=== block 1 ===
==> src/rtl/cu_fsm_seq.sv <==
// Multi-cycle control-unit FSM: INIT, FETCH, EXEC, WB, optional INTR.
// Optional interrupt support is enabled by defining CU_FSM_INTR_EN.
//
// Ports:
//   CLK, CU_FSM_RST_N      rising-edge clock, async active-low reset
//   CU_FSM_OPCODE[6:0]     ir[6:0] of the current instruction
//   CU_FSM_FUNC3[2:0]      ir[14:12]
//   CU_FSM_MEM_READY       memory read data valid this cycle
//   CU_FSM_INTR, _MIE      interrupt request (level) and CSR enable
//   CU_FSM_PC_RST ..       1-bit control strobes, decoded combinationally
//   CU_FSM_STATE[2:0]      state code (INIT=0 FETCH=1 EXEC=2 WB=3 INTR=4)
//   CU_FSM_INSTRET[31:0]   retired-instruction counter
`timescale 1ns/1ps

module cu_fsm_seq (
  input  logic        CLK,
  input  logic        CU_FSM_RST_N,
  input  logic [6:0]  CU_FSM_OPCODE,
  input  logic [2:0]  CU_FSM_FUNC3,
  input  logic        CU_FSM_MEM_READY,
  input  logic        CU_FSM_INTR,
  input  logic        CU_FSM_MIE,
  output logic        CU_FSM_PC_RST,
  output logic        CU_FSM_PC_WRITE,
  output logic        CU_FSM_REG_WRITE,
  output logic        CU_FSM_MEM_RDEN1,
  output logic        CU_FSM_MEM_RDEN2,
  output logic        CU_FSM_MEM_WE2,
  output logic        CU_FSM_CSR_WE,
  output logic        CU_FSM_INT_TAKEN,
  output logic [2:0]  CU_FSM_STATE,
  output logic [31:0] CU_FSM_INSTRET
);

  typedef enum logic [2:0] {
    S_INIT  = 3'd0,
    S_FETCH = 3'd1,
    S_EXEC  = 3'd2,
    S_WB    = 3'd3,
    S_INTR  = 3'd4
  } state_t;

  localparam logic [6:0] OP_LOAD   = 7'b0000011;
  localparam logic [6:0] OP_STORE  = 7'b0100011;
  localparam logic [6:0] OP_BRANCH = 7'b1100011;
  localparam logic [6:0] OP_SYSTEM = 7'b1110011;

  state_t      r_state;
  state_t      w_next;
  state_t      w_ret_next;
  logic [31:0] r_instret;
  logic        w_retire;

  logic w_is_load;
  logic w_is_store;
  logic w_is_branch;
  logic w_is_system;
  logic w_f3_nz;

  assign w_is_load   = (CU_FSM_OPCODE == OP_LOAD);
  assign w_is_store  = (CU_FSM_OPCODE == OP_STORE);
  assign w_is_branch = (CU_FSM_OPCODE == OP_BRANCH);
  assign w_is_system = (CU_FSM_OPCODE == OP_SYSTEM);
  assign w_f3_nz     = (CU_FSM_FUNC3 != 3'b000);

`ifdef CU_FSM_INTR_EN
  logic r_pending;

  // Leaving INTR clears the request even if INTR is still high.
  always_ff @(posedge CLK or negedge CU_FSM_RST_N) begin
    if (!CU_FSM_RST_N) begin
      r_pending <= 1'b0;
    end else if (r_state == S_INTR) begin
      r_pending <= 1'b0;
    end else if (CU_FSM_INTR) begin
      r_pending <= 1'b1;
    end
  end

  assign w_ret_next = (r_pending && CU_FSM_MIE)
                    ? S_INTR : S_FETCH;
`else
  logic w_unused;
  assign w_unused   = ^{CU_FSM_INTR, CU_FSM_MIE};
  assign w_ret_next = S_FETCH;
`endif

  always_ff @(posedge CLK or negedge CU_FSM_RST_N) begin
    if (!CU_FSM_RST_N) begin
      r_state   <= S_INIT;
      r_instret <= 32'd0;
    end else begin
      r_state <= w_next;
      if (w_retire) begin
        r_instret <= r_instret + 32'd1;
      end
    end
  end

  always_comb begin
    w_next           = S_INIT;
    w_retire         = 1'b0;
    CU_FSM_PC_RST    = 1'b0;
    CU_FSM_PC_WRITE  = 1'b0;
    CU_FSM_REG_WRITE = 1'b0;
    CU_FSM_MEM_RDEN1 = 1'b0;
    CU_FSM_MEM_RDEN2 = 1'b0;
    CU_FSM_MEM_WE2   = 1'b0;
    CU_FSM_CSR_WE    = 1'b0;
    CU_FSM_INT_TAKEN = 1'b0;
    unique case (r_state)
      S_INIT: begin
        CU_FSM_PC_RST = 1'b1;
        w_next        = S_FETCH;
      end
      S_FETCH: begin
        CU_FSM_MEM_RDEN1 = 1'b1;
        w_next = CU_FSM_MEM_READY ? S_EXEC : S_FETCH;
      end
      S_EXEC: begin
        w_next = w_ret_next;
        unique case (1'b1)
          w_is_load: begin
            CU_FSM_MEM_RDEN2 = 1'b1;
            w_next           = S_WB;
          end
          w_is_store: begin
            CU_FSM_MEM_WE2  = 1'b1;
            CU_FSM_PC_WRITE = 1'b1;
            w_retire        = 1'b1;
          end
          w_is_branch: begin
            CU_FSM_PC_WRITE = 1'b1;
            w_retire        = 1'b1;
          end
          w_is_system: begin
            CU_FSM_PC_WRITE  = 1'b1;
            CU_FSM_CSR_WE    = w_f3_nz;
            CU_FSM_REG_WRITE = w_f3_nz;
            w_retire         = 1'b1;
          end
          default: begin
            CU_FSM_PC_WRITE  = 1'b1;
            CU_FSM_REG_WRITE = 1'b1;
            w_retire         = 1'b1;
          end
        endcase
      end
      S_WB: begin
        w_next = S_WB;
        if (CU_FSM_MEM_READY) begin
          CU_FSM_REG_WRITE = 1'b1;
          CU_FSM_PC_WRITE  = 1'b1;
          w_retire         = 1'b1;
          w_next           = w_ret_next;
        end
      end
`ifdef CU_FSM_INTR_EN
      S_INTR: begin
        CU_FSM_INT_TAKEN = 1'b1;
        CU_FSM_PC_WRITE  = 1'b1;
        w_next           = S_FETCH;
      end
`endif
      default: begin
        w_next = S_INIT;
      end
    endcase
  end

  assign CU_FSM_STATE   = r_state;
  assign CU_FSM_INSTRET = r_instret;

endmodule

==> config.mk <==
export PLATFORM = sky130hd
export DESIGN_NAME = cu_fsm_seq
export DESIGN_NICKNAME = d
export VERILOG_FILES = /design/src/rtl/cu_fsm_seq.sv
export SDC_FILE = /design/constraint.sdc
export NUM_CORES = 1
export LEC_CHECK = 0
export ABC_AREA = 0
export CAP_MARGIN = 20
export CORE_MARGIN = 8
export CORE_UTILIZATION = 42
export CTS_BUF_LIST = sky130_fd_sc_hd__clkbuf_4
export CTS_CLUSTER_SIZE = 10
export DETAILED_ROUTE_END_ITERATION = 7
export PLACE_DENSITY = 0.79
export SLEW_MARGIN = 20
export SYNTH_ARGS = -nofsm -noshare
export SYNTH_HDL_FRONTEND = slang
export SYNTH_SLANG_ARGS = --single-unit
export TNS_END_PERCENT = 20
==> constraint.sdc <==
create_clock -name CLK -period 1.5 [get_ports CLK]
set_input_delay 0.15 -clock CLK [delete_from_list [all_inputs] [get_ports CLK]]
set_output_delay 0.15 -clock CLK [all_outputs]
set_load 0.005 [all_outputs]
=== block 2 ===
--- src/rtl/counter_ctrl.sv ---
// Push-button sequencer: sync, debounce FSM, switch capture, event count.
// COUNTER_CTRL_AUTOREPEAT_EN adds periodic strobes while the key is held.
module counter_ctrl #(
   parameter int DATA_W       = 10,
   parameter int CNT_W        = 8,
   parameter int DEBOUNCE_CYC = 4,
   parameter int REPEAT_CYC   = 16
) (
   input  logic              clk100_i,
   input  logic              rst_i,
   input  logic              key_n_i,
   input  logic [DATA_W-1:0] sw_i,
   input  logic              clr_i,
   output logic [DATA_W-1:0] data_o,
   output logic              we_o,
   output logic [CNT_W-1:0]  cnt_o,
   output logic              busy_o,
   output logic [1:0]        state_o
);

   localparam int DBC_W =
      (DEBOUNCE_CYC > 1) ? $clog2(DEBOUNCE_CYC) : 1;
   localparam logic [DBC_W-1:0] DBC_MAX =
      DBC_W'(DEBOUNCE_CYC - 1);

   typedef enum logic [1:0] {
      IDLE        = 2'd0,
      DEB_PRESS   = 2'd1,
      PRESSED     = 2'd2,
      DEB_RELEASE = 2'd3
   } state_t;

   state_t            state;
   state_t            state_nxt;
   logic              key_m;
   logic              key_s;
   logic [DBC_W-1:0]  dbc;
   logic [DBC_W-1:0]  dbc_nxt;
   logic              strobe;
   logic [DATA_W-1:0] data_q;
   logic              we_q;
   logic [CNT_W-1:0]  cnt_q;
   logic              busy_q;

`ifdef COUNTER_CTRL_AUTOREPEAT_EN
   localparam int RPT_W = $clog2(REPEAT_CYC);
   localparam logic [RPT_W-1:0] RPT_MAX =
      RPT_W'(REPEAT_CYC - 1);

   logic [RPT_W-1:0]  rpt;
   logic [RPT_W-1:0]  rpt_nxt;
`endif

   always_comb begin
      state_nxt = state;
      dbc_nxt   = dbc;
      strobe    = 1'b0;
`ifdef COUNTER_CTRL_AUTOREPEAT_EN
      // Zero unless held in PRESSED, so every entry restarts the period.
      rpt_nxt   = '0;
`endif
      unique case (state)
         IDLE: begin
            if (!key_s) begin
               state_nxt = DEB_PRESS;
               dbc_nxt   = '0;
            end
         end
         DEB_PRESS: begin
            if (key_s) begin
               state_nxt = IDLE;
            end else if (dbc == DBC_MAX) begin
               state_nxt = PRESSED;
               strobe    = 1'b1;
            end else begin
               dbc_nxt = dbc + 1'b1;
            end
         end
         PRESSED: begin
            if (key_s) begin
               state_nxt = DEB_RELEASE;
               dbc_nxt   = '0;
            end
`ifdef COUNTER_CTRL_AUTOREPEAT_EN
            else if (rpt == RPT_MAX) begin
               strobe = 1'b1;
            end else begin
               rpt_nxt = rpt + 1'b1;
            end
`endif
         end
         DEB_RELEASE: begin
            if (!key_s) begin
               state_nxt = PRESSED;
            end else if (dbc == DBC_MAX) begin
               state_nxt = IDLE;
            end else begin
               dbc_nxt = dbc + 1'b1;
            end
         end
         default: state_nxt = IDLE;
      endcase
   end

   // Sync flops reset to released so reset never fakes a press.
   always_ff @(posedge clk100_i) begin
      if (rst_i) begin
         key_m  <= 1'b1;
         key_s  <= 1'b1;
         state  <= IDLE;
         dbc    <= '0;
         data_q <= '0;
         we_q   <= 1'b0;
         cnt_q  <= '0;
         busy_q <= 1'b0;
`ifdef COUNTER_CTRL_AUTOREPEAT_EN
         rpt    <= '0;
`endif
      end else begin
         key_m  <= key_n_i;
         key_s  <= key_m;
         state  <= state_nxt;
         dbc    <= dbc_nxt;
         we_q   <= strobe;
         busy_q <= (state_nxt != IDLE);
`ifdef COUNTER_CTRL_AUTOREPEAT_EN
         rpt    <= rpt_nxt;
`endif
         if (strobe) begin
            data_q <= sw_i;
         end
         if (clr_i) begin
            cnt_q <= '0;
         end else if (strobe) begin
            cnt_q <= cnt_q + 1'b1;
         end
      end
   end

   assign data_o  = data_q;
   assign we_o    = we_q;
   assign cnt_o   = cnt_q;
   assign busy_o  = busy_q;
   assign state_o = state;

endmodule
--- config.mk ---
export PLATFORM = sky130hd
export DESIGN_NAME = counter_ctrl
export DESIGN_NICKNAME = d
export VERILOG_FILES = /design/src/rtl/counter_ctrl.sv
export SDC_FILE = /design/constraint.sdc
export NUM_CORES = 1
export LEC_CHECK = 0
export ABC_AREA = 0
export CORE_MARGIN = 5
export CORE_UTILIZATION = 40
export CTS_CLUSTER_SIZE = 10
export DETAILED_ROUTE_END_ITERATION = 7
export PLACE_DENSITY = 0.73
export SETUP_SLACK_MARGIN = 0.4
export SYNTH_ARGS = -nofsm -noshare
export SYNTH_HDL_FRONTEND = slang
export SYNTH_SLANG_ARGS = --single-unit
--- constraint.sdc ---
create_clock -name clk100_i -period 1.9 [get_ports clk100_i]
set_input_delay 0.475 -clock clk100_i [delete_from_list [all_inputs] [get_ports clk100_i]]
set_output_delay 0.475 -clock clk100_i [all_outputs]
set_load 0.05 [all_outputs]
=== block 3 ===
[src/rtl/db_pkg.sv]
// Shared debounce definitions: per-channel FSM state encodings and parameter defaults.
package db_pkg;

  typedef enum logic [1:0] {
    STABLE_LO = 2'b00,
    WAIT_HI   = 2'b01,
    STABLE_HI = 2'b10,
    WAIT_LO   = 2'b11
  } db_state_e;

  localparam int DB_CYCLES_DEF = 50000;
  localparam int CNT_W_DEF     = 16;

endpackage

[src/rtl/db_channel.sv]
// One debounce channel: two-flop synchronizer, then a stability FSM with a saturating-by-design counter.
// The level changes DB_CYCLES edges after the synchronized sample first differs from it; edge_pulse marks that cycle.
module db_channel
  import db_pkg::*;
#(
  parameter int DB_CYCLES = DB_CYCLES_DEF,
  parameter int CNT_W     = CNT_W_DEF
) (
  input  logic clk,
  input  logic rst,
  input  logic raw,
  output logic level,
  output logic edge_pulse
);

  localparam logic [CNT_W-1:0] CNT_LAST = CNT_W'(DB_CYCLES - 1);
  localparam logic [CNT_W-1:0] CNT_ONE  = CNT_W'(1);

  logic [1:0]       sync_q;
  logic             s;
  db_state_e        state_q, state_d;
  logic [CNT_W-1:0] cnt_q, cnt_d;
  logic             level_q, level_d;
  logic             edge_q, edge_d;

  assign s = sync_q[1];

  always_ff @(posedge clk) begin
    if (rst) begin
      sync_q  <= 2'b00;
      state_q <= STABLE_LO;
      cnt_q   <= '0;
      level_q <= 1'b0;
      edge_q  <= 1'b0;
    end else begin
      sync_q  <= {sync_q[0], raw};
      state_q <= state_d;
      cnt_q   <= cnt_d;
      level_q <= level_d;
      edge_q  <= edge_d;
    end
  end

  always_comb begin
    state_d = state_q;
    cnt_d   = cnt_q;
    level_d = level_q;
    edge_d  = 1'b0;
    unique case (state_q)
      STABLE_LO: begin
        if (s) begin
          state_d = WAIT_HI;
          cnt_d   = CNT_ONE;
        end else begin
          cnt_d   = '0;
        end
      end
      WAIT_HI: begin
        if (!s) begin
          state_d = STABLE_LO;
          cnt_d   = '0;
        end else if (cnt_q == CNT_LAST) begin
          state_d = STABLE_HI;
          cnt_d   = '0;
          level_d = 1'b1;
          edge_d  = 1'b1;
        end else begin
          cnt_d   = cnt_q + CNT_ONE;
        end
      end
      STABLE_HI: begin
        if (!s) begin
          state_d = WAIT_LO;
          cnt_d   = CNT_ONE;
        end else begin
          cnt_d   = '0;
        end
      end
      WAIT_LO: begin
        if (s) begin
          state_d = STABLE_HI;
          cnt_d   = '0;
        end else if (cnt_q == CNT_LAST) begin
          state_d = STABLE_LO;
          cnt_d   = '0;
          level_d = 1'b0;
          edge_d  = 1'b1;
        end else begin
          cnt_d   = cnt_q + CNT_ONE;
        end
      end
      default: begin
        state_d = STABLE_LO;
        cnt_d   = '0;
      end
    endcase
  end

  assign level      = level_q;
  assign edge_pulse = edge_q;

endmodule

[src/rtl/dual_debounce.sv]
// Two independent debounce channels (X and Y) sharing clock and reset; wiring only.
module dual_debounce
  import db_pkg::*;
#(
  parameter int DB_CYCLES = DB_CYCLES_DEF,
  parameter int CNT_W     = CNT_W_DEF
) (
  input  logic clk,
  input  logic rst,
  input  logic sw_x,
  input  logic sw_y,
  output logic x,
  output logic y,
  output logic x_edge,
  output logic y_edge
);

  db_channel #(.DB_CYCLES(DB_CYCLES), .CNT_W(CNT_W)) u_ch_x (
    .clk        (clk),
    .rst        (rst),
    .raw        (sw_x),
    .level      (x),
    .edge_pulse (x_edge)
  );

  db_channel #(.DB_CYCLES(DB_CYCLES), .CNT_W(CNT_W)) u_ch_y (
    .clk        (clk),
    .rst        (rst),
    .raw        (sw_y),
    .level      (y),
    .edge_pulse (y_edge)
  );

endmodule

[config.mk]
export PLATFORM = sky130hd
export DESIGN_NAME = dual_debounce
export DESIGN_NICKNAME = d
export VERILOG_FILES = /design/src/rtl/db_pkg.sv /design/src/rtl/db_channel.sv /design/src/rtl/dual_debounce.sv
export SDC_FILE = /design/constraint.sdc
export NUM_CORES = 1
export LEC_CHECK = 0
export ABC_AREA = 1
export CAP_MARGIN = 25
export CELL_PAD_IN_SITES_DETAIL_PLACEMENT = 1
export CELL_PAD_IN_SITES_GLOBAL_PLACEMENT = 1
export CORE_MARGIN = 2
export CORE_UTILIZATION = 47
export CTS_CLUSTER_SIZE = 30
export DETAILED_ROUTE_END_ITERATION = 7
export GPL_TIMING_DRIVEN = 0
export PLACE_DENSITY = 0.87
export SLEW_MARGIN = 15
export SYNTH_ARGS = -nofsm -noshare
export SYNTH_HDL_FRONTEND = slang
export SYNTH_SLANG_ARGS = --single-unit
[constraint.sdc]
create_clock -name clk -period 2.52 [get_ports clk]
set_input_delay 0.756 -clock clk [delete_from_list [all_inputs] [get_ports clk]]
set_output_delay 0.756 -clock clk [all_outputs]
set_load 0.02 [all_outputs]
**Block 3: signal wires by layer**

(4 px per um) Two of the layers only.
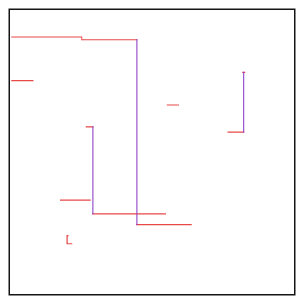
metal 3: shown in red, wire length 88.3 um. metal 4: shown in purple, wire length 83.0 um.

**Block 3: the clock network**

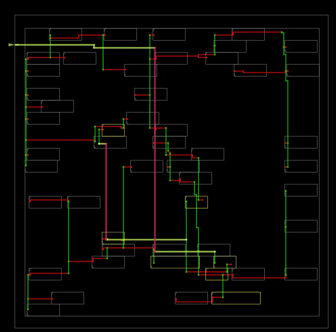
Clk Latency, worst-skew pair: 0.30 ns
Seq cells: 44
CTS buffer count: 5

==> impl_metrics.yaml, block 3 <==
# flow metrics
sta:
  finalCriticalPeriod_ns: 2.01
  post-route-period-util: 0.799
  fmax_mhz: 496
power_and_ir_drop:
  powerComb_w: 0.0000143
  pwr-share-seq: 0.523
  power_density_nw_per_um2: 569
  clock_power_share: 0.467
  leakagePower_nw: 0.816
  maxPowerGroup: "sequential cells"
  switching_share: 0.186
logic_synthesis:
  syn_area_per_cell_um2: 7.20
  synthCells: 293
  ys_cells: 293
  ys_ff: 44
outcome:
  status: "completed"
die:
  io_pins: 8
  initial_core_util: 0.485
final_layout:
  lay_top_cells: "65 x nor2_1, 59 x nand2_1, 44 x dfxtp_1"
  n_fill_cell: 571
  sh_seq_area: 0.372
worst_setup_path:
  start_kind: "flop"
  cpMaxStageDelayCell: "clkdlybuf4s50_1"
  crit_start: "u_ch_y.level"
run:
  maxCapViolCount: 0
hold_path:
  min_to: "u_ch_y.sync_q[1]"
clocking:
  htreeDepth: 2
placed_design:
  place_ws_ns: 0.643
## block 3: cell usage after synthesis (all sizes together), types with 2 or more instances
cell type  number
ha              2
a21oi           8
nor3           13
a31oi           2
nand2          64
nand3          16
nor2           70
nand4           9
nor3b           7
buf             2
inv            38
xor2            8
or2             2
o21ai           3
dfxtp          44
## block 3: worst max path at each step
| stage | endpoint | slack [ns] | cells after the start |
|---|---|---|---|
| after CTS | y | 0.48 | 1 |
| final | y | 0.51 | 1 |
| after global routing | y | 0.45 | 1 |
| after detailed placement | u_ch_x.cnt_q[7] | 0.64 | 7 |
| after global placement | u_ch_x.cnt_q[2] | 0.74 | 7 |
| after floorplan | u_ch_x.cnt_q[2] | 0.90 | 7 |
## block 3: routing by layer
metal  track usage  share of wire  vias up
met5             0              0        -
met4        0.0985          0.017        0
met3        0.0556          0.018        6
met2         0.391           0.51       14
met1         0.252           0.45      837
li1              -              -      956
## block 3: per-stage QoR
stage          utilization  power [W]
6_report             0.543    0.00135
5_1_grt              0.543    0.00140
4_1_cts              0.543    0.00137
3_5_place_dp         0.514   0.000735
3_3_place_gp         0.514   0.000734
2_1_floorplan            -   0.000728
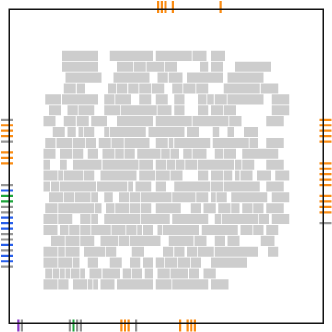
**Above:** block 1 (ports around the boundary).
(4 px per um) Pins as bars across the die edge, other pins in gray.
CU_FSM_INTR: shown in purple, pins 1, direction input, edge bottom. CU_FSM_INSTRET: shown in orange, pins 32, direction output, edge 14 right, 7 bottom, 6 left, 5 top. CU_FSM_STATE: shown in green, pins 3, direction output, edge 2 left, 1 bottom. CU_FSM_OPCODE: shown in blue, pins 7, direction input, edge left.
All pins by edge: 24 left, 15 right, 14 bottom, 5 top.
Die Y: 78.1 um
input/output buffers: 53
Die X: 78.1 um

**Block 1: M4 wires**

(4 px per um)
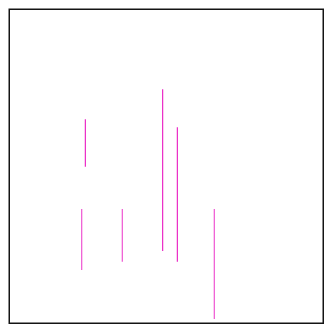
The wires run mostly vertical. The layer carries 140 um of wire. 6 nets have wire on it.

==> impl_metrics.yaml, block 1 <==
# flow metrics
logic_synthesis:
  synthDistinctLibCells: 28
final_layout:
  finalNonFillerCells: 304
  lay_top_cells: "43 x buf_4, 34 x dfrtp_1, 25 x xnor2_1"
  area_growth_pct: 80.5
  buffers: 107
  sh_comb_area: 0.316
  comb_cells: 106
outcome:
  status: "finished with violations"
  violations: "negative setup slack"
grt:
  busiest_layer: "met2"
  antenna_found_initial: 0
  grt_max_degree: 35
power_and_ir_drop:
  switching_share: 0.308
sta:
  setup_ws_ns: -0.272
  report.final.setup_viol: 38
detailed_routing:
  wl_met3_um: 348
-- block 1: repair_timing --
action	CTS	global route
setup buffers	12	5
endpoints found under the setup margin	52	56
gates resized	64	34
pin swaps	19	10
gates cloned	0	0
endpoints found under the hold margin	0	0
-- block 1: flip-flops by register name, summed over array words and instances, names as in the netlist --
signal / count
CU_FSM_STATE: 2
CU_FSM_INSTRET: 32
-- block 1: metrics by stage --
step            util  area, um2  power (W)  hold WS, ns  setup TNS, ns
2_1_floorplan      -       1650    0.00145       -0.146         -0.140
3_3_place_gp   0.682       2520    0.00206        0.472         -13.22
3_5_place_dp   0.682       2520    0.00211        0.473         -15.33
4_1_cts        0.752       2770    0.00304        0.199          -3.38
5_1_grt        0.793       2920    0.00326        0.213          -8.10
6_report       0.793       2920    0.00311        0.190          -5.72
-- block 1: worst reg2reg max path, delay by kind of cell, from the launching register on --
| kind | cells | cell delay, ns |
|---|---|---|
| buf+inv | 4 | 0.58 |
| simple gates | 4 | 0.52 |
| flops | 1 | 0.41 |
| xor+xnor | 1 | 0.15 |
**Block 2: ports around the boundary**

(6 px per um) Pins as bars across the die edge, other pins in gray.
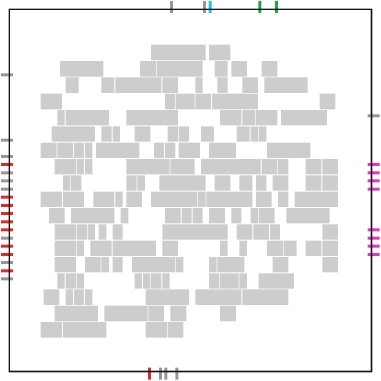
sw_i: shown in red, pins 10, direction input, edge 9 left, 1 bottom. state_o: shown in green, pins 2, direction output, edge top. clr_i: shown in cyan, pins 1, direction input, edge top. cnt_o: shown in magenta, pins 8, direction output, edge right.
All pins by edge: 18 left, 9 right, 5 top, 4 bottom.

==> impl_metrics.yaml, block 2 <==
# flow metrics
sta:
  report.final.setup_viol: 0
  hold_viol: 0
  fmax_mhz: 677
worst_setup_path:
  critPathTopFamily: "flip-flops"
  start_kind: "flop"
  cpMaxStageDelayCell: "dfxtp_2"
  crit_cells: 1
power_and_ir_drop:
  clock_power_share: 0.386
  pg_clk_w: 0.000377
  powerSeq_w: 0.000551
detailed_routing:
  drt_wl_total_um: 2440
logic_synthesis:
  ys_cells: 114
  top_area_cell: "dfxtp_1"
  syn-cell-area_um2: 1000
  synthMuxAreaShare: 0.00996
  synthCells: 114
grt:
  overflow: 0
placed_design:
  routabilityCongestion: 0.740
outcome:
  status: "completed"
clocking:
  cts-root-buf: "clkbuf_4"
hold_path:
  min_from: "key_m"
[block 2: logic make-up after synthesis]
family,count (synthesis)
multiplexers,1
flip-flops,26
buffers and inverters,8
XOR/XNOR,2
AND-OR/OR-AND,27
AND/OR/NAND/NOR,48
adder cells (fa/ha/maj),2
[block 2: registers in the layout (all words and copies together), names as in the netlist]
signal and flops:
data_o 10, cnt_o 8, dbc 2, state_o 2, busy_o 1, key_m 1
key_s 1, we_o 1
[block 2: layout by cell type (no fill, tap or decap), drive strengths merged, types with 3 or more instances in the layout]
cell	n
or4	4
or2	3
clkbuf	3
buf	25
nand2	25
a21oi	19
nand4bb	3
dfxtp	26
clkdlybuf4s50	13
o31ai	4
nor2	4
[block 2: repair_timing]
action                     in CTS  in global routing
hold buffers                    0                  0
resized                         5                  3
cloned                          0                  1
buffers inserted                0                  1
setup endpoints to repair       4                  6
[block 2: area by class of cell]
type,instances,area [um2],share of cell area
multi-input cells,81,497,0.344
inverters,1,3.75,0.00260
flip-flops and latches,26,536,0.371
repair buffers,38,318,0.220
clock buffers,3,22.5,0.0156
well taps,30,37.5,0.0260
clock inverters,1,30.0,0.0208

==> gallery <==
Selected gate families.
shot_01.png
(4 px per um)
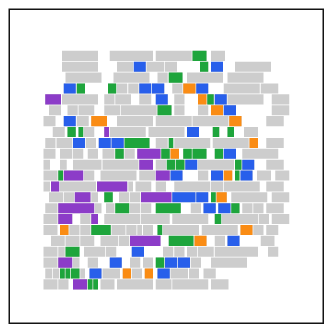
shot_02.png
(6 px per um)
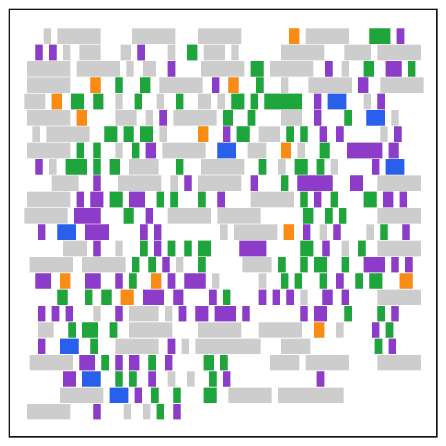
shot_03.png
(6 px per um)
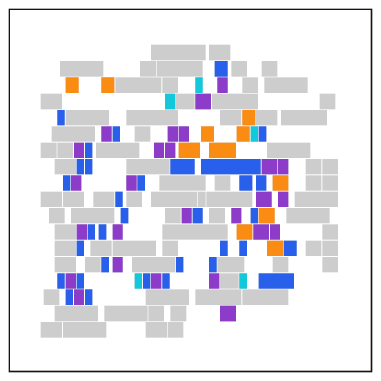
shot_02.png comes from block 3.
shot_03.png comes from block 2.
shot_01.png comes from block 1.


=== block 4 ===
**Block 4: selected gate families**

(4 px per um)
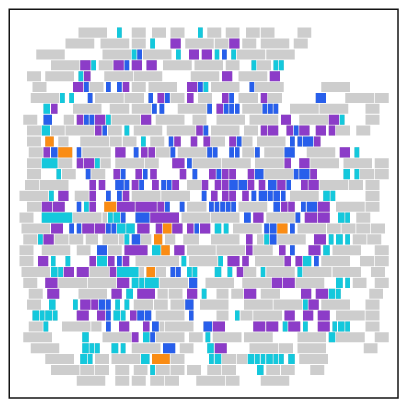

<file path="src/rtl/alu_pkg.sv">
// alu_pkg: shared ALU op-code constants, RV32I opcode/funct7 constants and the
// decoded-bundle struct carried from the decoder to the ALU/register file.
// Ports: none (package).
package alu_pkg;

  localparam logic [3:0] ALU_ADD  = 4'b0000;
  localparam logic [3:0] ALU_SUB  = 4'b0001;
  localparam logic [3:0] ALU_SLL  = 4'b0010;
  localparam logic [3:0] ALU_SLT  = 4'b0011;
  localparam logic [3:0] ALU_SLTU = 4'b0100;
  localparam logic [3:0] ALU_XOR  = 4'b0101;
  localparam logic [3:0] ALU_SRL  = 4'b0110;
  localparam logic [3:0] ALU_SRA  = 4'b0111;
  localparam logic [3:0] ALU_OR   = 4'b1000;
  localparam logic [3:0] ALU_AND  = 4'b1001;
  localparam logic [3:0] ALU_ILL  = 4'b1111;

  localparam logic [6:0] OPC_OP     = 7'b0110011;
  localparam logic [6:0] OPC_OP_IMM = 7'b0010011;
  localparam logic [6:0] OPC_LUI    = 7'b0110111;

  localparam logic [6:0] F7_BASE = 7'b0000000;
  localparam logic [6:0] F7_ALT  = 7'b0100000;

  typedef struct packed {
    logic [3:0]  alu_op;
    logic        use_imm;
    logic [31:0] imm;
    logic [4:0]  rs1;
    logic [4:0]  rs2;
    logic [4:0]  rd;
    logic        reg_wr;
    logic        illegal;
  } dec_t;

  // funct3 -> ALU op; alt selects sub (000) or sra (101), ignored elsewhere.
  function automatic logic [3:0] f3_to_op(input logic [2:0] f3, input logic alt);
    logic [3:0] op;
    case (f3)
      3'b000:  op = alt ? ALU_SUB : ALU_ADD;
      3'b001:  op = ALU_SLL;
      3'b010:  op = ALU_SLT;
      3'b011:  op = ALU_SLTU;
      3'b100:  op = ALU_XOR;
      3'b101:  op = alt ? ALU_SRA : ALU_SRL;
      3'b110:  op = ALU_OR;
      default: op = ALU_AND;
    endcase
    return op;
  endfunction

endpackage

</file>
<file path="src/rtl/alu_dec_skid.sv">
// alu_dec_skid: 2-entry skid buffer (main register drives the outputs, skid
// register catches the word accepted while the output is stalled).
// Ports: clk_i, rst_i, vld_i/dat_i/rdy_o upstream, vld_o/dat_o/rdy_i downstream.
module alu_dec_skid #(
  parameter int W = 8
) (
  input  logic         clk_i,
  input  logic         rst_i,
  input  logic         vld_i,
  input  logic [W-1:0] dat_i,
  output logic         rdy_o,
  output logic         vld_o,
  output logic [W-1:0] dat_o,
  input  logic         rdy_i
);

  logic         main_vld_q, main_vld_d;
  logic         skid_vld_q, skid_vld_d;
  logic [W-1:0] main_q, main_d;
  logic [W-1:0] skid_q, skid_d;
  logic         rdy_q;
  logic         in_fire, out_fire;

  assign in_fire  = vld_i & rdy_q;
  assign out_fire = main_vld_q & rdy_i;

  always_comb begin
    main_vld_d = main_vld_q;
    skid_vld_d = skid_vld_q;
    main_d     = main_q;
    skid_d     = skid_q;
    if (!main_vld_q || out_fire) begin
      // Main slot frees up: the skid entry is older, so it goes first.
      // rdy_q is low whenever skid is full, so no new word competes with it.
      if (skid_vld_q) begin
        main_d     = skid_q;
        main_vld_d = 1'b1;
        skid_vld_d = 1'b0;
      end else begin
        main_vld_d = in_fire;
        if (in_fire) main_d = dat_i;
      end
    end else if (in_fire) begin
      skid_vld_d = 1'b1;
      skid_d     = dat_i;
    end
  end

  always_ff @(posedge clk_i) begin
    if (rst_i) begin
      main_vld_q <= 1'b0;
      skid_vld_q <= 1'b0;
      main_q     <= '0;
      skid_q     <= '0;
      rdy_q      <= 1'b0;
    end else begin
      main_vld_q <= main_vld_d;
      skid_vld_q <= skid_vld_d;
      main_q     <= main_d;
      skid_q     <= skid_d;
      rdy_q      <= ~skid_vld_d;
    end
  end

  assign rdy_o = rdy_q;
  assign vld_o = main_vld_q;
  assign dat_o = main_q;

endmodule

</file>
<file path="src/rtl/alu_decoder.sv">
// alu_decoder: registered RV32I OP/OP-IMM/LUI decode to ALU op, operand
// selects, immediate and register indices, behind a 2-entry skid buffer.
// Ports: clk_i, rst_i, instr_i/valid_i/ready_o in; bundle + valid_o/ready_i out.
// Option: ALU_DEC_ILLEGAL_CNT_EN adds illegal_cnt_o (saturating count of
// illegal bundles transferred out).
module alu_decoder
  import alu_pkg::*;
(
  input  logic        clk_i,
  input  logic        rst_i,
  input  logic [31:0] instr_i,
  input  logic        valid_i,
  output logic        ready_o,
  output logic        valid_o,
  input  logic        ready_i,
  output logic [3:0]  alu_op_o,
  output logic        use_imm_o,
  output logic [31:0] imm_o,
  output logic [4:0]  rs1_o,
  output logic [4:0]  rs2_o,
  output logic [4:0]  rd_o,
  output logic        reg_wr_o,
  output logic        illegal_o
`ifdef ALU_DEC_ILLEGAL_CNT_EN
  ,
  output logic [15:0] illegal_cnt_o
`endif
);

  logic [6:0] opc, f7;
  logic [2:0] f3;
  logic       is_shift;
  logic       legal;
  dec_t       dec;
  dec_t       bundle;

  assign opc      = instr_i[6:0];
  assign f3       = instr_i[14:12];
  assign f7       = instr_i[31:25];
  assign is_shift = (f3 == 3'b001) || (f3 == 3'b101);

  always_comb begin
    dec   = '0;
    legal = 1'b0;
    case (opc)
      OPC_OP: begin
        legal      = (f7 == F7_BASE) ||
                     ((f7 == F7_ALT) && ((f3 == 3'b000) || (f3 == 3'b101)));
        dec.alu_op = f3_to_op(f3, f7 == F7_ALT);
        dec.rs1    = instr_i[19:15];
        dec.rs2    = instr_i[24:20];
      end
      OPC_OP_IMM: begin
        // Only shifts constrain imm[11:5]; there it selects srl vs sra.
        legal       = !is_shift || (f7 == F7_BASE) ||
                      ((f3 == 3'b101) && (f7 == F7_ALT));
        dec.alu_op  = f3_to_op(f3, is_shift && (f7 == F7_ALT));
        dec.use_imm = 1'b1;
        dec.imm     = is_shift ? {27'b0, instr_i[24:20]}
                               : {{20{instr_i[31]}}, instr_i[31:20]};
        dec.rs1     = instr_i[19:15];
      end
      OPC_LUI: begin
        legal       = 1'b1;
        dec.alu_op  = ALU_ADD;
        dec.use_imm = 1'b1;
        dec.imm     = {instr_i[31:12], 12'b0};
      end
      default: legal = 1'b0;
    endcase
    if (legal) begin
      dec.rd     = instr_i[11:7];
      dec.reg_wr = (instr_i[11:7] != 5'd0);
    end else begin
      dec         = '0;
      dec.alu_op  = ALU_ILL;
      dec.illegal = 1'b1;
    end
  end

  alu_dec_skid #(.W($bits(dec_t))) u_skid (
    .clk_i (clk_i),
    .rst_i (rst_i),
    .vld_i (valid_i),
    .dat_i (dec),
    .rdy_o (ready_o),
    .vld_o (valid_o),
    .dat_o (bundle),
    .rdy_i (ready_i)
  );

  assign alu_op_o  = bundle.alu_op;
  assign use_imm_o = bundle.use_imm;
  assign imm_o     = bundle.imm;
  assign rs1_o     = bundle.rs1;
  assign rs2_o     = bundle.rs2;
  assign rd_o      = bundle.rd;
  assign reg_wr_o  = bundle.reg_wr;
  assign illegal_o = bundle.illegal;

`ifdef ALU_DEC_ILLEGAL_CNT_EN
  logic [15:0] ill_cnt_q, ill_cnt_d;

  always_comb begin
    ill_cnt_d = ill_cnt_q;
    if (valid_o && ready_i && bundle.illegal && (ill_cnt_q != 16'hFFFF))
      ill_cnt_d = ill_cnt_q + 16'd1;
  end

  always_ff @(posedge clk_i) begin
    if (rst_i) ill_cnt_q <= '0;
    else       ill_cnt_q <= ill_cnt_d;
  end

  assign illegal_cnt_o = ill_cnt_q;
`endif

endmodule

</file>
<file path="config.mk">
export PLATFORM = sky130hd
export DESIGN_NAME = alu_decoder
export DESIGN_NICKNAME = d
export VERILOG_FILES = /design/src/rtl/alu_pkg.sv /design/src/rtl/alu_dec_skid.sv /design/src/rtl/alu_decoder.sv
export SDC_FILE = /design/constraint.sdc
export NUM_CORES = 1
export LEC_CHECK = 0
export CAP_MARGIN = 20
export CORE_MARGIN = 2
export CORE_UTILIZATION = 56
export DETAILED_ROUTE_END_ITERATION = 16
export PLACE_DENSITY = 0.88
export SETUP_SLACK_MARGIN = 0.15
export SLEW_MARGIN = 30
export SYNTH_ARGS = -nofsm -noshare
export SYNTH_HDL_FRONTEND = slang
export SYNTH_SLANG_ARGS = --single-unit
</file>
<file path="constraint.sdc">
create_clock -name clk_i -period 4.45 [get_ports clk_i]
set_input_delay 0.6675 -clock clk_i [delete_from_list [all_inputs] [get_ports clk_i]]
set_output_delay 0.6675 -clock clk_i [all_outputs]
set_load 0.01 [all_outputs]
</file>
=== block 5 ===
`config.mk`:
```
export PLATFORM = sky130hd
export DESIGN_NAME = memcpy_job_scheduler
export DESIGN_NICKNAME = d
export VERILOG_FILES = /design/src/rtl/memcpy_sched_pkg.sv /design/src/rtl/rr_arbiter2.sv /design/src/rtl/memcpy_job_scheduler.sv
export SDC_FILE = /design/constraint.sdc
export NUM_CORES = 1
export LEC_CHECK = 0
export CAP_MARGIN = 20
export CORE_AREA = 2 2 252 254
export CTS_BUF_LIST = sky130_fd_sc_hd__clkbuf_4
export DETAILED_ROUTE_END_ITERATION = 10
export DIE_AREA = 0 0 254 256
export GPL_ROUTABILITY_DRIVEN = 0
export SLEW_MARGIN = 20
export SYNTH_ARGS = -nofsm -noshare
export SYNTH_HDL_FRONTEND = slang
export SYNTH_HIERARCHICAL = 1
export SYNTH_SLANG_ARGS = --single-unit
```
`constraint.sdc`:
```
create_clock -name clk -period 2.8 [get_ports clk]
set_clock_uncertainty 0.05 [all_clocks]
set_input_delay 0.28 -clock clk [delete_from_list [all_inputs] [get_ports clk]]
set_output_delay 0.28 -clock clk [all_outputs]
set_load 0.05 [all_outputs]
```
`src/rtl/memcpy_sched_pkg.sv`:
```
// memcpy_sched_pkg: shared types and widths for the memcpy job scheduler.
package memcpy_sched_pkg;
  localparam int TAG_W = 8;
  localparam int LEN_W = 64;
  localparam int NREQ  = 2;
  typedef enum logic [2:0] {S_IDLE, S_START, S_GUARD, S_WAIT, S_CPL, S_HALT} state_t;
endpackage

```
`src/rtl/rr_arbiter2.sv`:
```
// rr_arbiter2: two-requester round-robin; last grant moves only on acceptance.
module rr_arbiter2
  import memcpy_sched_pkg::*;
(
  input  logic            clk,
  input  logic            rst_n,
  input  logic [NREQ-1:0] i_req,
  input  logic            i_accept,
  output logic [NREQ-1:0] o_gnt
);
  logic r_last;
  // Reset to 1 so requester 0 wins the first contention.
  assign o_gnt = &i_req ? (r_last ? 2'b01 : 2'b10) : i_req;
  always_ff @(posedge clk or negedge rst_n) begin
    if (!rst_n) r_last <= 1'b1;
    else if (i_accept) r_last <= o_gnt[1];
  end
endmodule

```
`src/rtl/memcpy_job_scheduler.sv`:
```
// memcpy_job_scheduler: round-robin sequencing of two requesters' copy jobs
// onto one memcpy engine, with per-job completion and timeout-to-halt.
module memcpy_job_scheduler
  import memcpy_sched_pkg::*;
#(
  parameter int          ADDR_WIDTH     = 64,
  parameter logic [31:0] TIMEOUT_CYCLES = 32'd1048576
) (
  input  logic                    clk,
  input  logic                    rst_n,
  input  logic [NREQ-1:0]         req_valid,
  output logic [NREQ-1:0]         req_ready,
  input  logic [2*ADDR_WIDTH-1:0] req_src,
  input  logic [2*ADDR_WIDTH-1:0] req_tgt,
  input  logic [2*LEN_W-1:0]      req_len,
  input  logic [2*TAG_W-1:0]      req_tag,
  output logic [ADDR_WIDTH-1:0]   memcpy_src_addr,
  output logic [ADDR_WIDTH-1:0]   memcpy_tgt_addr,
  output logic [LEN_W-1:0]        memcpy_len,
  output logic                    memcpy_start,
  input  logic                    memcpy_done,
  output logic                    cpl_valid,
  output logic                    cpl_req,
  output logic [TAG_W-1:0]        cpl_tag,
  output logic                    cpl_err,
  output logic                    busy,
  output logic [31:0]             jobs_done
);
  state_t                r_state, w_next;
  logic [NREQ-1:0]       w_gnt;
  logic                  w_accept, w_sel, w_zero, w_to;
  logic [LEN_W-1:0]      w_len;
  logic [31:0]           r_cnt, r_jobs;
  logic [ADDR_WIDTH-1:0] r_src, r_tgt;
  logic [LEN_W-1:0]      r_len;
  logic [TAG_W-1:0]      r_tag;
  logic                  r_req, r_err, r_start, r_cpl, r_busy;

  rr_arbiter2 u_arb (.clk(clk), .rst_n(rst_n), .i_req(req_valid), .i_accept(w_accept), .o_gnt(w_gnt));

  assign w_accept  = r_state == S_IDLE && |req_valid;
  assign req_ready = r_state == S_IDLE ? w_gnt : '0;
  assign w_sel     = w_gnt[1];
  assign w_len     = w_sel ? req_len[2*LEN_W-1:LEN_W] : req_len[LEN_W-1:0];
  assign w_zero    = w_len == '0;
  assign w_to      = r_cnt == TIMEOUT_CYCLES - 1;

  always_comb begin
    w_next = r_state;
    case (r_state)
      S_IDLE:  if (w_accept) w_next = w_zero ? S_CPL : S_START;
      S_START: w_next = S_GUARD;
      // GUARD exists because the previous job's done level may still be high.
      S_GUARD: w_next = S_WAIT;
      S_WAIT:  if (memcpy_done || w_to) w_next = S_CPL;
      S_CPL:   w_next = r_err ? S_HALT : S_IDLE;
      default: w_next = S_HALT;
    endcase
  end

  always_ff @(posedge clk or negedge rst_n) begin
    if (!rst_n) begin
      r_state <= S_IDLE;
      r_cnt   <= '0;
      r_jobs  <= '0;
      r_src   <= '0;
      r_tgt   <= '0;
      r_len   <= '0;
      r_tag   <= '0;
      r_req   <= 1'b0;
      r_err   <= 1'b0;
      r_start <= 1'b0;
      r_cpl   <= 1'b0;
      r_busy  <= 1'b0;
    end else begin
      r_state <= w_next;
      r_start <= w_next == S_START;
      r_cpl   <= w_next == S_CPL;
      r_busy  <= w_next != S_IDLE;
      r_cnt   <= r_state == S_WAIT ? r_cnt + 1 : '0;
      if (w_accept) begin
        r_src <= w_sel ? req_src[2*ADDR_WIDTH-1:ADDR_WIDTH] : req_src[ADDR_WIDTH-1:0];
        r_tgt <= w_sel ? req_tgt[2*ADDR_WIDTH-1:ADDR_WIDTH] : req_tgt[ADDR_WIDTH-1:0];
        r_len <= w_len;
        r_tag <= w_sel ? req_tag[2*TAG_W-1:TAG_W] : req_tag[TAG_W-1:0];
        r_req <= w_sel;
        r_err <= 1'b0;
      end
      if (r_state == S_WAIT && w_next == S_CPL) r_err <= !memcpy_done;
      if (r_state == S_CPL && !r_err) r_jobs <= r_jobs + 1;
    end
  end

  assign memcpy_src_addr = r_src;
  assign memcpy_tgt_addr = r_tgt;
  assign memcpy_len      = r_len;
  assign memcpy_start    = r_start;
  assign cpl_valid       = r_cpl;
  assign cpl_req         = r_req;
  assign cpl_tag         = r_tag;
  assign cpl_err         = r_err;
  assign busy            = r_busy;
  assign jobs_done       = r_jobs;
endmodule

```
=== block 6 ===
[src/rtl/gpio_cfg_pkg.sv]
// Shared types and constants for the GPIO configuration chain loader.
package gpio_cfg_pkg;

    localparam int NUM_GPIO_DEF = 38;
    localparam int CFG_W_DEF    = 10;
    localparam int CLK_DIV_DEF  = 4;

    // Loader sequencer states.
    typedef enum logic [2:0] {
        ST_IDLE      = 3'd0,
        ST_FETCH     = 3'd1,
        ST_SHIFT     = 3'd2,
        ST_LOAD      = 3'd3,
        ST_CHAIN_RST = 3'd4,
        ST_FINISH    = 3'd5
    } state_t;

    // Counter width for a range of n values; a single-entry range still needs one bit.
    function automatic int idx_width(input int n);
        return (n > 1) ? $clog2(n) : 1;
    endfunction

    localparam int IDX_W = idx_width(NUM_GPIO_DEF);

endpackage

[src/rtl/gpio_serial_phase.sv]
// Bit-period timer for the serial chain: serial_clock is low for the first
// CLK_DIV cycles of each bit and high for the last CLK_DIV; bit_end marks the
// final cycle of a bit. Both stay idle (clock low, counter zero) while run=0.
module gpio_serial_phase
#(
    parameter int CLK_DIV = 4
) (
    input  logic clk,
    input  logic rst,
    input  logic run,
    output logic serial_clock,
    output logic bit_end
);

    localparam int PW = $clog2(2 * CLK_DIV);
    localparam logic [PW-1:0] RISE_AT = PW'(CLK_DIV - 1);
    localparam logic [PW-1:0] LAST_AT = PW'(2 * CLK_DIV - 1);

    logic [PW-1:0] cnt_q;

    assign bit_end = run && (cnt_q == LAST_AT);

    // Phase counter and registered serial clock; clock rises mid-bit, falls at bit end.
    always_ff @(posedge clk) begin
        if (rst || !run) begin
            cnt_q        <= '0;
            serial_clock <= 1'b0;
        end else begin
            if (bit_end) begin
                cnt_q        <= '0;
                serial_clock <= 1'b0;
            end else begin
                cnt_q <= cnt_q + PW'(1);
                if (cnt_q == RISE_AT) begin
                    serial_clock <= 1'b1;
                end
            end
        end
    end

endmodule

[src/rtl/gpio_config_loader.sv]
// Sequences the GPIO configuration shift chain: fetches one word per pad from
// the register file, shifts them out highest pad first / MSB first, then pulses
// serial_load. A separate request holds serial_resetn low so every pad reverts
// to its tie-cell defaults.
//
// Handshake: xfer_start and defaults_req are single-cycle request pulses that
// are only accepted in IDLE (busy=0); while busy they are dropped, never queued.
// defaults_req wins if both arrive together. done pulses for one cycle as busy
// falls.
module gpio_config_loader
    import gpio_cfg_pkg::*;
#(
    parameter int NUM_GPIO = NUM_GPIO_DEF,
    parameter int CFG_W    = CFG_W_DEF,
    parameter int CLK_DIV  = CLK_DIV_DEF
) (
    input  logic                               wb_clk_i,
    input  logic                               wb_rst_i,
    input  logic                               xfer_start,
    input  logic                               defaults_req,
    output logic [idx_width(NUM_GPIO)-1:0]     cfg_idx,
    input  logic [CFG_W-1:0]                   cfg_word,
    output logic                               serial_clock,
    output logic                               serial_data,
    output logic                               serial_load,
    output logic                               serial_resetn,
    output logic                               busy,
    output logic                               done,
    output state_t                             dbg_state
);

    localparam int IW = idx_width(NUM_GPIO);
    localparam int BW = idx_width(CFG_W);
    localparam int PW = $clog2(2 * CLK_DIV);
    localparam logic [IW-1:0] IDX_TOP   = IW'(NUM_GPIO - 1);
    localparam logic [BW-1:0] BIT_TOP   = BW'(CFG_W - 1);
    localparam logic [PW-1:0] HOLD_LAST = PW'(2 * CLK_DIV - 1);

    state_t           state_q, state_d;
    logic [IW-1:0]    idx_q, idx_d;
    logic [BW-1:0]    bit_q, bit_d;
    logic [CFG_W-1:0] shreg_q, shreg_d;
    logic [PW-1:0]    hold_q, hold_d;
    logic             sdata_q, sdata_d;
    logic             load_q, load_d;
    logic             resetn_q, resetn_d;
    logic             busy_q, busy_d;
    logic             done_q, done_d;
    logic             bit_end;

    gpio_serial_phase #(
        .CLK_DIV (CLK_DIV)
    ) u_phase (
        .clk          (wb_clk_i),
        .rst          (wb_rst_i),
        .run          (state_q == ST_SHIFT),
        .serial_clock (serial_clock),
        .bit_end      (bit_end)
    );

    // State and output registers; reset aborts any operation with no load and no done.
    always_ff @(posedge wb_clk_i) begin
        if (wb_rst_i) begin
            state_q  <= ST_IDLE;
            idx_q    <= IDX_TOP;
            bit_q    <= '0;
            shreg_q  <= '0;
            hold_q   <= '0;
            sdata_q  <= 1'b0;
            load_q   <= 1'b0;
            resetn_q <= 1'b0;
            busy_q   <= 1'b0;
            done_q   <= 1'b0;
        end else begin
            state_q  <= state_d;
            idx_q    <= idx_d;
            bit_q    <= bit_d;
            shreg_q  <= shreg_d;
            hold_q   <= hold_d;
            sdata_q  <= sdata_d;
            load_q   <= load_d;
            resetn_q <= resetn_d;
            busy_q   <= busy_d;
            done_q   <= done_d;
        end
    end

    // Next-state and next-output decode.
    always_comb begin
        state_d  = state_q;
        idx_d    = idx_q;
        bit_d    = bit_q;
        shreg_d  = shreg_q;
        hold_d   = hold_q;
        sdata_d  = sdata_q;
        load_d   = 1'b0;
        resetn_d = 1'b1;
        busy_d   = busy_q;
        done_d   = 1'b0;

        unique case (state_q)
            ST_IDLE: begin
                sdata_d = 1'b0;
                busy_d  = 1'b0;
                if (defaults_req) begin
                    state_d  = ST_CHAIN_RST;
                    resetn_d = 1'b0;
                    hold_d   = '0;
                    busy_d   = 1'b1;
                end else if (xfer_start) begin
                    state_d = ST_FETCH;
                    idx_d   = IDX_TOP;
                    busy_d  = 1'b1;
                end
            end
            ST_FETCH: begin
                shreg_d = cfg_word;
                sdata_d = cfg_word[CFG_W-1];
                bit_d   = BIT_TOP;
                state_d = ST_SHIFT;
            end
            ST_SHIFT: begin
                if (bit_end) begin
                    if (bit_q == '0) begin
                        sdata_d = 1'b0;
                        if (idx_q == '0) begin
                            state_d = ST_LOAD;
                            load_d  = 1'b1;
                            hold_d  = '0;
                        end else begin
                            idx_d   = idx_q - IW'(1);
                            state_d = ST_FETCH;
                        end
                    end else begin
                        shreg_d = shreg_q << 1;
                        sdata_d = shreg_q[CFG_W-2];
                        bit_d   = bit_q - BW'(1);
                    end
                end
            end
            ST_LOAD: begin
                load_d = 1'b1;
                hold_d = hold_q + PW'(1);
                if (hold_q == HOLD_LAST) begin
                    load_d  = 1'b0;
                    state_d = ST_FINISH;
                end
            end
            ST_CHAIN_RST: begin
                resetn_d = 1'b0;
                hold_d   = hold_q + PW'(1);
                if (hold_q == HOLD_LAST) begin
                    resetn_d = 1'b1;
                    state_d  = ST_FINISH;
                end
            end
            ST_FINISH: begin
                done_d  = 1'b1;
                busy_d  = 1'b0;
                state_d = ST_IDLE;
            end
            default: begin
                state_d = ST_IDLE;
            end
        endcase
    end

    assign cfg_idx       = idx_q;
    assign serial_data   = sdata_q;
    assign serial_load   = load_q;
    assign serial_resetn = resetn_q;
    assign busy          = busy_q;
    assign done          = done_q;
    assign dbg_state     = state_q;

endmodule
[config.mk]
export PLATFORM = sky130hd
export DESIGN_NAME = gpio_config_loader
export DESIGN_NICKNAME = d
export VERILOG_FILES = /design/src/rtl/gpio_cfg_pkg.sv /design/src/rtl/gpio_serial_phase.sv /design/src/rtl/gpio_config_loader.sv
export SDC_FILE = /design/constraint.sdc
export NUM_CORES = 1
export LEC_CHECK = 0
export CAP_MARGIN = 20
export CORE_UTILIZATION = 50
export CTS_CLUSTER_SIZE = 16
export DETAILED_ROUTE_END_ITERATION = 8
export GPL_TIMING_DRIVEN = 0
export PLACE_DENSITY = 0.76
export REMOVE_ABC_BUFFERS = 1
export SLEW_MARGIN = 20
export SYNTH_ARGS = -nofsm -noshare
export SYNTH_HDL_FRONTEND = slang
export SYNTH_SLANG_ARGS = --single-unit
[constraint.sdc]
create_clock -name wb_clk_i -period 2.3 [get_ports wb_clk_i]
set_clock_uncertainty 0.1 [all_clocks]
set_input_delay 0.46 -clock wb_clk_i [delete_from_list [all_inputs] [get_ports wb_clk_i]]
set_output_delay 0.46 -clock wb_clk_i [all_outputs]
set_load 0.02 [all_outputs]
=== block 7 ===
## src/rtl/vis_byte_framer.sv

```systemverilog
// -----------------------------------------------------------------------------
// vis_byte_framer
//
// Receiving end of the correlator visibility stream on the bus-clock side.
// Each accepted visibility is a {real, imaginary} pair of ACCUM-bit values.
// The block packs these pairs into a framed byte stream for the host-link
// serialiser. A frame is laid out as follows:
//   HEADER byte, 8-bit sequence number, 2*ACCUM/8 payload bytes per entry
//   (MSB first), then an optional XOR checksum byte.
// A frame closes on the input 'last' flag or after TOTAL entries, whichever
// comes first. The frame length is checked against TOTAL.
//
// Optional feature macro: VIS_FRAMER_CHECKSUM_EN
//   defined   -> a trailing checksum byte (XOR of every frame byte) is sent,
//                and byte_last_o marks that checksum byte.
//   undefined -> no checksum; byte_last_o marks the final payload byte.
//
// Ports
//   bus_clock     in   sole clock
//   reset         in   synchronous, active-high
//   vis_valid_i   in   input visibility valid
//   vis_ready_o   out  input ready (high only while waiting for an entry)
//   vis_last_i    in   final visibility of the set
//   vis_revis_i   in   real part, ACCUM bits
//   vis_imvis_i   in   imaginary part, ACCUM bits
//   byte_valid_o  out  output byte valid
//   byte_ready_i  in   downstream ready
//   byte_data_o   out  output byte
//   byte_last_o   out  final byte of frame
//   frame_o       out  pulse after the final byte of a frame is accepted
//   err_short_o   out  pulse, 'last' arrived before TOTAL entries
//   err_long_o    out  pulse, TOTAL entries reached without 'last'
// -----------------------------------------------------------------------------
module vis_byte_framer #(
    parameter int          ACCUM  = 36,
    parameter int          TOTAL  = 540,
    parameter int          NBITS  = 10,
    parameter logic [7:0]  HEADER = 8'hA5
) (
    input  logic               bus_clock,
    input  logic               reset,
    input  logic               vis_valid_i,
    output logic               vis_ready_o,
    input  logic               vis_last_i,
    input  logic [ACCUM-1:0]   vis_revis_i,
    input  logic [ACCUM-1:0]   vis_imvis_i,
    output logic               byte_valid_o,
    input  logic               byte_ready_i,
    output logic [7:0]         byte_data_o,
    output logic               byte_last_o,
    output logic               frame_o,
    output logic               err_short_o,
    output logic               err_long_o
);

    localparam int PW = 2 * ACCUM;
    localparam int NB = PW / 8;
    localparam int IW = (NB > 1) ? $clog2(NB) : 1;

    localparam logic [IW-1:0]    IDX_LAST = IW'(NB - 1);
    localparam logic [NBITS-1:0] CNT_LAST = NBITS'(TOTAL - 1);

    typedef enum logic [2:0] {
        IDLE,
        HDR0,
        HDR1,
        LOAD,
        SEND
`ifdef VIS_FRAMER_CHECKSUM_EN
        , CSUM
`endif
    } state_t;

    state_t           state_q, state_d;
    logic [7:0]       seq_q, seq_d;
    logic [NBITS-1:0] cnt_q, cnt_d;
    logic [PW-1:0]    shift_q, shift_d;
    logic             lastFlag_q, lastFlag_d;
    logic [IW-1:0]    idx_q, idx_d;
`ifdef VIS_FRAMER_CHECKSUM_EN
    logic [7:0]       csum_q, csum_d;
`endif

    logic             visReady_q, visReady_d;
    logic             byteValid_q, byteValid_d;
    logic [7:0]       byteData_q, byteData_d;
    logic             byteLast_q, byteLast_d;
    logic             frame_q, frame_d;
    logic             errShort_q, errShort_d;
    logic             errLong_q, errLong_d;

    logic             byteFire;
    logic             visFire;
    logic             frameEnd;
    logic             closing;

    // Handshakes are judged against the registered outputs, so ready never
    // depends combinationally on the upstream valid.
    assign byteFire = byteValid_q && byte_ready_i;
    assign visFire  = visReady_q && vis_valid_i;
    // byte_last_o is only ever set on the closing byte, so its acceptance
    // is the single point where a frame ends.
    assign frameEnd = byteFire && byteLast_q;
    assign closing  = lastFlag_q || (cnt_q == CNT_LAST);

    // State and all outputs are registered; synchronous reset abandons any
    // partial frame and restarts the sequence number at zero.
    always_ff @(posedge bus_clock) begin
        if (reset) begin
            state_q     <= IDLE;
            seq_q       <= '0;
            cnt_q       <= '0;
            shift_q     <= '0;
            lastFlag_q  <= 1'b0;
            idx_q       <= '0;
`ifdef VIS_FRAMER_CHECKSUM_EN
            csum_q      <= '0;
`endif
            visReady_q  <= 1'b0;
            byteValid_q <= 1'b0;
            byteData_q  <= '0;
            byteLast_q  <= 1'b0;
            frame_q     <= 1'b0;
            errShort_q  <= 1'b0;
            errLong_q   <= 1'b0;
        end else begin
            state_q     <= state_d;
            seq_q       <= seq_d;
            cnt_q       <= cnt_d;
            shift_q     <= shift_d;
            lastFlag_q  <= lastFlag_d;
            idx_q       <= idx_d;
`ifdef VIS_FRAMER_CHECKSUM_EN
            csum_q      <= csum_d;
`endif
            visReady_q  <= visReady_d;
            byteValid_q <= byteValid_d;
            byteData_q  <= byteData_d;
            byteLast_q  <= byteLast_d;
            frame_q     <= frame_d;
            errShort_q  <= errShort_d;
            errLong_q   <= errLong_d;
        end
    end

    // Next-state logic. The output registers are loaded from the *next*
    // state so that they line up with state_q one cycle later; when a byte
    // is stalled nothing advances, which keeps data/last stable.
    always_comb begin
        state_d    = state_q;
        seq_d      = seq_q;
        cnt_d      = cnt_q;
        shift_d    = shift_q;
        lastFlag_d = lastFlag_q;
        idx_d      = idx_q;
`ifdef VIS_FRAMER_CHECKSUM_EN
        csum_d     = csum_q;
`endif
        errShort_d = 1'b0;
        errLong_d  = 1'b0;

        case (state_q)
            IDLE: begin
                // The waiting entry is not consumed here; it is taken in LOAD.
                if (vis_valid_i) begin
                    state_d = HDR0;
                end
            end
            HDR0: begin
                if (byteFire) begin
                    state_d = HDR1;
                end
            end
            HDR1: begin
                if (byteFire) begin
                    state_d = LOAD;
                end
            end
            LOAD: begin
                if (visFire) begin
                    shift_d    = {vis_revis_i, vis_imvis_i};
                    lastFlag_d = vis_last_i;
                    idx_d      = '0;
                    state_d    = SEND;
                    errShort_d = vis_last_i && (cnt_q != CNT_LAST);
                    errLong_d  = !vis_last_i && (cnt_q == CNT_LAST);
                end
            end
            SEND: begin
                if (byteFire) begin
                    if (idx_q == IDX_LAST) begin
                        if (closing) begin
`ifdef VIS_FRAMER_CHECKSUM_EN
                            state_d = CSUM;
`else
                            state_d = IDLE;
`endif
                        end else begin
                            cnt_d   = cnt_q + NBITS'(1);
                            state_d = LOAD;
                        end
                    end else begin
                        idx_d   = idx_q + IW'(1);
                        shift_d = shift_q << 8;
                    end
                end
            end
`ifdef VIS_FRAMER_CHECKSUM_EN
            CSUM: begin
                if (byteFire) begin
                    state_d = IDLE;
                end
            end
`endif
            default: begin
                state_d = IDLE;
            end
        endcase

        if (frameEnd) begin
            seq_d = seq_q + 8'd1;
            cnt_d = '0;
        end

`ifdef VIS_FRAMER_CHECKSUM_EN
        // Running XOR of every byte handed over, headers included.
        if (frameEnd) begin
            csum_d = '0;
        end else if (byteFire) begin
            csum_d = csum_q ^ byteData_q;
        end
`endif

        visReady_d  = (state_d == LOAD);
        byteValid_d = 1'b0;
        byteData_d  = '0;
        case (state_d)
            HDR0: begin
                byteValid_d = 1'b1;
                byteData_d  = HEADER;
            end
            HDR1: begin
                byteValid_d = 1'b1;
                byteData_d  = seq_d;
            end
            SEND: begin
                byteValid_d = 1'b1;
                byteData_d  = shift_d[PW-1 -: 8];
            end
`ifdef VIS_FRAMER_CHECKSUM_EN
            CSUM: begin
                byteValid_d = 1'b1;
                byteData_d  = csum_d;
            end
`endif
            default: begin
                byteValid_d = 1'b0;
                byteData_d  = '0;
            end
        endcase

`ifdef VIS_FRAMER_CHECKSUM_EN
        byteLast_d = (state_d == CSUM);
`else
        byteLast_d = (state_d == SEND) && (idx_d == IDX_LAST) &&
                     (lastFlag_d || (cnt_d == CNT_LAST));
`endif

        frame_d = frameEnd;
    end

    assign vis_ready_o  = visReady_q;
    assign byte_valid_o = byteValid_q;
    assign byte_data_o  = byteData_q;
    assign byte_last_o  = byteLast_q;
    assign frame_o      = frame_q;
    assign err_short_o  = errShort_q;
    assign err_long_o   = errLong_q;

endmodule
```

## config.mk

```make
export PLATFORM = sky130hd
export DESIGN_NAME = vis_byte_framer
export DESIGN_NICKNAME = d
export VERILOG_FILES = /design/src/rtl/vis_byte_framer.sv
export SDC_FILE = /design/constraint.sdc
export NUM_CORES = 1
export LEC_CHECK = 0
export ABC_AREA = 1
export CORE_MARGIN = 5
export CORE_UTILIZATION = 30
export CTS_CLUSTER_DIAMETER = 60
export DETAILED_ROUTE_END_ITERATION = 10
export GPL_TIMING_DRIVEN = 0
export PLACE_DENSITY = 0.57
export SYNTH_ARGS = -nofsm -noshare
export SYNTH_HDL_FRONTEND = slang
export SYNTH_SLANG_ARGS = --single-unit
```

## constraint.sdc

```tcl
create_clock -name bus_clock -period 1.8 [get_ports bus_clock]
set_clock_uncertainty 0.2 [all_clocks]
set_input_delay 0.54 -clock bus_clock [delete_from_list [all_inputs] [get_ports bus_clock]]
set_output_delay 0.54 -clock bus_clock [all_outputs]
set_load 0.02 [all_outputs]
```


==> notes/layouts.md <==
Pictures saved along the way, in no particular order.

The clock network.
panel A
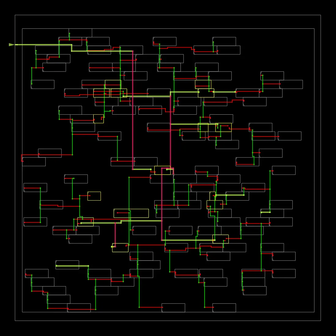
panel B
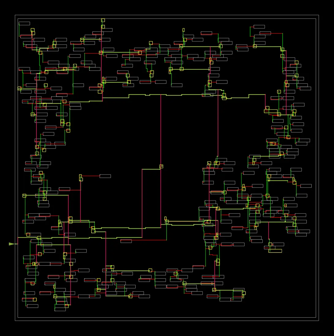
panel C
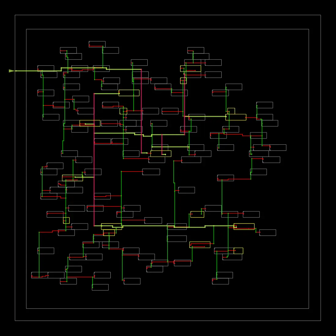
panel D
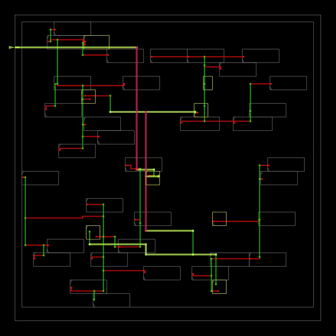
- fewest sequential cells: panel D
- fewest clock buffers: panel D
block 6 -> panel D
block 7 -> panel C
block 5 -> panel B
block 4 -> panel A

**Block 6: selected gate families**

(6 px per um)
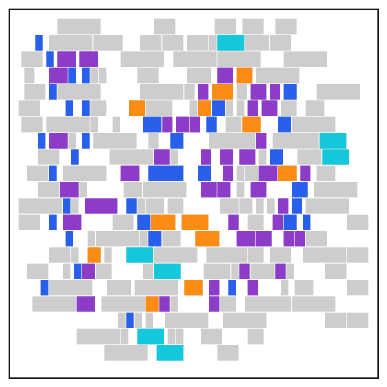
inverting AOI/OAI gates: shown in purple, cells 43. adder and majority cells: shown in cyan, cells 7. NAND gates: shown in blue, cells 34. AND and OR gates: shown in orange, cells 12.

==> impl_metrics.yaml, block 6 <==
# flow metrics
sta:
  slew_viol_final: 0
  relSlewSlack: 0.629
  holdWs_ns: 0.332
logic_synthesis:
  synthMuxAreaShare: 0.0185
  syn_area_per_cell_um2: 8.73
power_and_ir_drop:
  pwr-share-seq: 0.458
  clock_power_share: 0.203
  leakagePower_nw: 0.782
final_layout:
  sh_comb_area: 0.468
  final_util: 0.630
  n_fill_cell: 325
  bufAreaShareNonClock: 0.135
  flops: 34
  final_cell_area_um2: 2100
hold_path:
  min_to: "u_phase.cnt_q[0]"
  hold_class: "reg2reg"
placed_design:
  dp.cells: 262
  hpwl_um: 2490
grt:
  overflow: 0
die:
  row_count: 21
clocking:
  clkSlewWorstSetupHoldPaths_ns: 0.12
detailed_routing:
  drt_pass1_iterations: 4
outcome:
  status: "completed"
-- block 6: synth_stat cells, types with 2 or more instances --
cell type,n,area share
nand3_1,3,0.0086
nand2b_1,5,0.018
or3b_4,2,0.013
or4_1,2,0.0086
nand4_1,4,0.014
buf_2,3,0.0086
a211oi_1,2,0.0086
ha_1,7,0.050
nand2_1,19,0.041
a22o_1,2,0.010
xor2_1,2,0.010
nor2_1,25,0.053
a21oi_1,12,0.034
a21o_1,2,0.0086
inv_1,8,0.017
dfxtp_1,34,0.39
nor3b_2,3,0.021
nor2b_1,2,0.0071
o31ai_1,4,0.017
buf_6,2,0.013
nor3_1,3,0.0086
a311oi_1,8,0.040
o21ai_0,8,0.023
clkbuf_1,5,0.011
a31oi_1,4,0.014
mux2_2,2,0.013
buf_1,2,0.0043
-- block 6: cells in the final DEF, fill, tap and decap left out, drive strengths merged, types with 3 or more instances in the layout --
cell type	count
nand2	19
nor2	26
a21oi	12
nand4	4
nor3	3
o31ai	4
nand2b	5
nor3b	3
dfxtp	34
or3b	3
clkdlybuf4s50	27
ha	7
o21ai	8
a31oi	4
nand3	3
inv	8
a311oi	9
clkbuf	6
**Block 4: signal wires by layer**

(3 px per um) Two of the layers only.
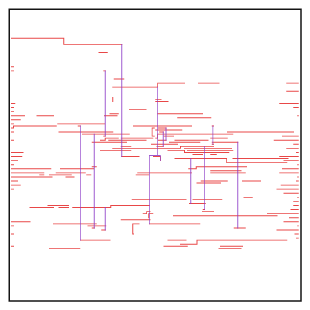
metal 4: shown in purple, wire length 267 um. metal 3: shown in red, wire length 1120 um.
DRT Wirelength: 13200 um
via count: 4697
WL per Instance: 17.5 um

About 'selected gate families' of block 4:
inverting AOI/OAI gates: shown in purple, cells 147. AND and OR gates: shown in orange, cells 9. NAND gates: shown in blue, cells 113. NOR gates: shown in cyan, cells 114, where widely spread.

==> impl_metrics.yaml, block 4 <==
# flow metrics
outcome:
  status: "completed"
final_layout:
  lay_top_cells: "111 x dfxtp_1, 90 x clkdlybuf4s50_1, 84 x nand2_1"
  lay_top_count: "dfxtp_1"
  final_util: 0.719
  n_fill_cell: 622
  logic_area_um2: 2390
grt:
  grt_pass1_vias: 4525
  overflow: 0
sta:
  fmax_mhz: 342
  setup_tns_ns: 0
  setup_ws_ns: 1.52
worst_setup_path:
  crit_chain: "clkdlybuf4s50_1 > nor4b_2 > o211ai_2 > a21oi_1 > a31oi_1 > a211oi_1"
  crit_start: "instr_i[13]"
  worstPathArrival_ns: 3.22
logic_synthesis:
  top_cells_by_count: "111 x dfxtp_1, 84 x nand2_1, 73 x nor2_1, 58 x a21oi_1, 36 x clkbuf_1"
  top_area_cell: "dfxtp_1"
die:
  die-area_um2: 9370
clocking:
  htreeDepth: 3
  numClockSinks: 111
  postCtsSetupBuffers: 0
power_and_ir_drop:
  p_int_w: 0.00145
placed_design:
  place_ws_ns: 1.18
block 4: cell type report:
class                           count  share of cell area
Clock buffer                       11              0.0254
Clock inverter                      5              0.0107
Inverter                            4             0.00252
Multi-Input combinational cell    414               0.401
Sequential cell                   111               0.373
Tap cell                          105              0.0220
Timing Repair Buffer              100               0.166
block 4: worst reg2reg max path, stage by stage, from the launching register on:
cell      delay (ns)
dfxtp_1         0.33
buf_4           0.38
a21oi_1         0.21
or2_2           0.54
a31oi_1         0.47
a211oi_1        0.13
block 4: sequential cells by signal, indices dropped and copies added (netlist names):
name / count
u_skid.skid_q: 54
u_skid.skid_vld_q: 1
u_skid.vld_o: 1
u_skid.rdy_o: 1
u_skid.dat_o: 54
block 4: routing by layer:
layer / track usage / up-vias / share of wire
li1: - / 2202 / -
met1: 0.375 / 2226 / 0.42
met2: 0.451 / 242 / 0.48
met3: 0.0629 / 27 / 0.085
met4: 0.108 / 0 / 0.020
met5: 0 / - / 0
block 4: cells by family (layout without fill, tap and decap cells):
logic type      after synthesis  in the layout  synth area share
xor+xnor                      1              1           0.00182
flops                       111            111             0.461
compound gates              158            158             0.228
mux                          19             19            0.0394
simple gates                236            236             0.226
buf+inv                      54            120            0.0444
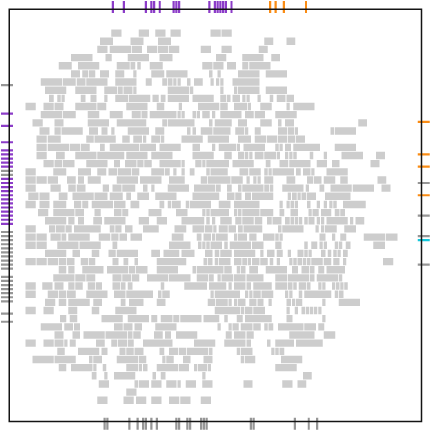
**Above:** block 7 (ports around the boundary).
(3 px per um) Pins as bars across the die edge, other pins in gray.
byte_data_o: shown in orange, pins 8, direction output, edge 4 right, 4 top. vis_revis_i: shown in purple, pins 36, direction input, edge 20 left, 16 top. byte_ready_i: shown in cyan, pins 1, direction input, edge right.
All pins by edge: 42 left, 20 top, 20 bottom, 9 right.
Die X: 137 um
input/output buffers: 90
Die Y: 137 um

==> impl_metrics.yaml, block 7 <==
# flow metrics
hold_path:
  min_to: "shift_q[58]"
  min_from: "shift_q[58]"
power_and_ir_drop:
  combPwrFrac: 0.102
  p_int_w: 0.00377
  ir_drop_v: 0.000457
clocking:
  clkSlewWorstSetupHoldPaths_ns: 0.07
  cts-root-buf: "clkbuf_16"
  cts_buffer_depth: 2
  numCtsBuffers: 9
logic_synthesis:
  synthCells: 621
  yosysSeqAreaShare: 0.464
  syn-cell-area_um2: 4830
  async_reset_ff_frac: 0
worst_setup_path:
  cpMostUsedCell: "nor2_4"
  worstPathArrival_ns: 2.13
  critPathCaptureType: "flop"
  required_ns: 1.90
  crit_chain: "nor2_4 > buf_6 > nand3_4 > nor2_4 > buf_6 > inv_4 > nor2_4 > nand4_1 > nand2_1 > nor2_1 > nor2_1 > nand2_1 > a21oi_2"
run:
  maxCapViolCount: 0
detailed_routing:
  num_vias: 4907
  drtAntennaViolNets: 0
outcome:
  status: "finished with violations"
  violations: "negative setup slack"
die:
  core_area_um2: 15800
  row_count: 46
sta:
  setup_ws_ns: -0.235
  report.final.setup_viol: 78
grt:
  use_met3: 0.0445
placed_design:
  routabilityCongestion: 0.866
block 7: Yosys cell counts (all sizes together), types with 5 or more instances:
cell type	number	area share
nand4	12	0.016
dfxtp	112	0.46
clkbuf	11	0.0085
nand2	145	0.12
nand3	22	0.030
xor2	5	0.0091
a21oi	79	0.083
inv	44	0.034
o21ai	8	0.011
nor2	75	0.067
nor3	7	0.0073
a22oi	56	0.087
buf	21	0.029
block 7: through the flow:
stage,total power (W),area (um2)
after floorplan,0.00270,4870
after CTS,0.00504,7350
final,0.00505,7790
after detailed placement,0.00296,6040
after global routing,0.00522,7790
after global placement,0.00296,6040
block 7: final cells by class:
class | instances | area share
inverter | 46 | 0.0251
sequential | 112 | 0.291
clock buffer | 10 | 0.0307
tap | 216 | 0.0347
clock inverter | 6 | 0.00771
buffer | 32 | 0.0366
timing repair buffer | 142 | 0.189
multi-input combinational | 432 | 0.385
block 7: worst reg2reg max path, cell delays in order, from the launching register on:
cell and delay (ns):
dfxtp_4 0.36, nor2_4 0.14, buf_6 0.12, nand3_4 0.08, nor2_4 0.19, buf_6 0.14
inv_4 0.03, nor2_4 0.17, nand4_1 0.11, nand2_1 0.10, nor2_1 0.05, nor2_1 0.10
nand2_1 0.07, a21oi_2 0.13
**Block 5: M4 wires**

(1.5 px per um)
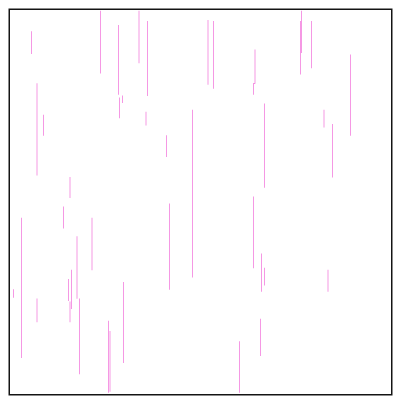
The layer carries 1460 um of wire. The layer holds 2.6% of the routed length. The longest straight run is 112 um. The wires run mostly vertical.
via count: 13000
DRT Wirelength: 55300 um

==> impl_metrics.yaml, block 5 <==
# flow metrics
die:
  initial_core_util: 0.203
final_layout:
  final_util: 0.377
  nets: 2546
grt:
  grt_pass1_wl_um: 82700
  use_met3: 0.0557
  met2_usage: 0.293
logic_synthesis:
  syn-cell-area_um2: 12700
  yosys.area_share.aoi: 0.0906
  synthCells: 1229
  synthDistinctLibCells: 45
run:
  maxCapViolCount: 0
  warnings: 26
sta:
  tightest_slew_ns: 0.783
detailed_routing:
  drt_pass1_iterations: 4
  routedWlPerCell_um: 18.2
power_and_ir_drop:
  power_switching_w: 0.00235
outcome:
  status: "completed"
## block 5: final cells by class
cell class / instances / area, um2
well taps: 846 / 1060
repair buffers: 899 / 9030
inverters: 5 / 18.8
fillers: 6210 / 38900
clock inverters: 29 / 186
diodes: 6 / 15.0
flip-flops and latches: 273 / 6830
clock buffers: 109 / 818
multi-input cells: 877 / 5560
## block 5: repair_timing
action,CTS,global route
hold endpoints to repair,390,0
hold buffers,209,0
endpoints found under the setup margin,2,1
resized,4,1
## block 5: through the flow
step	total power [W]	instance area, um2	std cells
after global routing	0.00970	23500	3043
after CTS	0.00940	23500	3038
after detailed placement	0.00508	20400	2691
after global placement	0.00507	20400	2691
after floorplan	0.00426	12700	1229
final	0.00920	23500	3044
## block 5: worst max-delay path: stages, from the launching register on
cell and delay (ns):
dfstp_2 0.40, a21boi_4 0.23, buf_12 0.38, and2_1 0.21, buf_4 0.19
## block 5: layer usage
layer / up-vias / routed length, um
li1: 6179 / -
met1: 6228 / 21900
met2: 492 / 27800
met3: 109 / 4170
met4: 4 / 1460
met5: - / 26


## Gallery

Ports around the boundary.
(a)
(1.5 px per um) Pins as bars across the die edge, other pins in gray.
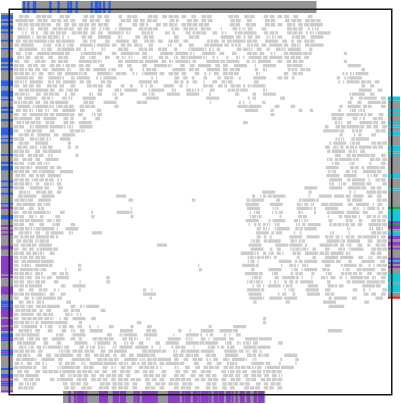
(b)
(4 px per um) Pins as bars across the die edge, other pins in gray.
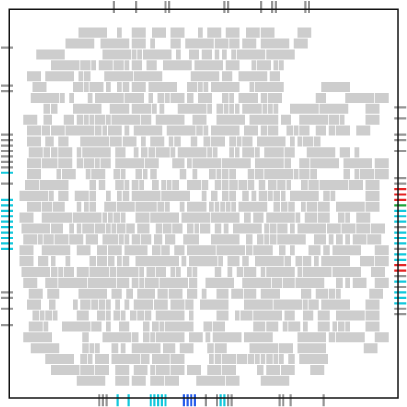
(c)
(6 px per um) Pins as bars across the die edge, other pins in gray.
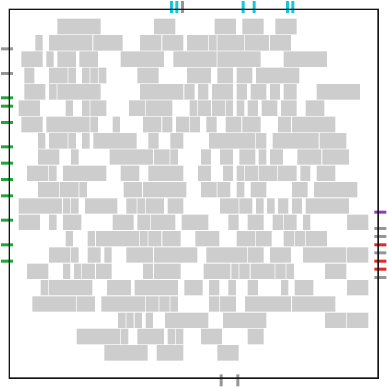
The one with the most pins is (a).
The one with the smallest die is (c).
- (a) = block 5
- (c) = block 6
- (b) = block 4

Key to (a):
rst_n: shown in red, pins 1, direction input, edge right. req_ready: shown in green, pins 2, direction output, edge right. jobs_done: shown in cyan, pins 32, direction output, edge right. req_src: shown in purple, pins 128, direction input, edge 81 bottom, 36 left, 11 right. memcpy_tgt_addr: shown in blue, pins 64, direction output, edge 49 left, 15 top.
All pins by edge: 213 top, 186 left, 146 bottom, 99 right.


==> screenshots <==
Routed clock nets over the placement.
image #1
(8 px per um)
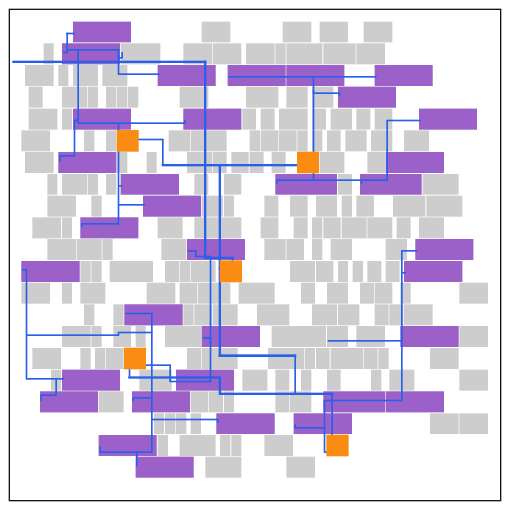
image #2
(8 px per um)
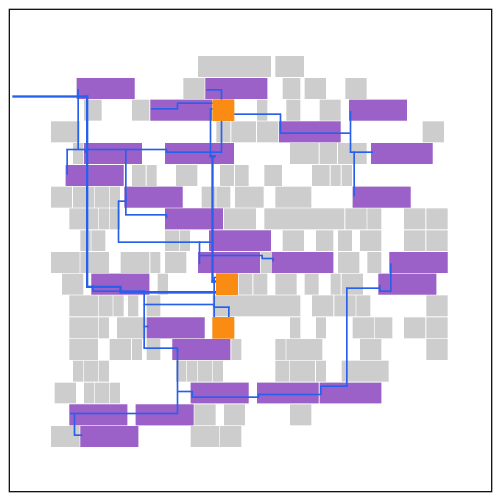
image #3
(6 px per um)
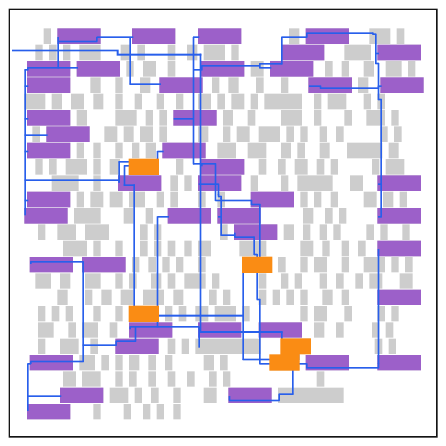
Block 3 is image #3.
Block 6 is image #1.
Block 2 is image #2.
- most sequential cells: image #3

Key to image #2:
clock wires: shown in blue, length 309 um. flip-flops: shown in purple, count 26. clock drivers: shown in orange, count 3.
There are 4 routed clock nets.

Power is estimated from default activity; no workload was simulated.
